==================== pal_sync_decoder
Fig. 1: pal_sync_decoder, M4 wires
Drawn at 2 px/um. Supply wires on this layer in grey. Cells faint in the background.
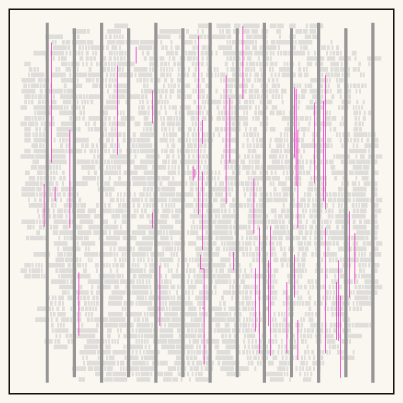

<file path="config.mk">
export PLATFORM = sky130hd
export DESIGN_NAME = pal_sync_decoder
export DESIGN_NICKNAME = d
export VERILOG_FILES = /design/src/rtl/pal_sync_decoder.sv
export SDC_FILE = /design/constraint.sdc
export NUM_CORES = 1
export LEC_CHECK = 0
export ABC_AREA = 1
export CAP_MARGIN = 0
export CORE_MARGIN = 5
export CORE_UTILIZATION = 50
export DETAILED_ROUTE_END_ITERATION = 6
export PLACE_DENSITY = 0.69
export SLEW_MARGIN = 20
export SYNTH_ARGS = -nofsm -noshare
export SYNTH_HDL_FRONTEND = slang
export SYNTH_SLANG_ARGS = --single-unit
</file>
<file path="constraint.sdc">
create_clock -name phaseClock -period 4.2 [get_ports phaseClock]
set_input_delay 0.84 -clock phaseClock [delete_from_list [all_inputs] [get_ports phaseClock]]
set_output_delay 0.84 -clock phaseClock [all_outputs]
set_load 0.1 [all_outputs]
</file>
<file path="src/rtl/pal_sync_decoder.sv">
`timescale 1ns/1ps
// PAL sync separator and colour-burst demodulator: classifies sync-tip runs,
// tracks line/field timing and measures burst phase/amplitude per line.
module pal_sync_decoder #(
    parameter int SYNC_THRESHOLD = 4,
    parameter int BLANK_LEVEL    = 8,
    parameter int BURST_START    = 80,
    parameter int BURST_LENGTH   = 128,
    parameter int BURST_MIN      = 4096
) (
    input  logic               phaseClock,
    input  logic               reset,
    input  logic [4:0]         sample,
    output logic               hsyncPulse,
    output logic               vsyncPulse,
    output logic [9:0]         lineCount,
    output logic               locked,
    output logic               burstValid,
    output logic signed [20:0] burstI,
    output logic signed [20:0] burstQ,
    output logic               linePhase,
    output logic               colorKill
);

    localparam int          BURST_END     = BURST_START + BURST_LENGTH - 1;
    localparam logic [12:0] SPACE_MIN_POS = 13'd4507;
    localparam logic [12:0] SPACE_MAX_POS = 13'd4571;
    localparam logic [13:0] TIMEOUT_LIMIT = 14'd9080;

    typedef enum logic [1:0] {
        PC_NONE,
        PC_EQUALIZE,
        PC_HSYNC,
        PC_BROAD
    } pulse_class_t;

    function automatic logic signed [7:0] cosLut(input logic [3:0] p);
        case (p)
            4'd0:    return  8'sd127;
            4'd1:    return  8'sd117;
            4'd2:    return  8'sd90;
            4'd3:    return  8'sd49;
            4'd4:    return  8'sd0;
            4'd5:    return -8'sd49;
            4'd6:    return -8'sd90;
            4'd7:    return -8'sd117;
            4'd8:    return -8'sd127;
            4'd9:    return -8'sd117;
            4'd10:   return -8'sd90;
            4'd11:   return -8'sd49;
            4'd12:   return  8'sd0;
            4'd13:   return  8'sd49;
            4'd14:   return  8'sd90;
            default: return  8'sd117;
        endcase
    endfunction

    logic [11:0]        runCount;
    pulse_class_t       pulseClass;
    pulse_class_t       classNext;
    logic               prevBroad;
    logic [3:0]         phase;
    logic [12:0]        linePos;
    logic               lineSeen;
    logic [2:0]         consec;
    logic [13:0]        timeout;

    logic               s1Valid, s1First, s1Last;
    logic signed [5:0]  s1D;
    logic signed [7:0]  s1Cos, s1Sin;
    logic               s2Valid, s2First, s2Last;
    logic signed [13:0] s2I, s2Q;
    logic signed [20:0] accI, accQ;

    logic               inWindow;
    logic               spacingOk;
    logic signed [5:0]  dNext;
    logic signed [20:0] sumI, sumQ;
    logic [20:0]        absI, absQ;
    logic [21:0]        burstMag;

    always_comb begin
        classNext = PC_NONE;
        if (runCount >= 12'd1000)
            classNext = PC_BROAD;
        else if (runCount >= 12'd500)
            classNext = PC_NONE;
        else if (runCount >= 12'd250)
            classNext = PC_HSYNC;
        else if (runCount >= 12'd100)
            classNext = PC_EQUALIZE;
    end

    always_comb begin
        inWindow  = lineSeen && (linePos >= 13'(BURST_START)) && (linePos <= 13'(BURST_END));
        spacingOk = (linePos >= SPACE_MIN_POS) && (linePos <= SPACE_MAX_POS);
        dNext     = 6'({1'b0, sample}) - 6'(BLANK_LEVEL);
        sumI      = (s2First ? 21'sd0 : accI) + {{7{s2I[13]}}, s2I};
        sumQ      = (s2First ? 21'sd0 : accQ) + {{7{s2Q[13]}}, s2Q};
        absI      = sumI[20] ? -sumI : sumI;
        absQ      = sumQ[20] ? -sumQ : sumQ;
        burstMag  = {1'b0, absI} + {1'b0, absQ};
    end

    always_ff @(posedge phaseClock) begin
        if (reset) begin
            runCount   <= '0;
            pulseClass <= PC_NONE;
            prevBroad  <= 1'b0;
            phase      <= '0;
            linePos    <= '0;
            lineSeen   <= 1'b0;
            consec     <= '0;
            timeout    <= '0;
            s1Valid    <= 1'b0;
            s1First    <= 1'b0;
            s1Last     <= 1'b0;
            s1D        <= '0;
            s1Cos      <= '0;
            s1Sin      <= '0;
            s2Valid    <= 1'b0;
            s2First    <= 1'b0;
            s2Last     <= 1'b0;
            s2I        <= '0;
            s2Q        <= '0;
            accI       <= '0;
            accQ       <= '0;
            hsyncPulse <= 1'b0;
            vsyncPulse <= 1'b0;
            lineCount  <= '0;
            locked     <= 1'b0;
            burstValid <= 1'b0;
            burstI     <= '0;
            burstQ     <= '0;
            linePhase  <= 1'b0;
            colorKill  <= 1'b1;
        end else begin
            phase <= phase + 4'd1;

            if (sample < 5'(SYNC_THRESHOLD)) begin
                if (runCount != '1)
                    runCount <= runCount + 12'd1;
                pulseClass <= PC_NONE;
            end else begin
                runCount   <= '0;
                pulseClass <= classNext;
            end

            hsyncPulse <= (pulseClass == PC_HSYNC);
            vsyncPulse <= (pulseClass == PC_BROAD) && !prevBroad;
            if (pulseClass != PC_NONE)
                prevBroad <= (pulseClass == PC_BROAD);

            if ((pulseClass == PC_BROAD) && !prevBroad)
                lineCount <= '0;
            else if ((pulseClass == PC_HSYNC) && (lineCount != '1))
                lineCount <= lineCount + 10'd1;

            // An hsync inside the window restarts linePos, so the last-sample
            // flag never arrives and the burst outputs simply hold.
            if (pulseClass == PC_HSYNC) begin
                linePos  <= '0;
                lineSeen <= 1'b1;
            end else if (linePos != '1) begin
                linePos <= linePos + 13'd1;
            end

            s1Valid <= inWindow;
            s1First <= inWindow && (linePos == 13'(BURST_START));
            s1Last  <= inWindow && (linePos == 13'(BURST_END));
            s1D     <= dNext;
            s1Cos   <= cosLut(phase);
            s1Sin   <= cosLut(phase + 4'd12);

            s2Valid <= s1Valid;
            s2First <= s1First;
            s2Last  <= s1Last;
            s2I     <= 14'(s1D) * 14'(s1Cos);
            s2Q     <= 14'(s1D) * 14'(s1Sin);

            if (s2Valid) begin
                accI <= sumI;
                accQ <= sumQ;
            end
            burstValid <= s2Valid && s2Last;
            if (s2Valid && s2Last) begin
                burstI    <= sumI;
                burstQ    <= sumQ;
                linePhase <= !sumQ[20];
                colorKill <= (burstMag < 22'(BURST_MIN));
            end

            // Timeout loss overrides any burst result landing in the same cycle.
            if (pulseClass != PC_NONE) begin
                timeout <= '0;
                if (pulseClass == PC_HSYNC) begin
                    if (spacingOk) begin
                        if (consec >= 3'd3)
                            locked <= 1'b1;
                        if (consec != 3'd4)
                            consec <= consec + 3'd1;
                    end else begin
                        consec <= '0;
                    end
                end
            end else if (timeout == TIMEOUT_LIMIT) begin
                locked    <= 1'b0;
                consec    <= '0;
                colorKill <= 1'b1;
            end else begin
                timeout <= timeout + 14'd1;
            end
        end
    end

endmodule
</file>
==================== gba_capture_param
`config.mk`:
```
export PLATFORM = sky130hd
export DESIGN_NAME = gba_capture_param
export DESIGN_NICKNAME = d
export VERILOG_FILES = /design/src/rtl/capture_pkg.sv /design/src/rtl/sync_edge_det.sv /design/src/rtl/gba_capture_param.sv
export SDC_FILE = /design/constraint.sdc
export NUM_CORES = 1
export LEC_CHECK = 0
export CAP_MARGIN = 20
export CORE_AREA = 2 2 86 88
export CTS_CLUSTER_SIZE = 40
export DETAILED_ROUTE_END_ITERATION = 6
export DIE_AREA = 0 0 88 90
export DONT_BUFFER_PORTS = 1
export PLACE_DENSITY = 0.68
export SYNTH_ARGS = -nofsm -noshare
export SYNTH_HDL_FRONTEND = slang
export SYNTH_SLANG_ARGS = --single-unit
export TNS_END_PERCENT = 30
```
`constraint.sdc`:
```
create_clock -name clk -period 3.9 [get_ports clk]
set_clock_uncertainty 0.1 [all_clocks]
set_input_delay 0.78 -clock clk [delete_from_list [all_inputs] [get_ports clk]]
set_output_delay 0.78 -clock clk [all_outputs]
set_load 0.05 [all_outputs]
```
`src/rtl/capture_pkg.sv`:
```
// Shared types and helpers for the LCD capture front-end.
package capture_pkg;

  typedef enum logic [2:0] {IDLE, WAIT_LINE, IN_LINE, LINE_END, FRAME_DONE} capState_t;

  localparam int DEF_LINE_PXLS   = 240;
  localparam int DEF_FRAME_LINES = 160;
  localparam int PXL_CNT_W       = $clog2(DEF_LINE_PXLS);
  localparam int LINE_CNT_W      = $clog2(DEF_FRAME_LINES);
  localparam int COL_MAX_W       = 32;

  // Widen a colour by repeating its top bits into the new LSBs: {in, in[in_w-1 -: out_w-in_w]}.
  function automatic logic [COL_MAX_W-1:0] expandColour(input logic [COL_MAX_W-1:0] col,
                                                        input int in_w, input int out_w);
    logic [COL_MAX_W-1:0] res;
    res = '0;
    for (int i = 0; i < COL_MAX_W; i++) begin
      if (i < out_w) begin
        if (i >= out_w - in_w) res[i] = col[i - (out_w - in_w)];
        else                   res[i] = col[i + 2 * in_w - out_w];
      end
    end
    return res;
  endfunction

endpackage

```
`src/rtl/sync_edge_det.sv`:
```
// Multi-flop synchroniser with registered rise/fall detection; q is delayed to stay aligned with the edge flags.
module sync_edge_det #(
  parameter int STGS = 2,
  parameter int W    = 1
) (
  input  logic         clk,
  input  logic         rst,
  input  logic [W-1:0] d,
  output logic [W-1:0] q,
  output logic [W-1:0] rise,
  output logic [W-1:0] fall
);

  logic [W-1:0] stg_q [STGS];
  logic [W-1:0] stg_d [STGS];
  logic [W-1:0] prev_q, prev_d;
  logic [W-1:0] rise_q, rise_d;
  logic [W-1:0] fall_q, fall_d;

  always_comb begin
    stg_d[0] = d;
    for (int i = 1; i < STGS; i++) stg_d[i] = stg_q[i-1];
    prev_d = stg_q[STGS-1];
    rise_d = stg_q[STGS-1] & ~prev_q;
    fall_d = ~stg_q[STGS-1] & prev_q;
  end

  always_ff @(posedge clk or posedge rst) begin
    if (rst) begin
      for (int i = 0; i < STGS; i++) stg_q[i] <= '0;
      prev_q <= '0;
      rise_q <= '0;
      fall_q <= '0;
    end else begin
      for (int i = 0; i < STGS; i++) stg_q[i] <= stg_d[i];
      prev_q <= prev_d;
      rise_q <= rise_d;
      fall_q <= fall_d;
    end
  end

  assign q    = prev_q;
  assign rise = rise_q;
  assign fall = fall_q;

endmodule

```
`src/rtl/gba_capture_param.sv`:
```
// LCD bus capture: synchronises dot clock, vsync and colour, expands colour and tracks line/frame
// position with error flagging for short, long and extra lines and aborted frames.
module gba_capture_param
  import capture_pkg::*;
#(
  parameter int IN_W          = 5,
  parameter int OUT_W         = 8,
  parameter int LINE_PXLS     = DEF_LINE_PXLS,
  parameter int FRAME_LINES   = DEF_FRAME_LINES,
  parameter int SYNC_STGS     = 2,
  parameter int LINE_IDLE_CYC = 64
) (
  input  logic                           clk,
  input  logic                           rst,
  input  logic                           enable,
  input  logic [IN_W-1:0]                redPxl,
  input  logic [IN_W-1:0]                greenPxl,
  input  logic [IN_W-1:0]                bluePxl,
  input  logic                           dclk,
  input  logic                           vsync,
  output logic [OUT_W-1:0]               redPxlOut,
  output logic [OUT_W-1:0]               greenPxlOut,
  output logic [OUT_W-1:0]               bluePxlOut,
  output logic                           validPxlOut,
  output logic [$clog2(LINE_PXLS)-1:0]   pxlCnt,
  output logic                           validLine,
  output logic [$clog2(FRAME_LINES)-1:0] lineCnt,
  output logic                           newFrame,
  output logic                           frameErr
);

  localparam int PW = $clog2(LINE_PXLS);
  localparam int LW = $clog2(FRAME_LINES);
  localparam int IW = $clog2(LINE_IDLE_CYC + 1);
  localparam logic [PW-1:0] PXL_LAST  = PW'(LINE_PXLS - 1);
  localparam logic [LW-1:0] LINE_LAST = LW'(FRAME_LINES - 1);
  localparam logic [IW-1:0] IDLE_MAX  = IW'(LINE_IDLE_CYC);
  localparam logic [IW-1:0] IDLE_LAST = IW'(LINE_IDLE_CYC - 1);

  logic dclk_rise, dclk_fall_unused, dclk_q_unused;
  logic vsync_fall, vsync_rise_unused, vsync_q_unused;
  logic [3*IN_W-1:0] col_sync, col_rise_unused, col_fall_unused;

  sync_edge_det #(.STGS(SYNC_STGS), .W(1)) u_dclk_sync (
    .clk(clk), .rst(rst), .d(dclk), .q(dclk_q_unused), .rise(dclk_rise), .fall(dclk_fall_unused));
  sync_edge_det #(.STGS(SYNC_STGS), .W(1)) u_vsync_sync (
    .clk(clk), .rst(rst), .d(vsync), .q(vsync_q_unused), .rise(vsync_rise_unused), .fall(vsync_fall));
  sync_edge_det #(.STGS(SYNC_STGS), .W(3*IN_W)) u_col_sync (
    .clk(clk), .rst(rst), .d({redPxl, greenPxl, bluePxl}), .q(col_sync),
    .rise(col_rise_unused), .fall(col_fall_unused));

  capState_t state_q, state_d;
  logic [PW-1:0] pxl_cnt_q, pxl_cnt_d, pxl_idx;
  logic [LW-1:0] line_cnt_q, line_cnt_d;
  logic [IW-1:0] idle_cnt_q, idle_cnt_d;
  logic [OUT_W-1:0] red_q, red_d, green_q, green_d, blue_q, blue_d;
  logic valid_pxl_q, valid_pxl_d, valid_line_q, valid_line_d;
  logic new_frame_q, new_frame_d, frame_err_q, frame_err_d;
  logic emit;

  always_comb begin
    state_d      = state_q;
    pxl_cnt_d    = pxl_cnt_q;
    line_cnt_d   = line_cnt_q;
    frame_err_d  = frame_err_q;
    red_d        = red_q;
    green_d      = green_q;
    blue_d       = blue_q;
    valid_pxl_d  = 1'b0;
    valid_line_d = 1'b0;
    new_frame_d  = 1'b0;
    emit         = 1'b0;
    pxl_idx      = (state_q == IN_LINE) ? pxl_cnt_q + PW'(1) : '0;
    idle_cnt_d   = dclk_rise ? '0 : ((idle_cnt_q == IDLE_MAX) ? idle_cnt_q : idle_cnt_q + IW'(1));

    if (state_q != IDLE && vsync_fall && enable) begin
      new_frame_d = 1'b1;
      pxl_cnt_d   = '0;
      line_cnt_d  = '0;
      frame_err_d = (pxl_cnt_q != '0) || (line_cnt_q != LINE_LAST);
      idle_cnt_d  = IDLE_MAX;
      state_d     = WAIT_LINE;
    end else begin
      case (state_q)
        IDLE: begin
          if (vsync_fall && enable) begin
            new_frame_d = 1'b1;
            pxl_cnt_d   = '0;
            line_cnt_d  = '0;
            frame_err_d = 1'b0;
            idle_cnt_d  = IDLE_MAX;
            state_d     = WAIT_LINE;
          end
        end
        WAIT_LINE: begin
          // An edge before the line gap has elapsed is a surplus pixel of the previous line.
          if (dclk_rise) begin
            if (idle_cnt_q != IDLE_MAX) frame_err_d = 1'b1;
            else                        emit = 1'b1;
          end
        end
        IN_LINE: begin
          if (dclk_rise) begin
            emit = 1'b1;
          end else if (idle_cnt_q == IDLE_LAST) begin
            pxl_cnt_d   = '0;
            frame_err_d = 1'b1;
            state_d     = WAIT_LINE;
          end
        end
        LINE_END: begin
          valid_line_d = 1'b1;
          pxl_cnt_d    = '0;
          if (dclk_rise) frame_err_d = 1'b1;
          if (line_cnt_q == LINE_LAST) begin
            state_d = FRAME_DONE;
          end else begin
            line_cnt_d = line_cnt_q + LW'(1);
            state_d    = WAIT_LINE;
          end
        end
        FRAME_DONE: begin
          if (dclk_rise) frame_err_d = 1'b1;
        end
        default: state_d = IDLE;
      endcase
    end

    if (emit) begin
      valid_pxl_d = 1'b1;
      pxl_cnt_d   = pxl_idx;
      red_d   = OUT_W'(expandColour(COL_MAX_W'(col_sync[3*IN_W-1 -: IN_W]), IN_W, OUT_W));
      green_d = OUT_W'(expandColour(COL_MAX_W'(col_sync[2*IN_W-1 -: IN_W]), IN_W, OUT_W));
      blue_d  = OUT_W'(expandColour(COL_MAX_W'(col_sync[IN_W-1:0]), IN_W, OUT_W));
      state_d = (pxl_idx == PXL_LAST) ? LINE_END : IN_LINE;
    end

    // Disabling lets an active line run to completion before parking in IDLE.
    if (!enable && (state_d == WAIT_LINE || state_d == FRAME_DONE)) state_d = IDLE;
  end

  always_ff @(posedge clk or posedge rst) begin
    if (rst) begin
      state_q      <= IDLE;
      pxl_cnt_q    <= '0;
      line_cnt_q   <= '0;
      idle_cnt_q   <= '0;
      red_q        <= '0;
      green_q      <= '0;
      blue_q       <= '0;
      valid_pxl_q  <= 1'b0;
      valid_line_q <= 1'b0;
      new_frame_q  <= 1'b0;
      frame_err_q  <= 1'b0;
    end else begin
      state_q      <= state_d;
      pxl_cnt_q    <= pxl_cnt_d;
      line_cnt_q   <= line_cnt_d;
      idle_cnt_q   <= idle_cnt_d;
      red_q        <= red_d;
      green_q      <= green_d;
      blue_q       <= blue_d;
      valid_pxl_q  <= valid_pxl_d;
      valid_line_q <= valid_line_d;
      new_frame_q  <= new_frame_d;
      frame_err_q  <= frame_err_d;
    end
  end

  assign redPxlOut   = red_q;
  assign greenPxlOut = green_q;
  assign bluePxlOut  = blue_q;
  assign validPxlOut = valid_pxl_q;
  assign pxlCnt      = pxl_cnt_q;
  assign validLine   = valid_line_q;
  assign lineCnt     = line_cnt_q;
  assign newFrame    = new_frame_q;
  assign frameErr    = frame_err_q;

endmodule

```
==================== dm_uart_tx
**src/rtl/dm_uart_tx.sv**
```systemverilog
// Memory-mapped 8N1 UART transmitter on the CPU32 data-memory bus.
// CPU stores fill a TX FIFO; a baud-rate state machine serialises the bytes onto tx.
module dm_uart_tx #(
  parameter logic [31:0] BASE_ADDR    = 32'h0001_0000,
  parameter int unsigned CLKS_PER_BIT = 16,
  parameter int unsigned FIFO_DEPTH   = 8
) (
  input  logic        clock,
  input  logic        reset,
  input  logic [31:0] address,
  input  logic [3:0]  width,
  input  logic        write_en,
  input  logic [31:0] data_in,
  output logic [31:0] data_out,
  output logic        tx,
  output logic        irq
);

  localparam int unsigned PtrW  = $clog2(FIFO_DEPTH);
  localparam int unsigned CntW  = PtrW + 1;
  localparam int unsigned BaudW = $clog2(CLKS_PER_BIT);
  localparam logic [BaudW-1:0] BaudLoad = BaudW'(CLKS_PER_BIT - 1);
  localparam logic [CntW-1:0]  CntFull  = CntW'(FIFO_DEPTH);

  typedef enum logic [1:0] {StIdle, StStart, StData, StStop} state_e;

  state_e            r_state, w_state_next;
  logic [PtrW-1:0]   r_wptr, r_rptr;
  logic [CntW-1:0]   r_count;
  logic [7:0]        r_mem [FIFO_DEPTH];
  logic              r_ovf, r_enable;
  logic [BaudW-1:0]  r_baud;
  logic [2:0]        r_bit;
  logic [7:0]        r_shift;
  logic [31:0]       r_data_out;

  logic              w_sel, w_acc, w_wr, w_push_req, w_push, w_pop;
  logic              w_full, w_empty, w_busy, w_baud_done;
  logic [1:0]        w_offset;
  logic [31:0]       w_reg_val;
  logic              w_unused_data;

  // Byte accesses must be word-aligned; misaligned ones are dropped entirely.
  assign w_sel       = (address[31:4] == BASE_ADDR[31:4]) && (width == 4'd1 || width == 4'd4);
  assign w_acc       = w_sel && (width == 4'd4 || address[1:0] == 2'b00);
  assign w_offset    = address[3:2];
  assign w_wr        = w_acc && write_en;
  assign w_push_req  = w_wr && (w_offset == 2'd0);
  assign w_full      = (r_count == CntFull);
  assign w_empty     = (r_count == '0);
  assign w_baud_done = (r_baud == '0);
  assign w_busy      = (r_state != StIdle);
  // Pop from IDLE, or at the last STOP cycle so back-to-back frames have no gap.
  assign w_pop       = r_enable && !w_empty &&
                       ((r_state == StIdle) || (r_state == StStop && w_baud_done));
  assign w_push      = w_push_req && (!w_full || w_pop);
  assign w_unused_data = ^data_in[31:8];

  always_ff @(posedge clock) begin
    if (w_push) r_mem[r_wptr] <= data_in[7:0];
  end

  always_ff @(posedge clock or negedge reset) begin
    if (!reset) begin
      r_wptr   <= '0;
      r_rptr   <= '0;
      r_count  <= '0;
      r_ovf    <= 1'b0;
      r_enable <= 1'b1;
    end else begin
      if (w_push) r_wptr <= r_wptr + 1'b1;
      if (w_pop)  r_rptr <= r_rptr + 1'b1;
      case ({w_push, w_pop})
        2'b10:   r_count <= r_count + 1'b1;
        2'b01:   r_count <= r_count - 1'b1;
        default: r_count <= r_count;
      endcase
      if (w_push_req && !w_push) begin
        r_ovf <= 1'b1;
      end else if (w_wr && w_offset == 2'd1 && data_in[3]) begin
        r_ovf <= 1'b0;
      end
      if (w_wr && w_offset == 2'd2) r_enable <= data_in[0];
    end
  end

  always_ff @(posedge clock or negedge reset) begin
    if (!reset) r_state <= StIdle;
    else        r_state <= w_state_next;
  end

  always_comb begin
    w_state_next = r_state;
    case (r_state)
      StIdle:  if (w_pop) w_state_next = StStart;
      StStart: if (w_baud_done) w_state_next = StData;
      StData:  if (w_baud_done && r_bit == 3'd7) w_state_next = StStop;
      StStop:  if (w_baud_done) w_state_next = w_pop ? StStart : StIdle;
      default: w_state_next = StIdle;
    endcase
  end

  always_comb begin
    tx = 1'b1;
    case (r_state)
      StStart: tx = 1'b0;
      StData:  tx = r_shift[0];
      default: tx = 1'b1;
    endcase
  end

  always_ff @(posedge clock or negedge reset) begin
    if (!reset) begin
      r_baud  <= '0;
      r_bit   <= '0;
      r_shift <= '0;
    end else if (w_pop) begin
      r_shift <= r_mem[r_rptr];
      r_baud  <= BaudLoad;
      r_bit   <= '0;
    end else if (w_busy) begin
      if (w_baud_done) begin
        r_baud <= BaudLoad;
        if (r_state == StData) begin
          r_shift <= {1'b0, r_shift[7:1]};
          r_bit   <= r_bit + 3'd1;
        end
      end else begin
        r_baud <= r_baud - 1'b1;
      end
    end
  end

  always_comb begin
    w_reg_val = '0;
    case (w_offset)
      2'd1:    w_reg_val = {23'd0, 5'(r_count), r_ovf, w_busy, w_empty, w_full};
      2'd2:    w_reg_val = {31'd0, r_enable};
      default: w_reg_val = '0;
    endcase
    if (width == 4'd1) w_reg_val[31:8] = '0;
  end

  always_ff @(posedge clock or negedge reset) begin
    if (!reset) r_data_out <= '0;
    else        r_data_out <= (w_acc && !write_en) ? w_reg_val : '0;
  end

  assign data_out = r_data_out;
  assign irq      = r_enable && w_empty && !w_busy;

endmodule

```
**config.mk**
```make
export PLATFORM = sky130hd
export DESIGN_NAME = dm_uart_tx
export DESIGN_NICKNAME = d
export VERILOG_FILES = /design/src/rtl/dm_uart_tx.sv
export SDC_FILE = /design/constraint.sdc
export NUM_CORES = 1
export LEC_CHECK = 0
export CAP_MARGIN = 15
export CORE_MARGIN = 4
export CORE_UTILIZATION = 54
export CTS_CLUSTER_SIZE = 16
export DETAILED_ROUTE_END_ITERATION = 10
export PLACE_DENSITY_LB_ADDON = 0.1
export SETUP_SLACK_MARGIN = 0.1
export SYNTH_ARGS = -nofsm -noshare
export SYNTH_HDL_FRONTEND = slang
export SYNTH_SLANG_ARGS = --single-unit
```
**constraint.sdc**
```tcl
create_clock -name clock -period 4.9 [get_ports clock]
set_input_delay 0.98 -clock clock [delete_from_list [all_inputs] [get_ports clock]]
set_output_delay 0.98 -clock clock [all_outputs]
set_load 0.05 [all_outputs]
```
==================== vga_mem_scan_arbiter
<file path="src/rtl/vga_dbg_pkg.sv">
// rtl/vga_dbg_pkg.sv - shared types and helpers for the VGA debug memory scanner
package vga_dbg_pkg;

    typedef enum logic [1:0] {
        IDLE  = 2'd0,
        SCAN  = 2'd1,
        DRAIN = 2'd2
    } scan_state_e;

    localparam logic MEM_SEL_ROM = 1'b0;
    localparam logic MEM_SEL_RAM = 1'b1;

    // Display buffer index is {sel, page, word}
    function automatic int BUF_IDX_W(input int words);
        return $clog2(words) + 2;
    endfunction

endpackage

</file>
<file path="src/rtl/vga_rd_tag_pipe.sv">
// rtl/vga_rd_tag_pipe.sv - DEPTH-deep valid+tag shift register tracking in-flight reads
module vga_rd_tag_pipe #(
    parameter int DEPTH = 1,
    parameter int TAG_W = 8
) (
    input  logic             clk_i,
    input  logic             rst_i,
    input  logic             valid_i,
    input  logic [TAG_W-1:0] tag_i,
    output logic             valid_o,
    output logic [TAG_W-1:0] tag_o,
    output logic             pending_o
);

    logic [DEPTH-1:0] vld_q;
    logic [TAG_W-1:0] tag_q [DEPTH];

    always_ff @(posedge clk_i or posedge rst_i) begin
        if (rst_i) begin
            vld_q <= '0;
            for (int i = 0; i < DEPTH; i++) begin
                tag_q[i] <= '0;
            end
        end else begin
            vld_q[0] <= valid_i;
            tag_q[0] <= tag_i;
            for (int i = 1; i < DEPTH; i++) begin
                vld_q[i] <= vld_q[i-1];
                tag_q[i] <= tag_q[i-1];
            end
        end
    end

    assign valid_o = vld_q[DEPTH-1];
    assign tag_o   = tag_q[DEPTH-1];

    // Reads still travelling behind the tail stage; the tail itself completes this cycle
    generate
        if (DEPTH > 1) begin : g_pend
            assign pending_o = |vld_q[DEPTH-2:0];
        end else begin : g_nopend
            assign pending_o = 1'b0;
        end
    endgenerate

endmodule

</file>
<file path="src/rtl/vga_mem_scan_arbiter.sv">
// rtl/vga_mem_scan_arbiter.sv - shares the debug read port between CPU and a per-frame buffer scanner
module vga_mem_scan_arbiter
    import vga_dbg_pkg::*;
#(
    parameter int WORDS      = 64,
    parameter int RD_LAT     = 1,
    parameter int STARVE_MAX = 16
) (
    input  logic                        clk_i,
    input  logic                        rst_i,
    input  logic                        frame_start_i,
    input  logic                        sel_ram_i,
    input  logic                        page_i,
    input  logic                        cpu_req_i,
    input  logic [31:0]                 cpu_addr_i,
    output logic                        cpu_gnt_o,
    output logic                        mem_rd_o,
    output logic                        mem_sel_o,
    output logic [31:0]                 mem_addr_o,
    input  logic [31:0]                 mem_rdata_i,
    output logic                        buf_we_o,
    output logic [BUF_IDX_W(WORDS)-1:0] buf_idx_o,
    output logic [31:0]                 buf_data_o,
    output logic                        busy_o,
    output logic                        overrun_o
);

    localparam int L  = $clog2(WORDS);
    localparam int BW = BUF_IDX_W(WORDS);
    localparam int SW = $clog2(STARVE_MAX + 1);

    scan_state_e   state_q, state_d;
    logic [L-1:0]  idx_q, idx_d;
    logic [SW-1:0] starve_q, starve_d;
    logic          sel_q, sel_d;
    logic          page_q, page_d;
    logic          overrun_q, overrun_d;

    logic          buf_we_q;
    logic [BW-1:0] buf_idx_q;
    logic [31:0]   buf_data_q;

    logic          force_scan;
    logic          cpu_gnt;
    logic          scan_issue;
    logic          last_issue;
    logic [31:0]   scan_addr;

    logic          pipe_vld;
    logic          pipe_pending;
    logic [BW-1:0] pipe_tag;

    assign scan_addr = ((32'(page_q) * 32'(WORDS)) + 32'(idx_q)) << 2;

    always_ff @(posedge clk_i or posedge rst_i) begin
        if (rst_i) begin
            state_q <= IDLE;
        end else begin
            state_q <= state_d;
        end
    end

    always_comb begin
        state_d = state_q;
        unique case (state_q)
            IDLE:    if (frame_start_i) state_d = SCAN;
            SCAN:    if (last_issue)    state_d = DRAIN;
            DRAIN:   if (!pipe_pending) state_d = IDLE;
            default: state_d = IDLE;
        endcase
    end

    // Same-cycle grant: the CPU wins unless the scanner has been starved too long
    always_comb begin
        force_scan = 1'b0;
        cpu_gnt    = cpu_req_i;
        scan_issue = 1'b0;
        mem_rd_o   = cpu_req_i;
        mem_sel_o  = sel_ram_i;
        mem_addr_o = cpu_addr_i;
        if (state_q == SCAN) begin
            force_scan = (starve_q == SW'(STARVE_MAX));
            cpu_gnt    = cpu_req_i & ~force_scan;
            mem_rd_o   = 1'b1;
            if (!cpu_gnt) begin
                scan_issue = 1'b1;
                mem_sel_o  = sel_q;
                mem_addr_o = scan_addr;
            end
        end
    end

    assign cpu_gnt_o  = cpu_gnt;
    assign last_issue = scan_issue && (idx_q == L'(WORDS - 1));

    always_comb begin
        idx_d     = idx_q;
        starve_d  = starve_q;
        sel_d     = sel_q;
        page_d    = page_q;
        overrun_d = overrun_q;
        if (frame_start_i) begin
            if (state_q == IDLE) begin
                sel_d    = sel_ram_i ? MEM_SEL_RAM : MEM_SEL_ROM;
                page_d   = page_i;
                idx_d    = '0;
                starve_d = '0;
            end else begin
                overrun_d = 1'b1;
            end
        end
        if (scan_issue) begin
            idx_d    = last_issue ? '0 : idx_q + L'(1);
            starve_d = '0;
        end else if ((state_q == SCAN) && cpu_gnt) begin
            starve_d = starve_q + SW'(1);
        end
    end

    always_ff @(posedge clk_i or posedge rst_i) begin
        if (rst_i) begin
            idx_q     <= '0;
            starve_q  <= '0;
            sel_q     <= MEM_SEL_ROM;
            page_q    <= 1'b0;
            overrun_q <= 1'b0;
        end else begin
            idx_q     <= idx_d;
            starve_q  <= starve_d;
            sel_q     <= sel_d;
            page_q    <= page_d;
            overrun_q <= overrun_d;
        end
    end

    vga_rd_tag_pipe #(
        .DEPTH (RD_LAT),
        .TAG_W (BW)
    ) u_tag_pipe (
        .clk_i     (clk_i),
        .rst_i     (rst_i),
        .valid_i   (scan_issue),
        .tag_i     ({sel_q, page_q, idx_q}),
        .valid_o   (pipe_vld),
        .tag_o     (pipe_tag),
        .pending_o (pipe_pending)
    );

    // Tail of the pipe lines up with mem_rdata; CPU reads carry valid=0 and never write
    always_ff @(posedge clk_i or posedge rst_i) begin
        if (rst_i) begin
            buf_we_q   <= 1'b0;
            buf_idx_q  <= '0;
            buf_data_q <= '0;
        end else begin
            buf_we_q <= pipe_vld;
            if (pipe_vld) begin
                buf_idx_q  <= pipe_tag;
                buf_data_q <= mem_rdata_i;
            end
        end
    end

    assign buf_we_o   = buf_we_q;
    assign buf_idx_o  = buf_idx_q;
    assign buf_data_o = buf_data_q;
    assign busy_o     = (state_q != IDLE);
    assign overrun_o  = overrun_q;

endmodule
</file>
<file path="config.mk">
export PLATFORM = sky130hd
export DESIGN_NAME = vga_mem_scan_arbiter
export DESIGN_NICKNAME = d
export VERILOG_FILES = /design/src/rtl/vga_dbg_pkg.sv /design/src/rtl/vga_rd_tag_pipe.sv /design/src/rtl/vga_mem_scan_arbiter.sv
export SDC_FILE = /design/constraint.sdc
export NUM_CORES = 1
export LEC_CHECK = 0
export CAP_MARGIN = 30
export CORE_MARGIN = 3
export CORE_UTILIZATION = 39
export DETAILED_ROUTE_END_ITERATION = 6
export HOLD_SLACK_MARGIN = 0.05
export PLACE_DENSITY = 0.8
export SLEW_MARGIN = 10
export SYNTH_ARGS = -nofsm -noshare
export SYNTH_HDL_FRONTEND = slang
export SYNTH_SLANG_ARGS = --single-unit
export TNS_END_PERCENT = 30
</file>
<file path="constraint.sdc">
create_clock -name clk_i -period 2.5 [get_ports clk_i]
set_input_delay 0.25 -clock clk_i [delete_from_list [all_inputs] [get_ports clk_i]]
set_output_delay 0.25 -clock clk_i [all_outputs]
set_load 0.1 [all_outputs]
</file>
Fig. 2: vga_mem_scan_arbiter, clock nets
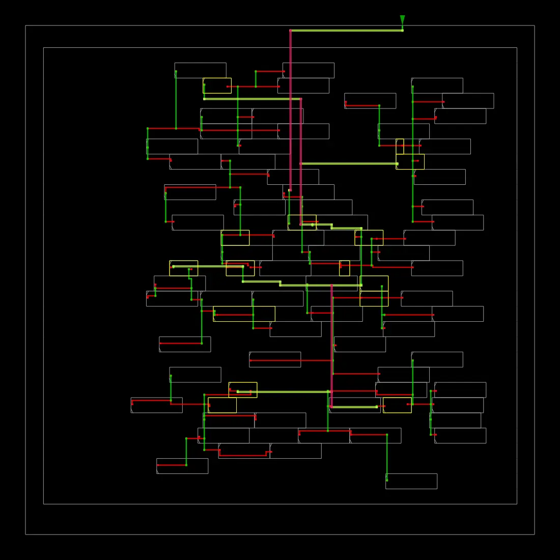
sinks on the clock net: 66
Latency at later pin: 330 ps
clk pwr: 903 uW

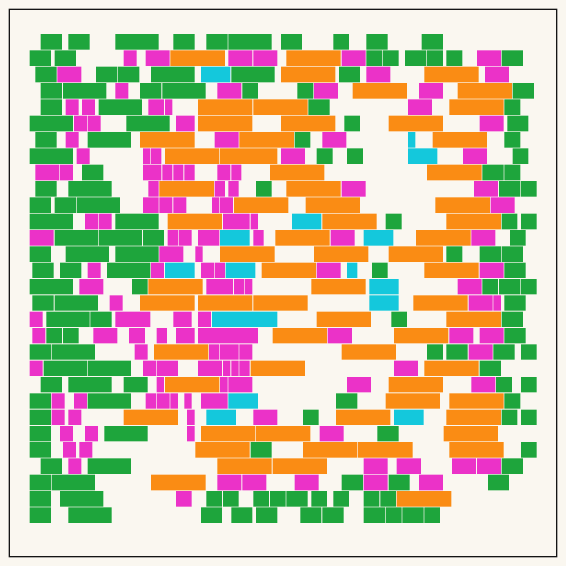
Fig. 3. Cells coloured by class (vga_mem_scan_arbiter).
Drawn at 6 px/um.
- combinational and other logic: magenta (cells 135)
- clock drivers and dummy loads: cyan (cells 15)
- other buffers and delay cells: green (cells 151)
- flops: orange (cells 66)
design area: 4820 um^2
sequential share of cell area: 34.3%
final core utilization: 69.7%
Floorplan Core Area: 6910 um^2

==> flow_metrics.env, vga_mem_scan_arbiter <==
# physical design summary
export IMPL_status="finished clean"
export IMPL_clockBufferDepth=2
export IMPL_synth_cellmix_compoundShare_pct=4.80
export IMPL_finalClockSkew_ps=7.58
export IMPL_synth_cellmix_xorXnorShare_pct=0.622
export IMPL_worst_setup_endpoint="mem_addr_o[2]"
export IMPL_cts_htree_levels=3
export IMPL_grt_busiest_layer="met2"
export IMPL_fp_nets=283
export IMPL_core_util_at_fp_pct=40.8
export IMPL_kind_of_end_point_of_the_critical_path="output port"
export IMPL_critPathLaunchType="register"
export IMPL_slew_viols_final=0
export IMPL_timing_reg2reg_setup_slack_ps=750
export IMPL_final_cell_mix="clkdlybuf4s50_1, dfrtp_1, mux2_2, buf_4, buf_12"
export IMPL_synthTopCellsByCount="dfrtp_1, mux2_2, nor2b_1"
export IMPL_synth_adder_area_share_pct=1.33
export IMPL_per_cell_routed_wire_length_um=14.7
export IMPL_drive_gt1_share_pct=41.4
export IMPL_die_width_um=91
export IMPL_launch_point_of_the_worst_path="starve_q[0]"
export IMPL_synth_logic_top_family="multiplexers"
export IMPL_totalWireLength_mm=6.79
export IMPL_flops=66
export IMPL_cellLeakagePower_nw=2.12
export IMPL_logic_share_of_the_area_pct=22.8
export IMPL_tightestPinTransition_ps=857
export IMPL_finalWorstPathRequiredPeriod_ps=2430
export IMPL_rsz0062_at_grt="true"
export IMPL_simple_gate_share_pct=11.5
## vga_mem_scan_arbiter: layer usage
metal	vias up	wire, um	share of wire (%)
li1	1031	-	-
met1	1064	2700	40
met2	107	3320	49
met3	8	692	10
met4	0	72	1.1
met5	-	0	0
## vga_mem_scan_arbiter: critical path, cell delays in order, from the launching register on
cell	delay [ps]
dfrtp_1	400
inv_1	100
ha_1	200
nand4bb_4	160
a21oi_4	190
buf_4	240
mux2_2	380
buf_12	170
## vga_mem_scan_arbiter: where the power goes
group,internal [mW],switching [mW]
sequential,1.25,0.155
combinational,0.567,1.30
clock,0.536,0.367
total,2.35,1.82
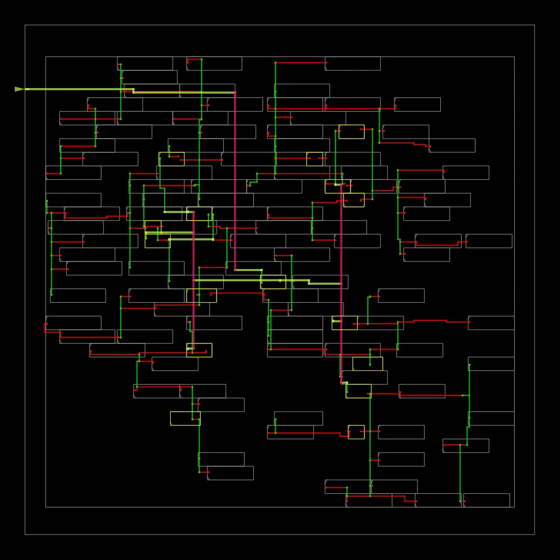
Fig. 4. Clock nets (dm_uart_tx).
sinks on the clock net: 101
count of clock-net buffers in the final layout: 9
clk pwr: 531 uW

==> flow_metrics.env, dm_uart_tx <==
# physical design summary
export IMPL_status="finished clean"
export IMPL_critPathLaunchType="input pin"
export IMPL_layout_setup_ws_ps=1160
export IMPL_critPathMaxStageDelay_ps=550
export IMPL_mux_share_pct=10.6
export IMPL_seq_area_share_pct=51.4
export IMPL_hold_path_end="r_bit[1]"
export IMPL_synth_top_cell_area_share_pct=40.7
export IMPL_finalWorstPathRequiredPeriod_ps=3740
export IMPL_globalRouteMet1Util_pct=24.3
export IMPL_crit_arrival_ps=3990
export IMPL_clock_tree_from_tritoncts="built"
export IMPL_worst_ep_required_time_ps=5150
export IMPL_floorplan_die_height_um=102
export IMPL_synth_logic_top_family="multiplexers"
export IMPL_antenna_violating_nets_post_route=0
export IMPL_grt_util_met2_pct=28.5
export IMPL_wirelength_met1_mm=3.69
export IMPL_synth_chip_area_um2=4720
export IMPL_min_period_over_period_pct=76.3
export IMPL_rows=33
export IMPL_path_depth=12
export IMPL_finalClockSkew_ps=14.1
export IMPL_timing_critical_path_slowest_stage_cell="or3_4"
export IMPL_grt_max_degree=38
export IMPL_async_s_r_ff_share_synth_pct=36.6
dm_uart_tx: state kept, by name (all words and copies together) (netlist names), 3 cells and up:
signal,count
r_mem,64
r_wptr,3
r_bit,3
r_rptr,3
r_shift,8
data_out,8
r_count,4
r_baud,4
dm_uart_tx: report_power, final:
| part | internal (mW) | switching, mW | leakage, nW | total, mW |
|---|---|---|---|---|
| Combinational | 0.0355 | 0.0643 | 0.900 | 0.0998 |
| Sequential | 0.906 | 0.000000000305 | 1.08 | 0.906 |
| Clock | 0.206 | 0.325 | 0.105 | 0.531 |
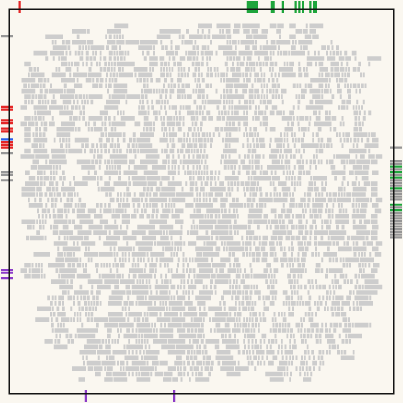
Fig. 5. Ports around the boundary (pal_sync_decoder).
Drawn at 2 px/um. Pins as bars across the die edge, other pins in grey.
- lineCount: red (pins 10; direction output; edge 9 west, 1 north)
- sample: purple (pins 5; direction input; edge 3 west, 2 south)
- hsyncPulse: blue (pins 1; direction output; edge west)
- burstQ: green (pins 21; direction output; edge 15 north, 6 east)
- all pins by edge: 29 east, 18 west, 16 north, 2 south
number of I/O port buffers: 64
Die Wd: 192 um
Die Height: 192 um

Notes on Fig. 1 above:
- main direction: vertical
- longest straight run: 89.1 um
- wire length on this layer: 1450 um
- nets with wire on the layer: 33
- share of all routed wire: 3.3%
number of vias after detailed routing: 16212
final wirelength: 44.1 mm

==> flow_metrics.env, pal_sync_decoder <==
# physical design summary
export IMPL_status="finished clean"
export IMPL_cts_resized=13
export IMPL_synth_warnings=0
export IMPL_timing_reg2reg_setup_slack_ps=100
export IMPL_route_detailed_vias_per_inst=5.10
export IMPL_mostFrequentLayoutCell="nand2_1"
export IMPL_finalClockSkew_ps=10.6
export IMPL_gpl_final_weighted_congestion=0.939
export IMPL_cts_clk_pin_slew_worst_paths_ps=60
export IMPL_highest_layer="met4"
export IMPL_r2r_worst_path_cells=26
export IMPL_max_freq_mhz=244
export IMPL_r2r_end="colorKill"
export IMPL_clock_latency_ps=530
export IMPL_detailed_placement_wirelength_estimate_mm=34.2
export IMPL_hold_path_end="s2Valid"
export IMPL_worst_setup_endpoint="colorKill"
export IMPL_grt_antenna_before_repair=0
export IMPL_worst_ep_required_time_ps=4670
export IMPL_grt_busiest_layer="met2"
export IMPL_postLayoutCellArea_um2=20100
export IMPL_edf_count=0
export IMPL_cts_htree_levels=1
export IMPL_yosys_most_used_dff="dfxtp_1"
export IMPL_fp_nets=2714
export IMPL_mux_share_pct=0
## pal_sync_decoder: worst max-delay path, cell delays in order (launching register included)
cell	delay, ps
dfxtp_4	390
buf_12	170
nor2_1	70
ha_1	370
a21oi_1	280
nand2_1	120
inv_1	100
nand3_2	80
nand3_1	110
nand2_1	60
nand2_1	120
nand2_4	60
buf_4	170
o21ai_0	100
xor2_1	160
inv_1	50
ha_1	300
nand2_1	80
inv_1	100
nand2_1	110
nor3_1	320
nand3_1	150
nand4_1	120
nand2_1	80
nor3_1	190
nand3_1	90
nand2_1	60
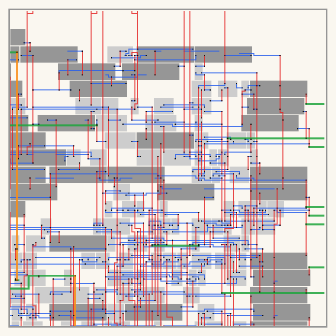
Fig. 6. Close-up of the layout (gba_capture_param).
Window x 38 to 88, y 40 to 90 um. Cells in grey, sequential cells in the stronger grey; small squares are vias.
- metal 4: orange
- metal 1: blue
- metal 2: red
- metal 3: green
- netlist names of flops here include: lineCnt (8), state_q (3), idle_cnt_q (2)
- cells with their middle in the window: 113
- most frequent: dfrtp_1 (27), nor2_1 (17), nand2_1 (7)
- sequential cells in the window: 27

==> flow_metrics.env, gba_capture_param <==
# physical design summary
export IMPL_powerDensity_nw_per_um2=641
export IMPL_rows=31
export IMPL_async_s_r_ff_share_synth_pct=100
export IMPL_dpl_worst_slack_ps=1350
export IMPL_floorplan_die_height_um=90
export IMPL_synth_area_top_cells="dfrtp_1, mux2_2, nor2_1"
export IMPL_antenna_violating_nets_post_route=0
export IMPL_seq_area_share_pct=62.4
export IMPL_mux_share_pct=4.84
export IMPL_wirelength_met1_mm=2.53
export IMPL_synth_warnings=0
export IMPL_status="finished clean"
export IMPL_logic_gates=162
export IMPL_kind_of_end_point_of_the_critical_path="register"
export IMPL_fp_nets=310
export IMPL_flops=98
export IMPL_route_vias_total=2052
export IMPL_drcViolationCount=0
export IMPL_grt_util_met2_pct=22.7
export IMPL_cellLeakagePower_nw=1.76
-- gba_capture_param: final timing paths --
check                                      from                     to  slack, ps  depth (start not counted)
setup / recovery                     state_q[2]           redPxlOut[4]       1390                          5
hold / removal                              rst    u_col_sync.stg_d[0]        230                          1
setup reg to reg                     state_q[2]           redPxlOut[4]       1390                          5
hold reg to reg            u_col_sync.stg_d[12]  u_col_sync.prev_d[12]        250                          0
max in group asynchronous                   rst              pxlCnt[3]       2710                          2
min in group clk           u_col_sync.stg_d[12]  u_col_sync.prev_d[12]        250                          0

==> layout pictures side by side <==
Met3 routing.
image #1
Drawn at 6 px/um. Cells faint in the background.
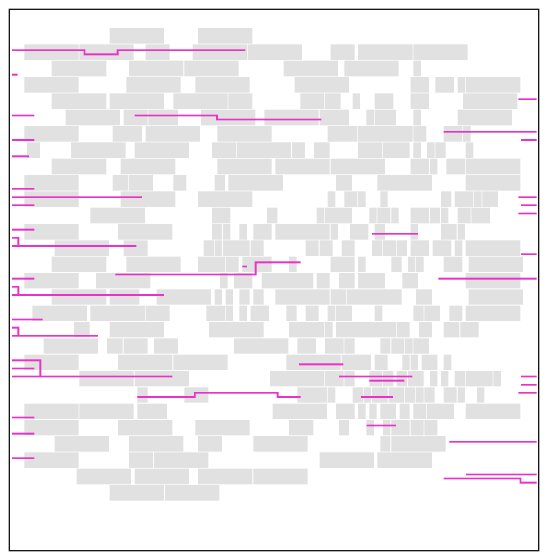
image #2
Drawn at 4 px/um. Cells faint in the background.
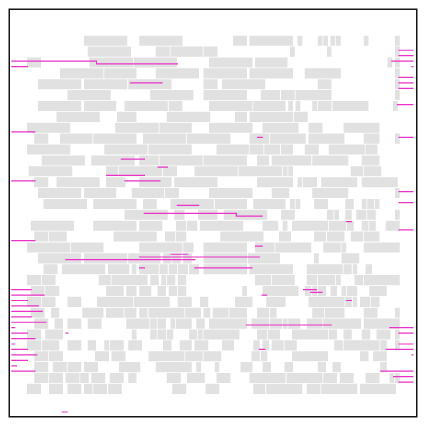
image #3
Drawn at 2 px/um. Cells faint in the background.
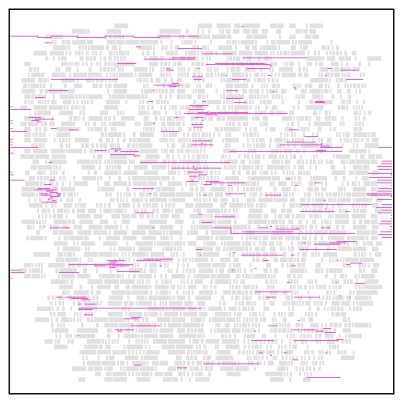
image #4
Drawn at 4 px/um. Cells faint in the background.
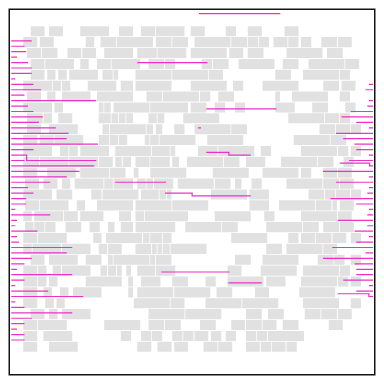
image #3 -> pal_sync_decoder
image #2 -> dm_uart_tx
image #1 -> gba_capture_param
image #4 -> vga_mem_scan_arbiter


==================== nibble_serial_adder
<file path="config.mk">
export PLATFORM = sky130hd
export DESIGN_NAME = nibble_serial_adder
export DESIGN_NICKNAME = d
export VERILOG_FILES = /design/src/rtl/nibble_serial_adder_pkg.sv /design/src/rtl/nibble_serial_adder_csa_4.sv /design/src/rtl/nibble_serial_adder.sv
export SDC_FILE = /design/constraint.sdc
export NUM_CORES = 1
export LEC_CHECK = 0
export ABC_AREA = 1
export ABC_CLOCK_PERIOD_IN_PS = 5190
export CORE_ASPECT_RATIO = 0.8
export CORE_MARGIN = 3
export CORE_UTILIZATION = 38
export DETAILED_ROUTE_END_ITERATION = 8
export PLACE_DENSITY = 0.71
export SLEW_MARGIN = 5
export SYNTH_ARGS = -nofsm -noshare
export SYNTH_HDL_FRONTEND = slang
export SYNTH_SLANG_ARGS = --single-unit
</file>
<file path="constraint.sdc">
create_clock -name I_CLK -period 5.19 [get_ports I_CLK]
set_input_delay 0.519 -clock I_CLK [delete_from_list [all_inputs] [get_ports I_CLK]]
set_output_delay 0.519 -clock I_CLK [all_outputs]
set_load 0.005 [all_outputs]
</file>
<file path="src/rtl/nibble_serial_adder_pkg.sv">
// nibble_serial_adder_pkg: shared FSM state encodings and sizing helpers for the nibble-serial adder
package nibble_serial_adder_pkg;
   typedef enum logic [1:0] {
      ST_IDLE = 2'd0,
      ST_CALC = 2'd1,
      ST_DONE = 2'd2
   } state_t;
   function automatic int cnt_width(input int n);
      return (n > 1) ? $clog2(n) : 1;
   endfunction
endpackage

</file>
<file path="src/rtl/nibble_serial_adder_csa_4.sv">
// nibble_serial_adder_csa_4: 4-bit adder slice with carry-in, carry-out and signed overflow
module nibble_serial_adder_csa_4 (
   input  logic [3:0] I_A,
   input  logic [3:0] I_B,
   input  logic       I_CI,
   output logic [3:0] O_SUM,
   output logic       O_CO,
   output logic       O_V
);
   logic [4:0] full;
   logic       c_msb;
   always_comb begin
      full  = {1'b0, I_A} + {1'b0, I_B} + {4'd0, I_CI};
      O_SUM = full[3:0];
      O_CO  = full[4];
      c_msb = I_A[3] ^ I_B[3] ^ full[3];
      O_V   = c_msb ^ full[4];
   end
endmodule

</file>
<file path="src/rtl/nibble_serial_adder.sv">
// nibble_serial_adder: adds/subtracts DW-bit operands one nibble per cycle through a single 4-bit slice.
// Optional zero flag output O_Z is enabled by defining NIBBLE_SERIAL_ADDER_ZERO_FLAG_EN.
module nibble_serial_adder
   import nibble_serial_adder_pkg::*;
#(
   parameter int DW = 32
) (
   input  logic          I_CLK,
   input  logic          I_RST,
   input  logic          I_VALID,
   output logic          O_READY,
   input  logic [DW-1:0] I_A,
   input  logic [DW-1:0] I_B,
   input  logic          I_SUB,
   output logic          O_VALID,
   input  logic          I_READY,
   output logic [DW-1:0] O_SUM,
   output logic          O_CO,
   output logic          O_V
`ifdef NIBBLE_SERIAL_ADDER_ZERO_FLAG_EN
  ,output logic          O_Z
`endif
);
   localparam int N  = DW / 4;
   localparam int CW = cnt_width(N);
   state_t        state, state_nx;
   logic [DW-1:0] a_r, b_r, acc, acc_nx;
   logic          carry;
   logic [CW-1:0] cnt;
   logic [3:0]    nib;
   logic          nib_co, nib_v;
   logic          accept, last_step;
   nibble_serial_adder_csa_4 u_csa (
      .I_A   (a_r[3:0]),
      .I_B   (b_r[3:0]),
      .I_CI  (carry),
      .O_SUM (nib),
      .O_CO  (nib_co),
      .O_V   (nib_v)
   );
   always_comb begin
      O_READY   = state == ST_IDLE;
      O_VALID   = state == ST_DONE;
      accept    = O_READY && I_VALID;
      last_step = state == ST_CALC && cnt == CW'(N - 1);
      state_nx  = accept ? ST_CALC : last_step ? ST_DONE : (O_VALID && I_READY) ? ST_IDLE : state;
      // Nibbles enter from the top so nibble k settles at bits [4k+3:4k] after N steps
      acc_nx    = (acc >> 4) | (DW'(nib) << (DW - 4));
   end
   always_ff @(posedge I_CLK) begin
      if (I_RST) state <= ST_IDLE;
      else       state <= state_nx;
   end
   always_ff @(posedge I_CLK) begin
      if (I_RST) begin
         a_r   <= '0;
         b_r   <= '0;
         acc   <= '0;
         carry <= 1'b0;
         cnt   <= '0;
         O_SUM <= '0;
         O_CO  <= 1'b0;
         O_V   <= 1'b0;
`ifdef NIBBLE_SERIAL_ADDER_ZERO_FLAG_EN
         O_Z   <= 1'b0;
`endif
      end else if (accept) begin
         a_r   <= I_A;
         b_r   <= I_B ^ {DW{I_SUB}};
         carry <= I_SUB;
         cnt   <= '0;
      end else if (state == ST_CALC) begin
         a_r   <= a_r >> 4;
         b_r   <= b_r >> 4;
         acc   <= acc_nx;
         carry <= nib_co;
         cnt   <= cnt + 1'b1;
         // Result registers only change on the final step so the previous result stays visible
         if (last_step) begin
            O_SUM <= acc_nx;
            O_CO  <= nib_co;
            O_V   <= nib_v;
`ifdef NIBBLE_SERIAL_ADDER_ZERO_FLAG_EN
            O_Z   <= acc_nx == '0;
`endif
         end
      end
   end
endmodule

</file>
==================== net_packet_rx_flat
`src/rtl/net_packet_rx_pkg.sv`:
```
// Shared network packet definitions: packet layout, opcodes and receiver FSM states.
package net_packet_rx_pkg;

    localparam int mask_length_gp    = 8;
    localparam int rd_size_gp        = 5;
    localparam int rs_imm_size_gp    = 6;
    localparam int net_id_width_gp   = 10;
    localparam int net_addr_width_gp = 10;
    localparam int net_data_width_gp = 32;

    typedef enum logic [2:0] {
        NULL  = 3'd0,
        INSTR = 3'd1,
        REG   = 3'd2,
        PC    = 3'd3,
        BAR   = 3'd4
    } net_op_e;

    typedef struct packed {
        logic [net_id_width_gp-1:0]   ID;
        net_op_e                      net_op;
        logic [net_addr_width_gp-1:0] net_addr;
        logic [net_data_width_gp-1:0] net_data;
    } net_packet_s;

    typedef enum logic {
        RX_LOAD = 1'b0,
        RX_RUN  = 1'b1
    } rx_state_e;

endpackage

```
`src/rtl/net_packet_rx_if.sv`:
```
// Packet input and core-facing write/status signals of the network receiver.
interface net_packet_rx_if
    import net_packet_rx_pkg::*;
#(
    parameter int imem_addr_width_p = 10,
    parameter int instr_width_p     = 16,
    parameter int rf_addr_width_p   = rs_imm_size_gp,
    parameter int cnt_width_p       = 16
);

    logic [$bits(net_packet_s)-1:0] net_packet_flat_i;
    logic                           imem_wen_o;
    logic [imem_addr_width_p-1:0]   imem_addr_o;
    logic [instr_width_p-1:0]       imem_data_o;
    logic                           rf_wen_o;
    logic [rf_addr_width_p-1:0]     rf_addr_o;
    logic [31:0]                    rf_data_o;
    logic [mask_length_gp-1:0]      barrier_mask_o;
    logic                           pc_wen_o;
    logic [imem_addr_width_p-1:0]   pc_o;
    logic                           run_o;
    logic                           err_o;
    logic [cnt_width_p-1:0]         instr_count_o;
    logic [cnt_width_p-1:0]         reg_count_o;

    // The receiver side: consumes packets, drives the core writes.
    modport master (
        input  net_packet_flat_i,
        output imem_wen_o, imem_addr_o, imem_data_o,
        output rf_wen_o, rf_addr_o, rf_data_o,
        output barrier_mask_o, pc_wen_o, pc_o, run_o, err_o,
        output instr_count_o, reg_count_o
    );

    modport slave (
        output net_packet_flat_i,
        input  imem_wen_o, imem_addr_o, imem_data_o,
        input  rf_wen_o, rf_addr_o, rf_data_o,
        input  barrier_mask_o, pc_wen_o, pc_o, run_o, err_o,
        input  instr_count_o, reg_count_o
    );

endinterface

```
`src/rtl/sat_counter.sv`:
```
// Up-counter that sticks at all-ones instead of wrapping.
module sat_counter #(
    parameter int width_p = 16
) (
    input  logic               clk,
    input  logic               reset,
    input  logic               inc_i,
    output logic [width_p-1:0] count_o
);

    // NOTE: sequential state is always assigned with <= so every flop samples pre-edge values.
    always_ff @(posedge clk or negedge reset) begin
        if (!reset) begin
            count_o <= '0;
        end else if (inc_i && (count_o != '1)) begin
            count_o <= count_o + width_p'(1);
        end
    end

endmodule

```
`src/rtl/net_packet_rx.sv`:
```
// Network packet receiver: registers each packet, decodes it and issues registered
// instruction/register/barrier/PC writes two edges after the packet is presented.
module net_packet_rx
    import net_packet_rx_pkg::*;
#(
    parameter logic [net_id_width_gp-1:0] core_id_p = 10'd1,
    parameter int imem_addr_width_p = 10,
    parameter int instr_width_p     = 16,
    parameter int rf_addr_width_p   = rs_imm_size_gp,
    parameter int cnt_width_p       = 16
) (
    input  logic            clk,
    input  logic            reset,
    net_packet_rx_if.master rx
);

    net_packet_s                  pkt_q;
    rx_state_e                    state_q, state_n;
    logic                         addressed;

    logic                         imem_wen_n, rf_wen_n, pc_wen_n, err_n;
    logic [imem_addr_width_p-1:0] imem_addr_n, pc_n;
    logic [instr_width_p-1:0]     imem_data_n;
    logic [rf_addr_width_p-1:0]   rf_addr_n;
    logic [31:0]                  rf_data_n;
    logic [mask_length_gp-1:0]    mask_n;
    logic                         instr_inc, reg_inc;

    always_ff @(posedge clk or negedge reset) begin
        if (!reset) begin
            pkt_q   <= '0;
            state_q <= RX_LOAD;
        end else begin
            pkt_q   <= net_packet_s'(rx.net_packet_flat_i);
            state_q <= state_n;
        end
    end

    assign addressed = (pkt_q.ID == core_id_p) && (pkt_q.net_op != NULL);

    // NOTE: every signal written here gets a default first, so no path can infer a latch.
    always_comb begin
        state_n     = state_q;
        imem_wen_n  = 1'b0;
        rf_wen_n    = 1'b0;
        pc_wen_n    = 1'b0;
        imem_addr_n = rx.imem_addr_o;
        imem_data_n = rx.imem_data_o;
        rf_addr_n   = rx.rf_addr_o;
        rf_data_n   = rx.rf_data_o;
        pc_n        = rx.pc_o;
        mask_n      = rx.barrier_mask_o;
        err_n       = rx.err_o;
        instr_inc   = 1'b0;
        reg_inc     = 1'b0;

        if (addressed) begin
            case (pkt_q.net_op)
                INSTR: begin
                    if (state_q == RX_LOAD) begin
                        imem_wen_n  = 1'b1;
                        imem_addr_n = pkt_q.net_addr[imem_addr_width_p-1:0];
                        imem_data_n = pkt_q.net_data[instr_width_p-1:0];
                        instr_inc   = 1'b1;
                    end else begin
                        err_n = 1'b1;
                    end
                end
                REG: begin
                    if (|pkt_q.net_addr[net_addr_width_gp-1:rf_addr_width_p]) begin
                        err_n = 1'b1;
                    end else begin
                        rf_wen_n  = 1'b1;
                        rf_addr_n = pkt_q.net_addr[rf_addr_width_p-1:0];
                        rf_data_n = pkt_q.net_data;
                        reg_inc   = 1'b1;
                    end
                end
                BAR: mask_n = pkt_q.net_data[mask_length_gp-1:0];
                PC: begin
                    pc_wen_n = 1'b1;
                    pc_n     = pkt_q.net_data[imem_addr_width_p-1:0];
                    state_n  = RX_RUN;
                end
                default: err_n = 1'b1;
            endcase
        end
    end

    // run_o is its own flop loaded from state_n so it rises with the first pc_wen_o.
    always_ff @(posedge clk or negedge reset) begin
        if (!reset) begin
            rx.imem_wen_o     <= 1'b0;
            rx.imem_addr_o    <= '0;
            rx.imem_data_o    <= '0;
            rx.rf_wen_o       <= 1'b0;
            rx.rf_addr_o      <= '0;
            rx.rf_data_o      <= '0;
            rx.barrier_mask_o <= '0;
            rx.pc_wen_o       <= 1'b0;
            rx.pc_o           <= '0;
            rx.run_o          <= 1'b0;
            rx.err_o          <= 1'b0;
        end else begin
            rx.imem_wen_o     <= imem_wen_n;
            rx.imem_addr_o    <= imem_addr_n;
            rx.imem_data_o    <= imem_data_n;
            rx.rf_wen_o       <= rf_wen_n;
            rx.rf_addr_o      <= rf_addr_n;
            rx.rf_data_o      <= rf_data_n;
            rx.barrier_mask_o <= mask_n;
            rx.pc_wen_o       <= pc_wen_n;
            rx.pc_o           <= pc_n;
            rx.run_o          <= (state_n == RX_RUN);
            rx.err_o          <= err_n;
        end
    end

    sat_counter #(.width_p(cnt_width_p)) u_instr_count (
        .clk     (clk),
        .reset   (reset),
        .inc_i   (instr_inc),
        .count_o (rx.instr_count_o)
    );

    sat_counter #(.width_p(cnt_width_p)) u_reg_count (
        .clk     (clk),
        .reset   (reset),
        .inc_i   (reg_inc),
        .count_o (rx.reg_count_o)
    );

endmodule

```
`src/flat_wrapper.sv`:
```
// flat-port wrapper written by rule: the top's interface ports become plain ports
module net_packet_rx_flat import net_packet_rx_pkg::*;
#(
    parameter logic [net_id_width_gp-1:0] core_id_p = 10'd1,
    parameter int imem_addr_width_p = 10,
    parameter int instr_width_p     = 16,
    parameter int rf_addr_width_p   = rs_imm_size_gp,
    parameter int cnt_width_p       = 16
)
  (clk, reset, rx_net_packet_flat_i, rx_imem_wen_o, rx_imem_addr_o, rx_imem_data_o, rx_rf_wen_o, rx_rf_addr_o, rx_rf_data_o, rx_barrier_mask_o, rx_pc_wen_o, rx_pc_o, rx_run_o, rx_err_o, rx_instr_count_o, rx_reg_count_o);
  net_packet_rx_if #(.imem_addr_width_p(imem_addr_width_p), .instr_width_p(instr_width_p), .rf_addr_width_p(rf_addr_width_p), .cnt_width_p(cnt_width_p)) rx_i ();
  input  logic clk;
  input  logic reset;
  input wire logic [$bits(rx_i.net_packet_flat_i)-1:0] rx_net_packet_flat_i;
  output wire logic [$bits(rx_i.imem_wen_o)-1:0] rx_imem_wen_o;
  output wire logic [$bits(rx_i.imem_addr_o)-1:0] rx_imem_addr_o;
  output wire logic [$bits(rx_i.imem_data_o)-1:0] rx_imem_data_o;
  output wire logic [$bits(rx_i.rf_wen_o)-1:0] rx_rf_wen_o;
  output wire logic [$bits(rx_i.rf_addr_o)-1:0] rx_rf_addr_o;
  output wire logic [$bits(rx_i.rf_data_o)-1:0] rx_rf_data_o;
  output wire logic [$bits(rx_i.barrier_mask_o)-1:0] rx_barrier_mask_o;
  output wire logic [$bits(rx_i.pc_wen_o)-1:0] rx_pc_wen_o;
  output wire logic [$bits(rx_i.pc_o)-1:0] rx_pc_o;
  output wire logic [$bits(rx_i.run_o)-1:0] rx_run_o;
  output wire logic [$bits(rx_i.err_o)-1:0] rx_err_o;
  output wire logic [$bits(rx_i.instr_count_o)-1:0] rx_instr_count_o;
  output wire logic [$bits(rx_i.reg_count_o)-1:0] rx_reg_count_o;
  assign rx_i.net_packet_flat_i = rx_net_packet_flat_i;
  assign rx_imem_wen_o = rx_i.imem_wen_o;
  assign rx_imem_addr_o = rx_i.imem_addr_o;
  assign rx_imem_data_o = rx_i.imem_data_o;
  assign rx_rf_wen_o = rx_i.rf_wen_o;
  assign rx_rf_addr_o = rx_i.rf_addr_o;
  assign rx_rf_data_o = rx_i.rf_data_o;
  assign rx_barrier_mask_o = rx_i.barrier_mask_o;
  assign rx_pc_wen_o = rx_i.pc_wen_o;
  assign rx_pc_o = rx_i.pc_o;
  assign rx_run_o = rx_i.run_o;
  assign rx_err_o = rx_i.err_o;
  assign rx_instr_count_o = rx_i.instr_count_o;
  assign rx_reg_count_o = rx_i.reg_count_o;
  net_packet_rx #(.core_id_p(core_id_p), .imem_addr_width_p(imem_addr_width_p), .instr_width_p(instr_width_p), .rf_addr_width_p(rf_addr_width_p), .cnt_width_p(cnt_width_p)) u_core (.clk(clk), .reset(reset), .rx(rx_i));
endmodule
```
`config.mk`:
```
export PLATFORM = sky130hd
export DESIGN_NAME = net_packet_rx_flat
export DESIGN_NICKNAME = d
export VERILOG_FILES = /design/src/rtl/net_packet_rx_pkg.sv /design/src/rtl/net_packet_rx_if.sv /design/src/rtl/sat_counter.sv /design/src/rtl/net_packet_rx.sv /design/src/flat_wrapper.sv
export SDC_FILE = /design/constraint.sdc
export NUM_CORES = 1
export LEC_CHECK = 0
export CAP_MARGIN = 20
export CORE_MARGIN = 10
export CORE_UTILIZATION = 51
export CTS_CLUSTER_SIZE = 16
export DETAILED_ROUTE_END_ITERATION = 7
export GPL_ROUTABILITY_DRIVEN = 0
export PLACE_DENSITY = 0.91
export SYNTH_ARGS = -nofsm -noshare
export SYNTH_HDL_FRONTEND = slang
export SYNTH_SLANG_ARGS = --single-unit
```
`constraint.sdc`:
```
create_clock -name clk -period 5.87 [get_ports clk]
set_input_delay 1.174 -clock clk [delete_from_list [all_inputs] [get_ports clk]]
set_output_delay 1.174 -clock clk [all_outputs]
set_load 0.01 [all_outputs]
```
==================== clk_div_bank
`src/rtl/clk_div_pkg.sv`:
```
// clk_div_pkg: shared constants and helpers for the clk_div_bank divider tree.
//   CDB_WIDTH   - default divisor width
//   CDB_NCH     - default channel count
//   chan_idx_w  - channel-index width, never below 1 bit
//   half_ceil   - length of the high phase, ceil(d/2)
package clk_div_pkg;

  localparam int CDB_WIDTH = 13;
  localparam int CDB_NCH   = 4;

  function automatic int chan_idx_w(input int n);
    return (n > 1) ? $clog2(n) : 1;
  endfunction

  // Evaluated at 32 bits so d = 2^WIDTH-1 cannot overflow the +1.
  function automatic logic [31:0] half_ceil(input logic [31:0] d);
    return (d + 32'd1) >> 1;
  endfunction

endpackage

```
`src/rtl/clk_div_chan.sv`:
```
// clk_div_chan: one divider channel (counter, divisor, registered outputs).
//   clk_in/rst_n    - system clock, async active-low reset
//   i_apply         - write i_new_div and restart the period this edge
//   i_new_div       - divisor to install on i_apply
//   i_sync          - restart the period (cnt <= 0), divisor unchanged
//   o_clk_out       - divided clock level, high for ceil(D/2) of D cycles
//   o_ce_out        - one-cycle strobe at the start of each period
//   o_at_boundary   - current cycle is the last of the period (or D<=1)
module clk_div_chan
  import clk_div_pkg::*;
#(
  parameter int               WIDTH       = CDB_WIDTH,
  parameter logic [WIDTH-1:0] DEFAULT_DIV = WIDTH'(1)
) (
  input  logic             clk_in,
  input  logic             rst_n,
  input  logic             i_apply,
  input  logic [WIDTH-1:0] i_new_div,
  input  logic             i_sync,
  output logic             o_clk_out,
  output logic             o_ce_out,
  output logic             o_at_boundary
);

  logic [WIDTH-1:0] r_cnt, r_div;
  logic             r_clk, r_ce;
  logic [31:0]      w_half;
  logic             w_on, w_wrap;

  assign w_half = half_ceil(32'(r_div));
  assign w_on   = (r_div != '0);
  // D=0 and D=1 pin cnt at 0, so every cycle counts as a period boundary.
  assign w_wrap = (r_div < WIDTH'(2)) || (r_cnt == r_div - WIDTH'(1));

  always_ff @(posedge clk_in or negedge rst_n) begin
    if (!rst_n) begin
      r_cnt <= '0;
      r_div <= DEFAULT_DIV;
      r_clk <= 1'b0;
      r_ce  <= 1'b0;
    end else begin
      // Outputs always come from the pre-update state, so an apply or sync
      // at the boundary never shortens the phase already being driven.
      r_clk <= w_on && (32'(r_cnt) < w_half);
      r_ce  <= w_on && (r_cnt == '0);
      if (i_apply) begin
        r_div <= i_new_div;
        r_cnt <= '0;
      end else if (i_sync || w_wrap) begin
        r_cnt <= '0;
      end else begin
        r_cnt <= r_cnt + WIDTH'(1);
      end
    end
  end

  assign o_clk_out     = r_clk;
  assign o_ce_out      = r_ce;
  assign o_at_boundary = w_wrap;

endmodule

```
`src/rtl/clk_div_bank.sv`:
```
// clk_div_bank: NCH-channel runtime-programmable clock divider.
//   clk_in/rst_n          - system clock, async active-low reset
//   div_load/div_ch/div_val - load request; captured only when not busy
//   div_busy              - a captured load is waiting for its apply point
//   div_ack               - pulse in the cycle the new divisor is in effect
//   sync                  - restart every channel at count 0
//   clk_out/ce_out        - per-channel divided clock and period strobe
module clk_div_bank
  import clk_div_pkg::*;
#(
  parameter int               NCH         = CDB_NCH,
  parameter int               WIDTH       = CDB_WIDTH,
  parameter logic [WIDTH-1:0] DEFAULT_DIV = WIDTH'(1)
) (
  input  logic                         clk_in,
  input  logic                         rst_n,
  input  logic                         div_load,
  input  logic [chan_idx_w(NCH)-1:0]   div_ch,
  input  logic [WIDTH-1:0]             div_val,
  output logic                         div_busy,
  output logic                         div_ack,
  input  logic                         sync,
  output logic [NCH-1:0]               clk_out,
  output logic [NCH-1:0]               ce_out
);

  localparam int CHW = chan_idx_w(NCH);

  logic             r_busy, r_ack;
  logic [CHW-1:0]   r_ch;
  logic [WIDTH-1:0] r_val;
  logic [NCH-1:0]   w_sel, w_bnd, w_apply;
  logic             w_ch_ok, w_fire;

  assign w_ch_ok = 32'(div_ch) < 32'(NCH);
  // A pending load lands at the target's period boundary, or immediately
  // on sync since every channel restarts there anyway.
  assign w_fire  = r_busy && (sync || |(w_bnd & w_sel));

  always_ff @(posedge clk_in or negedge rst_n) begin
    if (!rst_n) begin
      r_busy <= 1'b0;
      r_ack  <= 1'b0;
      r_ch   <= '0;
      r_val  <= '0;
    end else begin
      r_ack <= w_fire;
      if (div_load && !r_busy && w_ch_ok) begin
        r_busy <= 1'b1;
        r_ch   <= div_ch;
        r_val  <= div_val;
      end else if (w_fire) begin
        r_busy <= 1'b0;
      end
    end
  end

  for (genvar gi = 0; gi < NCH; gi++) begin : g_ch
    assign w_sel[gi]   = (r_ch == CHW'(gi));
    assign w_apply[gi] = w_fire & w_sel[gi];

    clk_div_chan #(
      .WIDTH       (WIDTH),
      .DEFAULT_DIV (DEFAULT_DIV)
    ) u_chan (
      .clk_in        (clk_in),
      .rst_n         (rst_n),
      .i_apply       (w_apply[gi]),
      .i_new_div     (r_val),
      .i_sync        (sync),
      .o_clk_out     (clk_out[gi]),
      .o_ce_out      (ce_out[gi]),
      .o_at_boundary (w_bnd[gi])
    );
  end

  assign div_busy = r_busy;
  assign div_ack  = r_ack;

endmodule

```
`config.mk`:
```
export PLATFORM = sky130hd
export DESIGN_NAME = clk_div_bank
export DESIGN_NICKNAME = d
export VERILOG_FILES = /design/src/rtl/clk_div_pkg.sv /design/src/rtl/clk_div_chan.sv /design/src/rtl/clk_div_bank.sv
export SDC_FILE = /design/constraint.sdc
export NUM_CORES = 1
export LEC_CHECK = 0
export CORE_ASPECT_RATIO = 1.1
export CORE_MARGIN = 1.5
export CORE_UTILIZATION = 57
export CTS_BUF_LIST = sky130_fd_sc_hd__clkbuf_8 sky130_fd_sc_hd__clkbuf_16
export CTS_CLUSTER_SIZE = 28
export DETAILED_ROUTE_END_ITERATION = 6
export HOLD_SLACK_MARGIN = 0.08
export PLACE_DENSITY = 0.75
export SKIP_LAST_GASP = 1
export SYNTH_ARGS = -nofsm -noshare
export SYNTH_HDL_FRONTEND = slang
export SYNTH_HIERARCHICAL = 1
export SYNTH_SLANG_ARGS = --single-unit
export TNS_END_PERCENT = 5
```
`constraint.sdc`:
```
create_clock -name clk_in -period 4.1 [get_ports clk_in]
set_input_delay 0.41 -clock clk_in [delete_from_list [all_inputs] [get_ports clk_in]]
set_output_delay 0.41 -clock clk_in [all_outputs]
set_load 0.02 [all_outputs]
```
==================== change_dispenser_flat
## config.mk

```make
export PLATFORM = sky130hd
export DESIGN_NAME = change_dispenser_flat
export DESIGN_NICKNAME = d
export VERILOG_FILES = /design/src/rtl/change_dispenser_if.sv /design/src/rtl/change_dispenser.sv /design/src/flat_wrapper.sv
export SDC_FILE = /design/constraint.sdc
export NUM_CORES = 1
export LEC_CHECK = 0
export CAP_MARGIN = 20
export CORE_ASPECT_RATIO = 0.9
export CORE_UTILIZATION = 30
export CTS_CLUSTER_DIAMETER = 60
export CTS_CLUSTER_SIZE = 25
export DETAILED_ROUTE_END_ITERATION = 7
export PLACE_DENSITY = 0.55
export SLEW_MARGIN = 20
export SYNTH_ARGS = -nofsm -noshare
export SYNTH_HDL_FRONTEND = slang
export SYNTH_SLANG_ARGS = --single-unit
```

## constraint.sdc

```tcl
create_clock -name clk -period 4.4 [get_ports clk]
set_input_delay 0.66 -clock clk [delete_from_list [all_inputs] [get_ports clk]]
set_output_delay 0.66 -clock clk [all_outputs]
set_load 0.05 [all_outputs]
```

## src/rtl/change_dispenser_if.sv

```systemverilog
// change_dispenser_if: request, refill, coin-eject and status signals of the change dispenser.
interface change_dispenser_if;
    logic       req_valid;
    logic       req_ready;
    logic [6:0] req_change;
    logic       refill;
    logic [1:0] refill_type;
    logic [3:0] refill_amount;
    logic       coin_valid;
    logic [1:0] coin_type;
    logic       coin_ready;
    logic       done;
    logic       short_err;
    logic [6:0] remaining;
    logic       busy;

    modport slave (
        input  req_valid, req_change, refill, refill_type, refill_amount, coin_ready,
        output req_ready, coin_valid, coin_type, done, short_err, remaining, busy
    );

    modport master (
        output req_valid, req_change, refill, refill_type, refill_amount, coin_ready,
        input  req_ready, coin_valid, coin_type, done, short_err, remaining, busy
    );
endinterface

```

## src/rtl/change_dispenser.sv

```systemverilog
// change_dispenser: greedy coin payout (20/10/5/1) from a per-denomination inventory.
// Define CHANGE_DISPENSER_TIMEOUT_EN to abort a coin the ejector never acknowledges.
module change_dispenser #(
    parameter int INV_W    = 4,
    parameter int INIT_CNT = 4,
    parameter int TIMEOUT  = 15
) (
    input logic clk,
    input logic rst,
    change_dispenser_if.slave bus
);
    localparam logic [2:0] IDLE = 3'd0, SELECT = 3'd1, ISSUE = 3'd2, DONE = 3'd3, ERR = 3'd4;
    localparam int SW = (INV_W > 4 ? INV_W : 4) + 1;
    localparam logic [INV_W-1:0] CMAX = '1;

    function automatic logic [6:0] coin_val(input logic [1:0] t);
        return t == 2'd3 ? 7'd20 : t == 2'd2 ? 7'd10 : t == 2'd1 ? 7'd5 : 7'd1;
    endfunction

    logic [2:0] state_q, state_d;
    logic [6:0] rem_q, rem_d;
    logic [1:0] type_q, type_d;
    logic [3:0][INV_W-1:0] cnt_q, cnt_d;
    logic [3:0] avail;
    logic [1:0] pick;
    logic [SW-1:0] sum;
    logic timeout;

    always_comb begin
        for (int i = 0; i < 4; i++) avail[i] = coin_val(2'(i)) <= rem_q && cnt_q[i] != '0;
        pick = avail[3] ? 2'd3 : avail[2] ? 2'd2 : avail[1] ? 2'd1 : 2'd0;
        sum = SW'(cnt_q[bus.refill_type]) + SW'(bus.refill_amount);
    end

`ifdef CHANGE_DISPENSER_TIMEOUT_EN
    localparam int TW = $clog2(TIMEOUT + 1);
    logic [TW-1:0] to_q, to_d;
    always_comb begin
        to_d = state_q == ISSUE && !bus.coin_ready ? to_q + 1'b1 : '0;
        timeout = to_q == TW'(TIMEOUT - 1);
    end
    always_ff @(posedge clk) to_q <= rst ? '0 : to_d;
`else
    assign timeout = TIMEOUT < 0;
`endif

    always_comb begin
        state_d = state_q;
        rem_d = rem_q;
        type_d = type_q;
        cnt_d = cnt_q;
        case (state_q)
            IDLE: begin
                if (bus.refill) cnt_d[bus.refill_type] = sum > SW'(CMAX) ? CMAX : sum[INV_W-1:0];
                if (bus.req_valid) begin
                    rem_d = bus.req_change;
                    state_d = SELECT;
                end
            end
            SELECT: begin
                type_d = avail != '0 ? pick : type_q;
                state_d = rem_q == '0 ? DONE : avail != '0 ? ISSUE : ERR;
            end
            ISSUE: begin
                if (bus.coin_ready) begin
                    cnt_d[type_q] = cnt_q[type_q] - 1'b1;
                    rem_d = rem_q - coin_val(type_q);
                    state_d = SELECT;
                end else if (timeout) state_d = ERR;
            end
            default: state_d = IDLE;
        endcase
    end

    always_ff @(posedge clk) begin
        if (rst) begin
            state_q <= IDLE;
            rem_q <= '0;
            type_q <= '0;
            cnt_q <= {4{INV_W'(INIT_CNT)}};
        end else begin
            state_q <= state_d;
            rem_q <= rem_d;
            type_q <= type_d;
            cnt_q <= cnt_d;
        end
    end

    assign bus.req_ready = state_q == IDLE;
    assign bus.busy = state_q != IDLE;
    assign bus.coin_valid = state_q == ISSUE;
    assign bus.coin_type = type_q;
    assign bus.done = state_q == DONE;
    assign bus.short_err = state_q == ERR;
    assign bus.remaining = rem_q;
endmodule
```

## src/flat_wrapper.sv

```systemverilog
// flat-port wrapper written by rule: the top's interface ports become plain ports
module change_dispenser_flat 
#(
    parameter int INV_W    = 4,
    parameter int INIT_CNT = 4,
    parameter int TIMEOUT  = 15
)
  (clk, rst, bus_req_valid, bus_req_change, bus_refill, bus_refill_type, bus_refill_amount, bus_coin_ready, bus_req_ready, bus_coin_valid, bus_coin_type, bus_done, bus_short_err, bus_remaining, bus_busy);
  change_dispenser_if bus_i ();
  input logic clk;
  input logic rst;
  input wire logic [$bits(bus_i.req_valid)-1:0] bus_req_valid;
  input wire logic [$bits(bus_i.req_change)-1:0] bus_req_change;
  input wire logic [$bits(bus_i.refill)-1:0] bus_refill;
  input wire logic [$bits(bus_i.refill_type)-1:0] bus_refill_type;
  input wire logic [$bits(bus_i.refill_amount)-1:0] bus_refill_amount;
  input wire logic [$bits(bus_i.coin_ready)-1:0] bus_coin_ready;
  output wire logic [$bits(bus_i.req_ready)-1:0] bus_req_ready;
  output wire logic [$bits(bus_i.coin_valid)-1:0] bus_coin_valid;
  output wire logic [$bits(bus_i.coin_type)-1:0] bus_coin_type;
  output wire logic [$bits(bus_i.done)-1:0] bus_done;
  output wire logic [$bits(bus_i.short_err)-1:0] bus_short_err;
  output wire logic [$bits(bus_i.remaining)-1:0] bus_remaining;
  output wire logic [$bits(bus_i.busy)-1:0] bus_busy;
  assign bus_i.req_valid = bus_req_valid;
  assign bus_i.req_change = bus_req_change;
  assign bus_i.refill = bus_refill;
  assign bus_i.refill_type = bus_refill_type;
  assign bus_i.refill_amount = bus_refill_amount;
  assign bus_i.coin_ready = bus_coin_ready;
  assign bus_req_ready = bus_i.req_ready;
  assign bus_coin_valid = bus_i.coin_valid;
  assign bus_coin_type = bus_i.coin_type;
  assign bus_done = bus_i.done;
  assign bus_short_err = bus_i.short_err;
  assign bus_remaining = bus_i.remaining;
  assign bus_busy = bus_i.busy;
  change_dispenser #(.INV_W(INV_W), .INIT_CNT(INIT_CNT), .TIMEOUT(TIMEOUT)) u_core (.clk(clk), .rst(rst), .bus(bus_i));
endmodule
```

Fig. 7: clk_div_bank, met3 routing
Drawn at 3 px/um. Cells faint in the background.
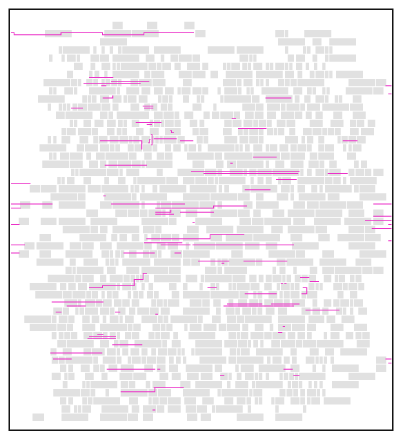
- main direction: horizontal
- share of all routed wire: 3.8%
- nets with wire on the layer: 69
- longest straight run: 35.9 um
- wire length on this layer: 794 um
number of vias after detailed routing: 7344
GR Layer Usage met3: 3.84%
final wirelength: 21.1 mm

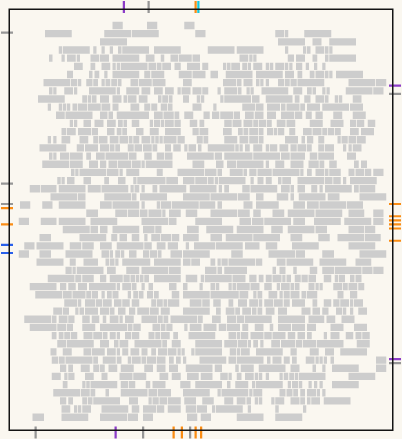
Fig. 8. Ports around the boundary (clk_div_bank).
Drawn at 3 px/um. Pins as bars across the die edge, other pins in grey.
- div_ack: cyan (pins 1; direction output; edge north)
- div_ch: blue (pins 2; direction input; edge west)
- div_val: orange (pins 13; direction input; edge 6 east, 4 south, 2 west, 1 north)
- ce_out: purple (pins 4; direction output; edge 2 east, 1 north, 1 south)
- all pins by edge: 10 east, 8 south, 7 west, 4 north
number of I/O port buffers: 28
Die Height: 140 um
Die Wd: 127 um

==> flow_metrics.env, clk_div_bank <==
# physical design summary
export IMPL_status="finished clean"
export IMPL_most_common_cell="dfrtp_1"
export IMPL_ioPinCount=29
export IMPL_wl_met3_um=793
export IMPL_timing_worst_setup_path_type="reg -> reg"
export IMPL_grt_busiest_layer="met2"
export IMPL_detailed_placement_wirelength_estimate_mm=15.0
export IMPL_vdd_drop_max_uv=392
export IMPL_synth_seq_share_pct=33.3
export IMPL_crit_fanout=16
export IMPL_synth_cellmix_xorXnorShare_pct=13.2
export IMPL_min_period_over_period_pct=89.4
export IMPL_rows=49
export IMPL_crit_arrival_ps=3980
export IMPL_grt_overflow_total=0
export IMPL_n_antenna_cell=0
export IMPL_regToRegStartpoint="g_ch[2].u_chan/r_div[0]"
export IMPL_avg_synthesized_cell_area_um2=9.43
[clk_div_bank: state kept, by name, summed over array words and instances (netlist names)]
register,count
div_ack,1
div_busy,1
g_ch.u_chan/o_ce_out,4
g_ch.u_chan/o_clk_out,4
g_ch.u_chan/r_cnt,52
g_ch.u_chan/r_div,52
r_ch,2
r_val,13
[clk_div_bank: where the power goes]
group          switching [mW]  total [mW]  internal, mW
registers               0.862        2.54          1.68
clock network           0.566        1.47         0.907
logic                    1.30        2.70          1.40
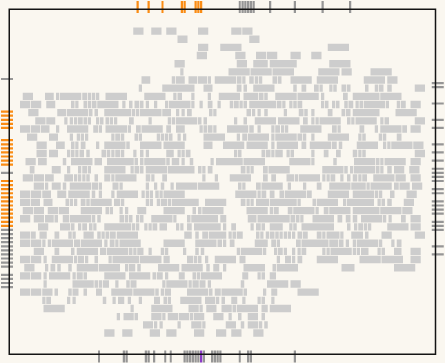
Fig. 9. Ports around the boundary (nibble_serial_adder).
Drawn at 3 px/um. Pins as bars across the die edge, other pins in grey.
- I_READY: purple (pins 1; direction input; edge south)
- I_B: orange (pins 32; direction input; edge 24 west, 8 north)
- all pins by edge: 40 west, 24 south, 23 east, 18 north
number of I/O port buffers: 104
Die Height: 114 um

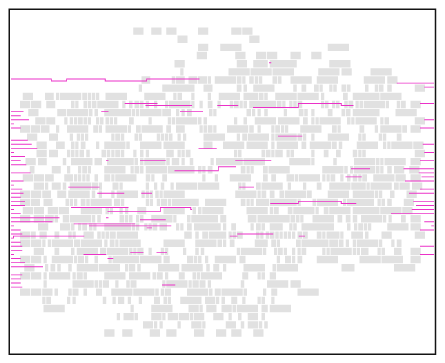
Fig. 10. Met3 routing (nibble_serial_adder).
Drawn at 3 px/um. Cells faint in the background.
- nets with wire on the layer: 82
- share of all routed wire: 5.7%
- longest straight run: 27.1 um
- wire length on this layer: 722 um
- main direction: horizontal
number of vias after detailed routing: 4869
GR Layer Usage met3: 4.38%
final wirelength: 12.6 mm

==> flow_metrics.env, nibble_serial_adder <==
# physical design summary
export IMPL_status="finished clean"
export IMPL_hold_start="a_r[30]"
export IMPL_crit_arrival_ps=2900
export IMPL_drive_gt1_share_pct=5.38
export IMPL_finalWorstPathRequiredPeriod_ps=2540
export IMPL_r2r_end="b_r[22]"
export IMPL_logic_share_of_the_area_pct=34.9
export IMPL_slew_viols_final=0
export IMPL_synth_cell_types=24
export IMPL_n_antenna_cell=0
export IMPL_worstPathCellList="nand2_2, inv_2, buf_4, nand2_1, nand3_1, nand2_1, inv_1"
export IMPL_timing_reg2reg_setup_slack_ps=2650
export IMPL_vdd_drop_max_uv=266
export IMPL_synth_logic_top_family="simple AND/OR/NAND/NOR gates"
export IMPL_post_cts_setup_buffer_count=0
export IMPL_cts_htree_levels=4
export IMPL_synth_adder_area_share_pct=1.84
export IMPL_synth_area_top_cells="dfxtp_1, nand2_1, nor2_1"
export IMPL_cellLeakagePower_nw=3.10
## nibble_serial_adder: metrics by stage
step           setup WS [ps]  hold WS, ps  area, um^2
3_5_place_dp            2650          457        6610
3_3_place_gp            2670          454        6610
6_report                2650          465        7210
5_1_grt                 2340          482        7210
4_1_cts                 2650          466        7210
2_1_floorplan           3440          444        5590
## nibble_serial_adder: metal layers
metal	vias up	share of wire [%]	global-route usage, %
li1	2576	-	-
met1	2153	48	21.9
met2	127	45	25.0
met3	13	5.7	4.38
met4	0	1.3	5.05
met5	-	0	0
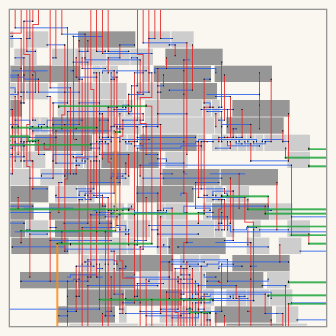
Fig. 11. Close-up of the layout (net_packet_rx_flat).
Window x 73 to 123, y 73 to 123 um. Cells in grey, sequential cells in the stronger grey; small squares are vias.
- metal 4: orange
- metal 3: green
- metal 2: red
- metal 1: blue
- netlist names of flops here include: u_core.pkt_q (10), u_core.rx.rf_data_o (10), u_core.rx.imem_data_o (7)
- sequential cells in the window: 31
- cells with their middle in the window: 135
- most frequent: nand2_1 (54), clkdlybuf4s50_1 (33), dfrtp_1 (31)

==> flow_metrics.env, net_packet_rx_flat <==
# physical design summary
export IMPL_most_area_hungry_cell_type_in_the_yosys_netlist="dfrtp_1"
export IMPL_timing_hold_violations_final=0
export IMPL_status="finished clean"
export IMPL_mux_share_pct=2.67
export IMPL_largest_registers="u_core.pkt_q x55, u_core.rx.rf_data_o x32"
export IMPL_critical_path_top_delay_family="simple AND/OR/NAND/NOR gates"
export IMPL_power_total_mw=2.50
export IMPL_syn_inst=555
export IMPL_dominant_cell_class="sequential cells"
export IMPL_globalRouteMet1Util_pct=20.9
export IMPL_synth_warnings=0
export IMPL_route_detailed_vias_per_inst=5.27
export IMPL_timing_worst_setup_path_type="reg -> reg"
export IMPL_slew_viols_final=0
export IMPL_grt_usage_pct=19.8
export IMPL_per_cell_routed_wire_length_um=18.5
export IMPL_grt_util_met2_pct=33.9
export IMPL_min_period_over_period_pct=48.3
export IMPL_p_int_mw=2.00
export IMPL_simple_gate_share_pct=22.2
export IMPL_finalClockSkew_ps=8.20
export IMPL_finalWorstPathRequiredPeriod_ps=2830
[net_packet_rx_flat: path summary, 6_finish.rpt]
check,from,endpoint,depth (start not counted)
min reg2reg,u_core.pkt_q[21],u_core.rx.rf_data_o[21],2
max in group asynchronous,reset,u_core.rx.barrier_mask_o[2],2
min,u_core.pkt_q[21],u_core.rx.rf_data_o[21],2
min in group asynchronous,reset,u_core.u_instr_count.count_o[11],1
max,u_core.pkt_q[46],u_core.u_instr_count.count_o[9],6
max reg2reg,u_core.pkt_q[46],u_core.u_instr_count.count_o[9],6
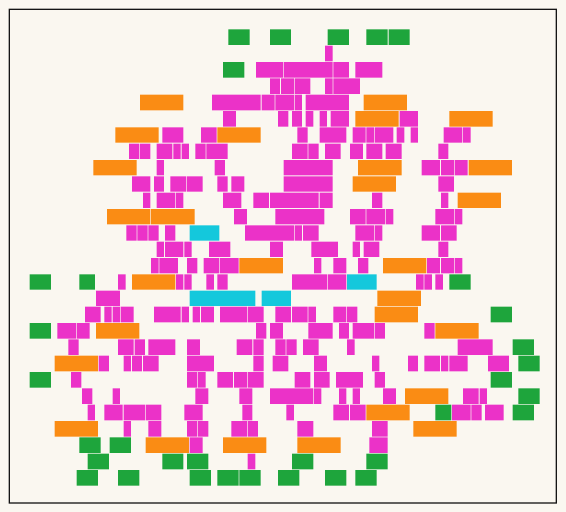
Fig. 12. Cells coloured by class (change_dispenser_flat).
Drawn at 6 px/um.
- combinational and other logic: magenta (cells 213)
- other buffers and delay cells: green (cells 33)
- flops: orange (cells 28)
- clock drivers and dummy loads: cyan (cells 4)
design area: 2580 um^2
sequential share of cell area: 21.7%
Floorplan Core Area: 6730 um^2

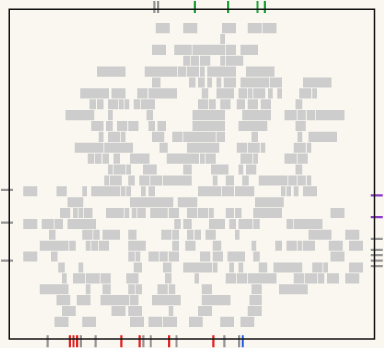
Fig. 13. Ports around the boundary (change_dispenser_flat).
Drawn at 4 px/um. Pins as bars across the die edge, other pins in grey.
- bus_remaining: red (pins 7; direction output; edge south)
- bus_refill_amount: green (pins 4; direction input; edge north)
- bus_req_ready: blue (pins 1; direction output; edge south)
- bus_coin_type: purple (pins 2; direction output; edge east)
- all pins by edge: 16 south, 7 east, 6 north, 3 west
Die Wd: 90.9 um
Die Height: 82.0 um
number of I/O port buffers: 31

==> flow_metrics.env, change_dispenser_flat <==
# physical design summary
export IMPL_clock_latency_ps=280
export IMPL_share_clk_of_total_power_pct=21.3
export IMPL_max_cap_violations=0
export IMPL_post_syn_area_um2=2140
export IMPL_status="finished clean"
export IMPL_openroad_warnings=26
export IMPL_synth_logic_top_family="AND-OR/OR-AND gates"
export IMPL_comb_power_uw=450
export IMPL_relSlewSlack_pct=42.8
export IMPL_logic_share_of_the_area_pct=55.3
export IMPL_tightestPinTransition_ps=858
export IMPL_worst_ep_required_time_ps=4560
export IMPL_synth_cellmix_compoundShare_pct=27.5
export IMPL_sw_frac_of_total_pct=41.1
export IMPL_crit_arrival_ps=3500
export IMPL_synthTopCellsByCount="dfxtp_1, inv_1, nor2_1"
export IMPL_powerDensity_nw_per_um2=384
export IMPL_syn_inst=254
export IMPL_hold_depth=2
export IMPL_grt_overflow_total=0
export IMPL_logic_area_um2=1430
export IMPL_cts_htree_levels=1
export IMPL_core_util_at_fp_pct=31.8
export IMPL_cts_resized=0
export IMPL_logic_gates=190
export IMPL_worst_path_buf_inv=2
export IMPL_path_depth=10
export IMPL_dominant_cell_class="logic gates"
change_dispenser_flat: registers in the layout, summed over array words and instances (netlist names):
register              count
u_core.state_q            3
u_core.cnt_q             16
u_core.bus.coin_type      2
u_core.bus.remaining      7
change_dispenser_flat: per-layer routing:
metal / routed length [um] / up-vias
li1: - / 1026
met1: 3080 / 998
met2: 2770 / 48
met3: 296 / 6
met4: 72 / 0
met5: 0 / -
change_dispenser_flat: worst min-delay path, cell delays in order (launching register included):
cell	delay, ps
dfxtp_1	350
nand3_1	70
o21ai_1	50

==> screenshots <==
Clock nets.
Plate I
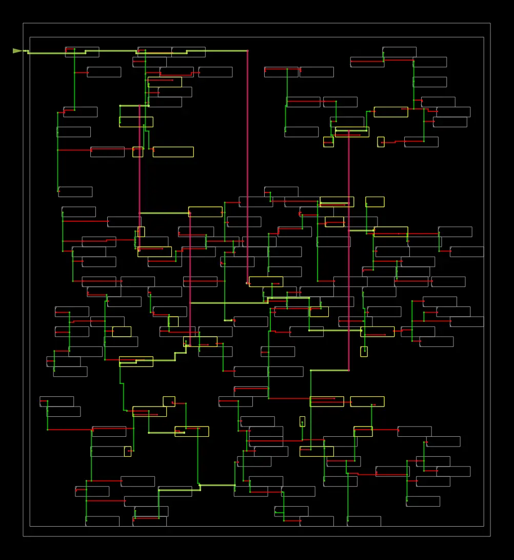
Plate II
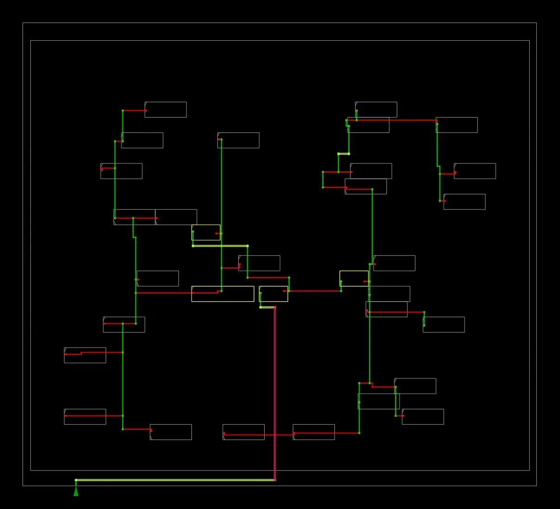
Plate III
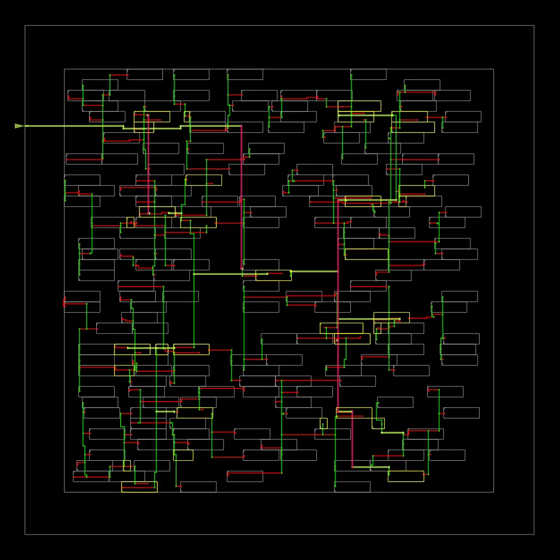
Plate IV
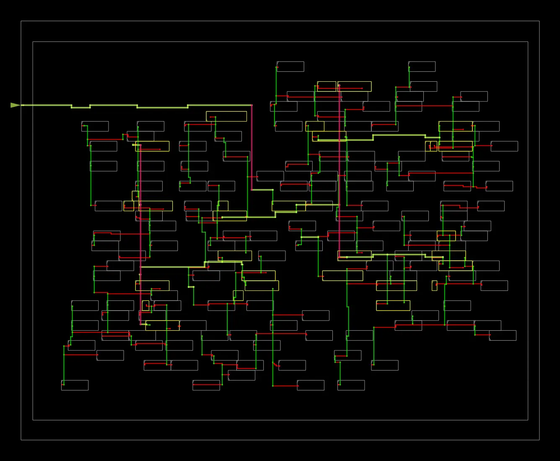
Plate II is change_dispenser_flat.
Plate IV is nibble_serial_adder.
Plate I is clk_div_bank.
Plate III is net_packet_rx_flat.
Of these, fewest clock buffers: Plate II
Of these, fewest sequential cells: Plate II


==================== mem_access_ctrl
Fig. 14: mem_access_ctrl, close-up of the layout
Window x 50 to 100, y 50 to 100 um. Cells in grey, sequential cells in the stronger grey; small squares are vias.
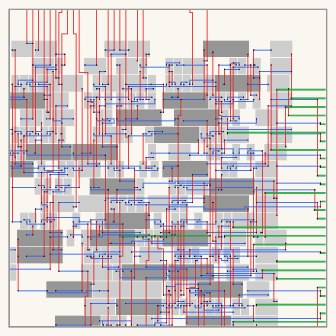

==> src/rtl/mem_access_ctrl.sv <==
// mem_access_ctrl: initiator for the ram512x8 port; turns one load/store request into a RAM transaction.
// Latency: DONE 3+ cycles after accept for a good transfer, 1 cycle for a rejected one, 18 on timeout (default).
// Backpressure: REQ is taken only while BUSY=0; requests while busy (including the DONE cycle) are dropped.
// Optional: define MEM_ALIGN_CHECK_EN to reject unaligned halfword/word requests like an illegal SIZE.
module mem_access_ctrl #(
   parameter int TIMEOUT_CYCLES = 16,
   parameter int MEM_BYTES      = 512
) (
   input  logic        CLK,
   input  logic        CLR,
   input  logic        REQ,
   input  logic        RW,
   input  logic [1:0]  SIZE,
   input  logic        SIGNED,
   input  logic [8:0]  ADDR,
   input  logic [31:0] WDATA,
   output logic        BUSY,
   output logic        DONE,
   output logic        ERR,
   output logic [31:0] RDATA,
   output logic        MEM_EN,
   output logic        MEM_RW,
   output logic [8:0]  MEM_ADDR,
   output logic [31:0] MEM_DIN,
   output logic [1:0]  MEM_MAS,
   input  logic [31:0] MEM_DOUT,
   input  logic        MEM_DONE
);

   localparam int CW = (TIMEOUT_CYCLES > 1) ? $clog2(TIMEOUT_CYCLES) : 1;

   typedef enum logic [1:0] {ST_IDLE, ST_ISSUE, ST_WAIT, ST_RESP} state_t;

   state_t         state, state_nxt;
   logic [CW-1:0]  cnt, cnt_nxt;
   logic           sgn, sgn_nxt;
   logic           busy_nxt, done_nxt, err_nxt;
   logic [31:0]    rdata_nxt;
   logic           en_nxt, rw_nxt;
   logic [8:0]     addr_nxt;
   logic [31:0]    din_nxt;
   logic [1:0]     mas_nxt;
   logic [10:0]    last_byte;
   logic           req_ok;
   logic [31:0]    load_ext;

   // Request legality: legal size, last byte inside the RAM (10+ bit arithmetic, no wrap), optional alignment
   always_comb begin
      last_byte = {2'b00, ADDR} + ((SIZE == 2'b00) ? 11'd0 : (SIZE == 2'b01) ? 11'd1 : 11'd3);
      req_ok    = (SIZE != 2'b11) && (last_byte < 11'(MEM_BYTES));
`ifdef MEM_ALIGN_CHECK_EN
      if ((SIZE == 2'b01 && ADDR[0]) || (SIZE == 2'b10 && ADDR[1:0] != 2'b00))
         req_ok = 1'b0;
`endif
   end

   // Load data extension, driven by the captured size and signedness of the transfer in flight
   always_comb begin
      case (MEM_MAS)
         2'b00:   load_ext = {{24{sgn & MEM_DOUT[7]}}, MEM_DOUT[7:0]};
         2'b01:   load_ext = {{16{sgn & MEM_DOUT[15]}}, MEM_DOUT[15:0]};
         default: load_ext = MEM_DOUT;
      endcase
   end

   // Next-state and next-output logic; every output is registered from these values
   always_comb begin
      state_nxt = state;
      cnt_nxt   = cnt;
      sgn_nxt   = sgn;
      busy_nxt  = BUSY;
      done_nxt  = 1'b0;
      err_nxt   = ERR;
      rdata_nxt = RDATA;
      en_nxt    = MEM_EN;
      rw_nxt    = MEM_RW;
      addr_nxt  = MEM_ADDR;
      din_nxt   = MEM_DIN;
      mas_nxt   = MEM_MAS;
      case (state)
         ST_IDLE: begin
            if (REQ) begin
               busy_nxt = 1'b1;
               sgn_nxt  = SIGNED;
               if (req_ok) begin
                  // RAM pins are loaded here so they are stable for the whole ISSUE cycle
                  state_nxt = ST_ISSUE;
                  en_nxt    = 1'b1;
                  rw_nxt    = RW;
                  addr_nxt  = ADDR;
                  din_nxt   = WDATA;
                  mas_nxt   = SIZE;
               end else begin
                  state_nxt = ST_RESP;
                  done_nxt  = 1'b1;
                  err_nxt   = 1'b1;
               end
            end
         end
         ST_ISSUE: begin
            cnt_nxt   = '0;
            state_nxt = ST_WAIT;
         end
         ST_WAIT: begin
            if (MEM_DONE) begin
               if (MEM_RW)
                  rdata_nxt = load_ext;
               en_nxt    = 1'b0;
               done_nxt  = 1'b1;
               state_nxt = ST_RESP;
            end else if (cnt == CW'(TIMEOUT_CYCLES - 1)) begin
               en_nxt    = 1'b0;
               done_nxt  = 1'b1;
               err_nxt   = 1'b1;
               state_nxt = ST_RESP;
            end else begin
               cnt_nxt = cnt + 1'b1;
            end
         end
         ST_RESP: begin
            busy_nxt  = 1'b0;
            err_nxt   = 1'b0;
            state_nxt = ST_IDLE;
         end
         default: state_nxt = ST_IDLE;
      endcase
   end

   // State and output registers; CLR overrides everything and silently abandons any transfer
   always_ff @(posedge CLK) begin
      if (CLR) begin
         state    <= ST_IDLE;
         cnt      <= '0;
         sgn      <= 1'b0;
         BUSY     <= 1'b0;
         DONE     <= 1'b0;
         ERR      <= 1'b0;
         RDATA    <= '0;
         MEM_EN   <= 1'b0;
         MEM_RW   <= 1'b0;
         MEM_ADDR <= '0;
         MEM_DIN  <= '0;
         MEM_MAS  <= '0;
      end else begin
         state    <= state_nxt;
         cnt      <= cnt_nxt;
         sgn      <= sgn_nxt;
         BUSY     <= busy_nxt;
         DONE     <= done_nxt;
         ERR      <= err_nxt;
         RDATA    <= rdata_nxt;
         MEM_EN   <= en_nxt;
         MEM_RW   <= rw_nxt;
         MEM_ADDR <= addr_nxt;
         MEM_DIN  <= din_nxt;
         MEM_MAS  <= mas_nxt;
      end
   end

endmodule

==> config.mk <==
export PLATFORM = sky130hd
export DESIGN_NAME = mem_access_ctrl
export DESIGN_NICKNAME = d
export VERILOG_FILES = /design/src/rtl/mem_access_ctrl.sv
export SDC_FILE = /design/constraint.sdc
export NUM_CORES = 1
export LEC_CHECK = 0
export ABC_AREA = 1
export CORE_MARGIN = 5
export CORE_UTILIZATION = 45
export CTS_CLUSTER_DIAMETER = 60
export CTS_CLUSTER_SIZE = 8
export DETAILED_ROUTE_END_ITERATION = 7
export PLACE_DENSITY_LB_ADDON = 0.25
export SLEW_MARGIN = 20
export SYNTH_ARGS = -nofsm -noshare
export SYNTH_HDL_FRONTEND = slang
export SYNTH_SLANG_ARGS = --single-unit
==> constraint.sdc <==
create_clock -name CLK -period 3.75 [get_ports CLK]
set_input_delay 0.75 -clock CLK [delete_from_list [all_inputs] [get_ports CLK]]
set_output_delay 0.75 -clock CLK [all_outputs]
set_load 0.05 [all_outputs]
==================== reg_file_banked
`config.mk`:
```
export PLATFORM = sky130hd
export DESIGN_NAME = reg_file_banked
export DESIGN_NICKNAME = d
export VERILOG_FILES = /design/src/rtl/reg_file_pkg.sv /design/src/rtl/reg_file_ctx_seq.sv /design/src/rtl/reg_file_banked.sv
export SDC_FILE = /design/constraint.sdc
export NUM_CORES = 1
export LEC_CHECK = 0
export CORE_MARGIN = 2
export CORE_UTILIZATION = 59
export DETAILED_ROUTE_END_ITERATION = 10
export GPL_ROUTABILITY_DRIVEN = 0
export MAX_ROUTING_LAYER = met4
export PLACE_DENSITY = 0.9
export RECOVER_POWER = 25
export SYNTH_ARGS = -nofsm -noshare
export SYNTH_HDL_FRONTEND = slang
export SYNTH_SLANG_ARGS = --single-unit
```
`constraint.sdc`:
```
create_clock -name clk -period 2.75 [get_ports clk]
set_clock_uncertainty 0.05 [all_clocks]
set_input_delay 0.275 -clock clk [delete_from_list [all_inputs] [get_ports clk]]
set_output_delay 0.275 -clock clk [all_outputs]
set_load 0.005 [all_outputs]
```
`src/rtl/reg_file_pkg.sv`:
```
// Shared definitions for the banked register file: opcodes, sequencer states,
// and named register indices.
package reg_file_pkg;

  localparam logic [5:0] MOV  = 6'b000100;
  localparam logic [5:0] IMOV = 6'b100100;

  localparam int unsigned X           = 0;
  localparam int unsigned Y           = 1;
  localparam int unsigned ACCUMULATOR = 2;

  typedef enum logic [1:0] {
    IDLE    = 2'd0,
    SAVE    = 2'd1,
    RESTORE = 2'd2
  } ctx_state_e;

  // Port 1 returns its index as an immediate for MOV/IMOV
  function automatic logic is_imm_mode(input logic [5:0] op);
    return (op == MOV) || (op == IMOV);
  endfunction

endpackage

```
`src/rtl/reg_file_ctx_seq.sv`:
```
// Context save/restore sequencer: walks index 0..N-1, one register per cycle,
// in the direction chosen when the request was taken.
module reg_file_ctx_seq
  import reg_file_pkg::*;
#(
  parameter  int unsigned N  = 4,
  localparam int unsigned AW = $clog2(N)
) (
  input  logic          clk,
  input  logic          rst,
  input  logic          save_req,
  input  logic          restore_req,
  output logic          busy,
  output logic          done,
  output logic          copy_en_c,
  output logic          copy_save_c,
  output logic [AW-1:0] copy_idx_c
);

  localparam logic [AW-1:0] LAST_IDX = AW'(N - 1);

  ctx_state_e    state_q, state_d;
  logic [AW-1:0] idx_q, idx_d;
  logic          busy_d, done_d;

  // State, copy index and the busy/done flops
  always_ff @(posedge clk or negedge rst) begin
    if (!rst) begin
      state_q <= IDLE;
      idx_q   <= '0;
      busy    <= 1'b0;
      done    <= 1'b0;
    end else begin
      state_q <= state_d;
      idx_q   <= idx_d;
      busy    <= busy_d;
      done    <= done_d;
    end
  end

  // Next state and index; save takes priority over restore
  always_comb begin
    state_d = state_q;
    idx_d   = idx_q;
    case (state_q)
      IDLE: begin
        idx_d = '0;
        if (save_req) begin
          state_d = SAVE;
        end else if (restore_req) begin
          state_d = RESTORE;
        end
      end
      SAVE, RESTORE: begin
        if (idx_q == LAST_IDX) begin
          state_d = IDLE;
          idx_d   = '0;
        end else begin
          idx_d = idx_q + AW'(1);
        end
      end
      default: begin
        state_d = IDLE;
        idx_d   = '0;
      end
    endcase
    busy_d = (state_d != IDLE);
    done_d = busy_d && (idx_d == LAST_IDX);
  end

  // Per-cycle copy controls for the storage array
  always_comb begin
    copy_en_c   = (state_q != IDLE);
    copy_save_c = (state_q == SAVE);
    copy_idx_c  = idx_q;
  end

endmodule

```
`src/rtl/reg_file_banked.sv`:
```
// Banked general-purpose register file: two combinational read ports, one
// write port, zero/negative flags, and a shadow bank for context switches.
// Optional same-cycle write-to-read bypass: define REG_FILE_BYPASS_EN.
module reg_file_banked
  import reg_file_pkg::*;
#(
  parameter  int unsigned W  = 16,
  parameter  int unsigned N  = 4,
  localparam int unsigned AW = $clog2(N)
) (
  input  logic          clk,
  input  logic          rst,
  input  logic          write_enable,
  input  logic [AW-1:0] write_destination,
  input  logic [W-1:0]  write_data,
  input  logic [5:0]    opcode,
  input  logic [AW-1:0] read_sources_1,
  input  logic [AW-1:0] read_sources_2,
  input  logic          save_req,
  input  logic          restore_req,
  output logic [W-1:0]  register_data_1,
  output logic [W-1:0]  register_data_2,
  output logic          flag_zero,
  output logic          flag_neg,
  output logic          busy,
  output logic          done
);

  // One extra bit so the range check stays meaningful when N is a power of two
  localparam int unsigned IW = AW + 1;

  logic [W-1:0]  live_q   [N];
  logic [W-1:0]  shadow_q [N];
  logic          saved_zero_q, saved_neg_q;

  logic          copy_en_c, copy_save_c;
  logic [AW-1:0] copy_idx_c;
  logic          wr_ok_c, rd1_ok_c, rd2_ok_c;

  reg_file_ctx_seq #(.N(N)) u_ctx_seq (
    .clk         (clk),
    .rst         (rst),
    .save_req    (save_req),
    .restore_req (restore_req),
    .busy        (busy),
    .done        (done),
    .copy_en_c   (copy_en_c),
    .copy_save_c (copy_save_c),
    .copy_idx_c  (copy_idx_c)
  );

  // Write acceptance and read index range checks
  always_comb begin
    wr_ok_c  = write_enable && !busy && (IW'(write_destination) < IW'(N));
    rd1_ok_c = (IW'(read_sources_1) < IW'(N));
    rd2_ok_c = (IW'(read_sources_2) < IW'(N));
  end

  // Live/shadow storage, flags, and the per-cycle context copy
  always_ff @(posedge clk or negedge rst) begin
    if (!rst) begin
      live_q       <= '{default: '0};
      shadow_q     <= '{default: '0};
      saved_zero_q <= 1'b0;
      saved_neg_q  <= 1'b0;
      flag_zero    <= 1'b0;
      flag_neg     <= 1'b0;
    end else if (copy_en_c) begin
      if (copy_save_c) begin
        shadow_q[copy_idx_c] <= live_q[copy_idx_c];
        if (done) begin
          saved_zero_q <= flag_zero;
          saved_neg_q  <= flag_neg;
        end
      end else begin
        live_q[copy_idx_c] <= shadow_q[copy_idx_c];
        if (done) begin
          flag_zero <= saved_zero_q;
          flag_neg  <= saved_neg_q;
        end
      end
    end else if (wr_ok_c) begin
      live_q[write_destination] <= write_data;
      flag_zero                 <= (write_data == '0);
      flag_neg                  <= write_data[W-1];
    end
  end

  // Combinational read ports
  always_comb begin
    register_data_1 = '0;
    register_data_2 = '0;
    if (rd1_ok_c) begin
      register_data_1 = live_q[read_sources_1];
    end
    if (rd2_ok_c) begin
      register_data_2 = live_q[read_sources_2];
    end
`ifdef REG_FILE_BYPASS_EN
    if (wr_ok_c && (write_destination == read_sources_1)) begin
      register_data_1 = write_data;
    end
    if (wr_ok_c && (write_destination == read_sources_2)) begin
      register_data_2 = write_data;
    end
`endif
    if (is_imm_mode(opcode)) begin
      register_data_1 = W'(read_sources_1);
    end
  end

endmodule
```
==================== fetch_unit
### config.mk
export PLATFORM = sky130hd
export DESIGN_NAME = fetch_unit
export DESIGN_NICKNAME = d
export VERILOG_FILES = /design/src/rtl/fetch_unit.sv
export SDC_FILE = /design/constraint.sdc
export NUM_CORES = 1
export LEC_CHECK = 0
export ABC_AREA = 1
export CORE_UTILIZATION = 42
export DETAILED_ROUTE_END_ITERATION = 6
export PLACE_DENSITY = 0.75
export SLEW_MARGIN = 20
export SYNTH_ARGS = -nofsm -noshare
export SYNTH_HDL_FRONTEND = slang
export SYNTH_SLANG_ARGS = --single-unit
### constraint.sdc
create_clock -name clk -period 1.5 [get_ports clk]
set_input_delay 0.15 -clock clk [delete_from_list [all_inputs] [get_ports clk]]
set_output_delay 0.15 -clock clk [all_outputs]
set_load 0.02 [all_outputs]
### src/rtl/fetch_unit.sv
// rtl/fetch_unit.sv - instruction fetch stage: PC, synchronous imem addressing, one-entry stall buffer, redirect.
// Optional feature macro: FETCH_MISALIGN_TRAP_EN (trap on misaligned redirect targets instead of truncating them).
module fetch_unit #(
   parameter int          ADDR_WIDTH = 5,
   parameter logic [31:0] RESET_PC   = 32'h0000_0000
) (
   input  logic                  clk,
   input  logic                  rst_n,
   output logic [ADDR_WIDTH-1:0] imem_addr,
   input  logic [31:0]           imem_data,
   input  logic                  redirect_valid,
   input  logic [31:0]           redirect_pc,
   input  logic                  instr_ready,
   output logic                  instr_valid,
   output logic [31:0]           instr,
   output logic [31:0]           instr_pc,
   output logic [31:0]           fetch_pc,
   output logic                  misalign_fault
);

   logic [31:0] pc_q, pc_d;
   logic [31:0] out_pc_q, out_pc_d;
   logic        req_v_q, req_v_d;
   logic        hold_v_q, hold_v_d;
   logic [31:0] hold_q, hold_d;
   logic [31:0] target;
   logic        fault_q;
   logic        stall;
   logic        issue;

`ifdef FETCH_MISALIGN_TRAP_EN
   logic fault_d;

   assign target = redirect_pc;

   always_ff @(posedge clk) begin
      if (!rst_n) fault_q <= 1'b0;
      else        fault_q <= fault_d;
   end

   always_comb begin
      fault_d = fault_q;
      if (redirect_valid) fault_d = (redirect_pc[1:0] != 2'b00);
   end
`else
   assign target  = redirect_pc & 32'hFFFF_FFFC;
   assign fault_q = 1'b0;
`endif

   // The imem always samples pc_q; pc_q only moves on issue/redirect, so a stalled
   // cycle re-reads the next word harmlessly while the held copy is shown.
   assign imem_addr      = pc_q[ADDR_WIDTH+1:2];
   assign instr_valid    = rst_n & (req_v_q | hold_v_q);
   assign instr          = !rst_n ? 32'h0 : (hold_v_q ? hold_q : (req_v_q ? imem_data : 32'h0));
   assign instr_pc       = rst_n ? out_pc_q : 32'h0;
   assign fetch_pc       = pc_q;
   assign misalign_fault = rst_n & fault_q;

   assign stall = instr_valid & ~instr_ready;
   assign issue = ~redirect_valid & ~stall & ~fault_q;

   always_comb begin
      pc_d     = pc_q;
      out_pc_d = out_pc_q;
      req_v_d  = req_v_q;
      hold_v_d = hold_v_q;
      hold_d   = hold_q;
      if (redirect_valid) begin
         pc_d     = target;
         req_v_d  = 1'b0;
         hold_v_d = 1'b0;
      end else if (issue) begin
         out_pc_d = pc_q;
         pc_d     = pc_q + 32'd4;
         req_v_d  = 1'b1;
         hold_v_d = 1'b0;
      end else if (stall) begin
         if (!hold_v_q) begin
            hold_d   = imem_data;
            hold_v_d = 1'b1;
         end
         req_v_d = 1'b0;
      end
   end

   always_ff @(posedge clk) begin
      if (!rst_n) begin
         pc_q     <= RESET_PC;
         out_pc_q <= 32'h0;
         req_v_q  <= 1'b0;
         hold_v_q <= 1'b0;
         hold_q   <= 32'h0;
      end else begin
         pc_q     <= pc_d;
         out_pc_q <= out_pc_d;
         req_v_q  <= req_v_d;
         hold_v_q <= hold_v_d;
         hold_q   <= hold_d;
      end
   end

endmodule

==> notes/layouts.md <==
Pictures saved along the way, in no particular order.

Ports around the boundary.
picture 1
Drawn at 3 px/um. Pins as bars across the die edge, other pins in grey.
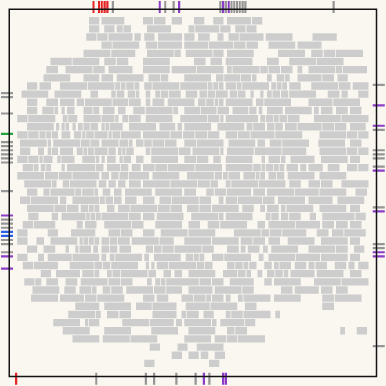
picture 2
Drawn at 3 px/um. Pins as bars across the die edge, other pins in grey.
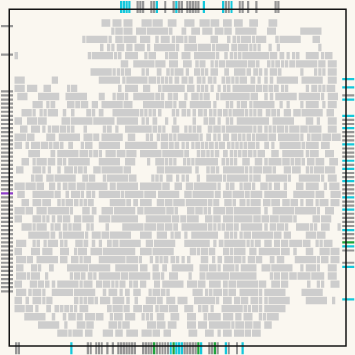
picture 3
Drawn at 4 px/um. Pins as bars across the die edge, other pins in grey.
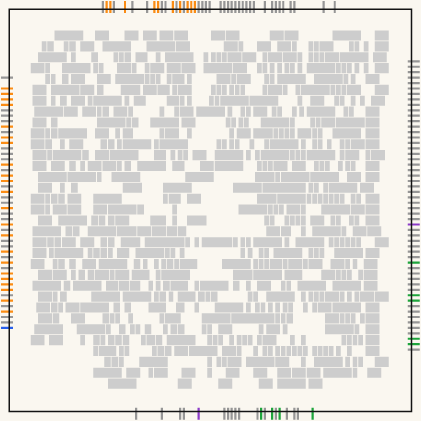
Picture 3 comes from mem_access_ctrl.
Picture 1 comes from reg_file_banked.
Picture 2 comes from fetch_unit.

Fig. 15: fetch_unit, met3 routing
Drawn at 4 px/um. Cells faint in the background.
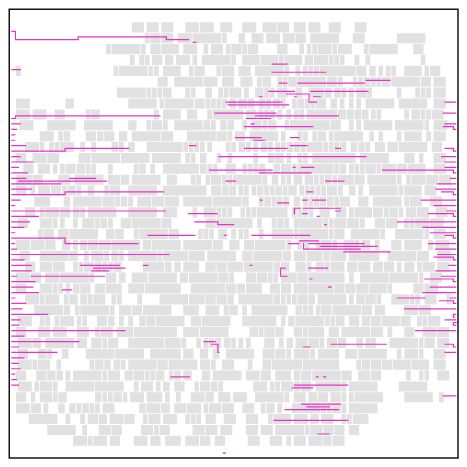
- main direction: horizontal
- nets with wire on the layer: 150
number of vias after detailed routing: 5976
GR Layer Usage met3: 5.06%

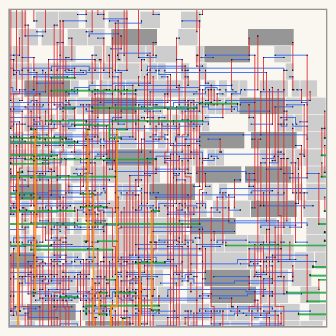
Fig. 16. Close-up of the layout (fetch_unit).
Window x 59 to 109, y 59 to 109 um. Cells in grey, sequential cells in the stronger grey; small squares are vias.
- metal 1: blue
- metal 2: red
- metal 3: green
- metal 4: orange
- most frequent: nand2_1 (59), inv_1 (48), nand3_1 (27)
- cells with their middle in the window: 277
- sequential cells in the window: 19
- netlist names of flops here include: fetch_pc (10), out_pc_q (9)

==> flow_metrics.env, fetch_unit <==
# physical design summary
export IMPL_wirelength_met1_mm=7.06
export IMPL_final_cell_count_no_fill=1195
export IMPL_mostFrequentLayoutCell="nand2_1"
export IMPL_share_clk_of_total_power_pct=38.4
export IMPL_synth_cellmix_xorXnorShare_pct=1.56
export IMPL_globalRouteMet1Util_pct=32.5
export IMPL_layout_setup_ws_ps=-88.8
export IMPL_combinationalPowerShare_pct=21.1
export IMPL_post_dp_cell_area_um2=7740
export IMPL_finalClockSkew_ps=7.03
export IMPL_status="complete, but fails checks"
export IMPL_drcViolationCount=11
export IMPL_n_antenna_cell=0
export IMPL_worstPathCellList="nor2_4, buf_12, nand2_1, a21oi_2, buf_4"
export IMPL_r2r_end="fetch_pc[21]"
export IMPL_violations="design-rule violations, negative setup slack"
export IMPL_final_tally_of_setup_violations=74
export IMPL_p_int_mw=4.95
export IMPL_grt_first_pass_wirelength_mm=26.1
export IMPL_final_core_utilization_pct=73.2
export IMPL_yosys_most_used_dff="dfxtp_1"
## fetch_unit: timing repair
action,in CTS,in global routing
resized,264,94
hold buffers,0,0
endpoints found under the hold margin,0,0
setup endpoints to repair,158,116
gates cloned,1,1
buffers inserted,0,11
pin swaps,2,18
## fetch_unit: layout make-up
class | count | area (um^2) | share of cell area (%)
Sequential cell | 94 | 1900 | 22.5
Clock buffer | 12 | 236 | 2.79
Clock inverter | 4 | 95.1 | 1.12
Timing Repair Buffer | 293 | 2670 | 31.5
Multi-Input combinational cell | 528 | 2930 | 34.6
Inverter | 121 | 462 | 5.45
Tap cell | 143 | 179 | 2.11
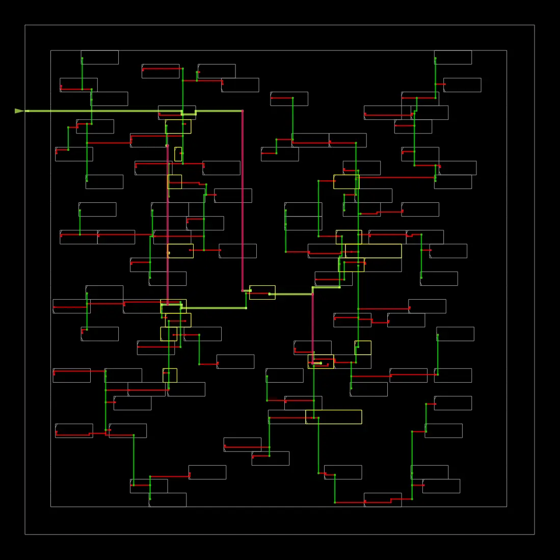
Fig. 17. Clock nets (mem_access_ctrl).
CTS Buf Count: 9
sinks on the clock net: 87

Notes on Fig. 14 above:
- metal 1: blue
- metal 2: red
- metal 3: green
- sequential cells in the window: 26
- netlist names of flops here include: MEM_DIN (26)
- most frequent: nand2_1 (48), nor2_1 (47), clkdlybuf4s50_1 (47)
- cells with their middle in the window: 196

==> flow_metrics.env, mem_access_ctrl <==
# physical design summary
export IMPL_timing_hold_violations_final=0
export IMPL_status="finished clean"
export IMPL_min_period_over_period_pct=75.5
export IMPL_floorplan_die_height_um=100
export IMPL_r2r_worst_path_cells=5
export IMPL_largest_registers="MEM_DIN x32, RDATA x32, MEM_ADDR x9"
export IMPL_grt_overflow_total=0
export IMPL_chip_area_um2=10000
export IMPL_r2r_end="RDATA[27]"
export IMPL_synth_seq_share_pct=47.6
export IMPL_antenna_violating_nets_post_route=0
export IMPL_vias_in_the_first_global_route=3432
export IMPL_worstPathCellList="clkdlybuf4s50_1"
export IMPL_worst_path_buf_inv=1
export IMPL_synth_logic_top_family="simple AND/OR/NAND/NOR gates"
export IMPL_p_switching_mw=1.48
export IMPL_dpl_worst_slack_ps=444
export IMPL_hold_depth=2
export IMPL_n_antenna_cell=0
[mem_access_ctrl: through the flow]
stage / instances / utilization, %
2_1_floorplan: 523 / -
3_3_place_gp: 765 / 65.9
3_5_place_dp: 765 / 65.9
4_1_cts: 781 / 68.7
5_1_grt: 782 / 68.9
6_report: 782 / 68.9
[mem_access_ctrl: layout make-up]
class                           count  area share, %
Clock inverter                      6           1.67
Timing Repair Buffer              163           29.7
Multi-Input combinational cell    339           27.7
Tap cell                          105           2.37
Inverter                           72           4.87
Clock buffer                       10           2.30
Sequential cell                    87           31.4
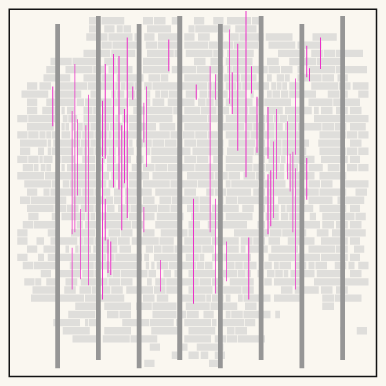
Fig. 18. M4 wires (reg_file_banked).
Drawn at 3 px/um. Supply wires on this layer in grey. Cells faint in the background.
- wire length on this layer: 1260 um
- main direction: vertical
number of vias after detailed routing: 6332
final wirelength: 23.5 mm

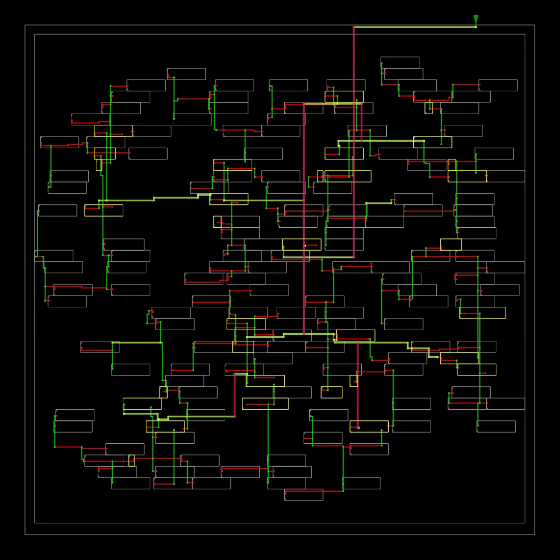
Fig. 19. Clock nets (reg_file_banked).
flip-flops: 138
Latency at later pin: 430 ps
count of clock-net buffers in the final layout: 24

==> flow_metrics.env, reg_file_banked <==
# physical design summary
export IMPL_vias_in_the_first_global_route=6796
export IMPL_edf_count=0
export IMPL_fill_cells=899
export IMPL_powerDensity_nw_per_um2=1010
export IMPL_cts_buf_count=17
export IMPL_grt_max_degree=77
export IMPL_worstPathCellList="clkdlybuf4s50_1, buf_12, mux4_2, nor2b_1, clkdlybuf4s50_1"
export IMPL_dpl_worst_slack_ps=260
export IMPL_grt_antenna_before_repair=0
export IMPL_setup_tns_ps=0
export IMPL_final_cell_mix="mux2_2, dfrtp_1, clkdlybuf4s50_1, a22oi_1, o21ai_0"
export IMPL_mostFrequentLayoutCell="mux2_2"
export IMPL_worst_path_buf_inv=3
export IMPL_grt_util_met2_pct=53.1
export IMPL_globalRouteMet1Util_pct=43.3
export IMPL_status="finished clean"
export IMPL_finalWorstPathRequiredPeriod_ps=2480
export IMPL_clock_tree_from_tritoncts="built"
export IMPL_layout_setup_ws_ps=267
export IMPL_async_s_r_ff_share_synth_pct=100
export IMPL_yosys_most_used_dff="dfrtp_1"
[reg_file_banked: flip-flops by register name (all words and copies together) (netlist names)]
signal,count
u_ctx_seq.copy_idx_c,2
u_ctx_seq.state_q,2
live_q,64
flag_neg,1
shadow_q,64
flag_zero,1
u_ctx_seq.busy,1
u_ctx_seq.done,1
saved_zero_q,1
saved_neg_q,1
[reg_file_banked: cell type report]
class	instances	area share, %
inverters	6	0.232
repair buffers	96	9.50
clock inverters	8	1.19
clock buffers	24	5.07
flip-flops and latches	138	35.6
well taps	180	2.32
multi-input cells	443	46.0


==> gallery <==
Clock nets.
(a)
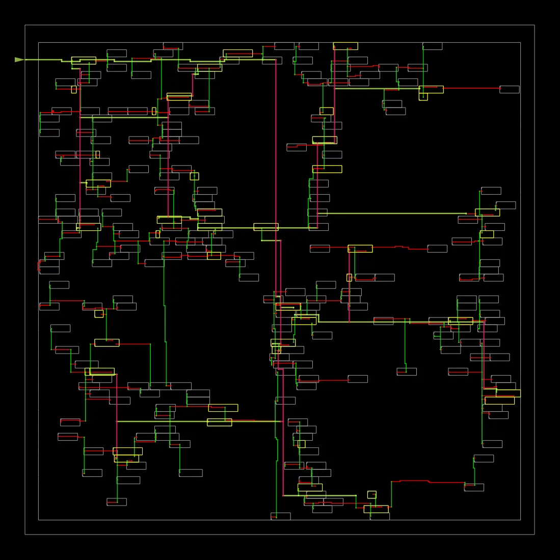
(b)
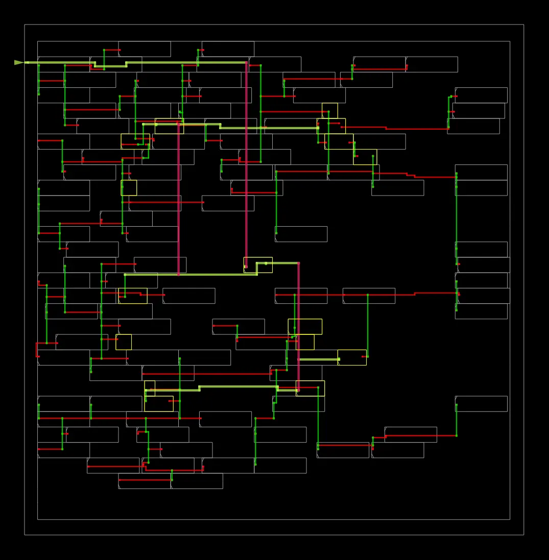
(c)
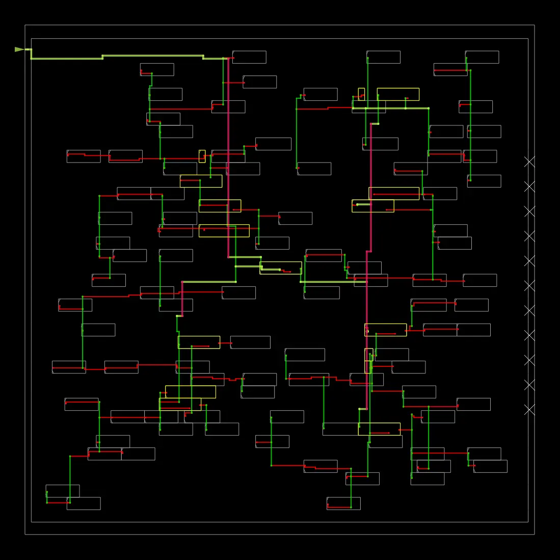
gba_capture_param -> (b)
pal_sync_decoder -> (a)
fetch_unit -> (c)
- most clock buffers: (a)
- most sequential cells: (a)


## Gallery

Met3 routing.
Drawn at 4 px/um. Cells faint in the background.
shot_01.png
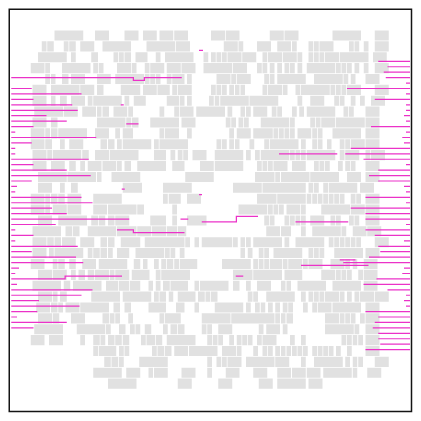
shot_02.png
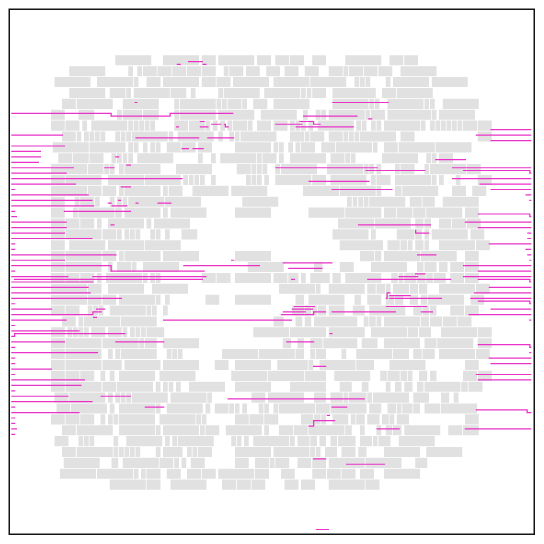
shot_03.png
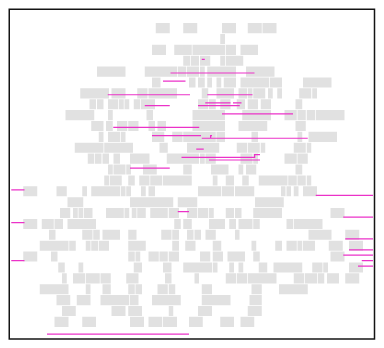
shot_04.png
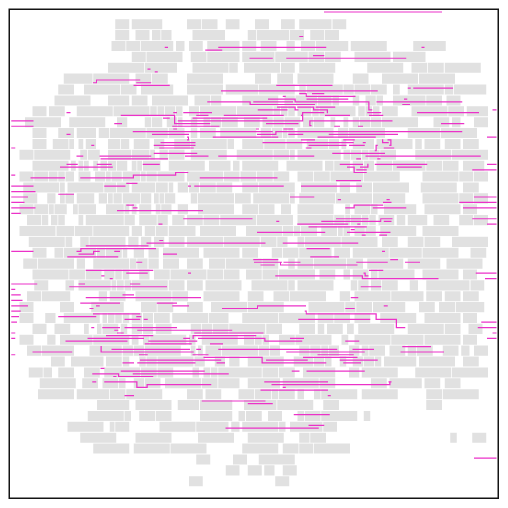
Of these, largest die: shot_02.png
net_packet_rx_flat is shot_02.png.
change_dispenser_flat is shot_03.png.
reg_file_banked is shot_04.png.
mem_access_ctrl is shot_01.png.

Key to shot_04.png:
- main direction: horizontal
- longest straight run: 46.5 um
- nets with wire on the layer: 147
- wire length on this layer: 2380 um

Power is estimated from default activity; no workload was simulated.
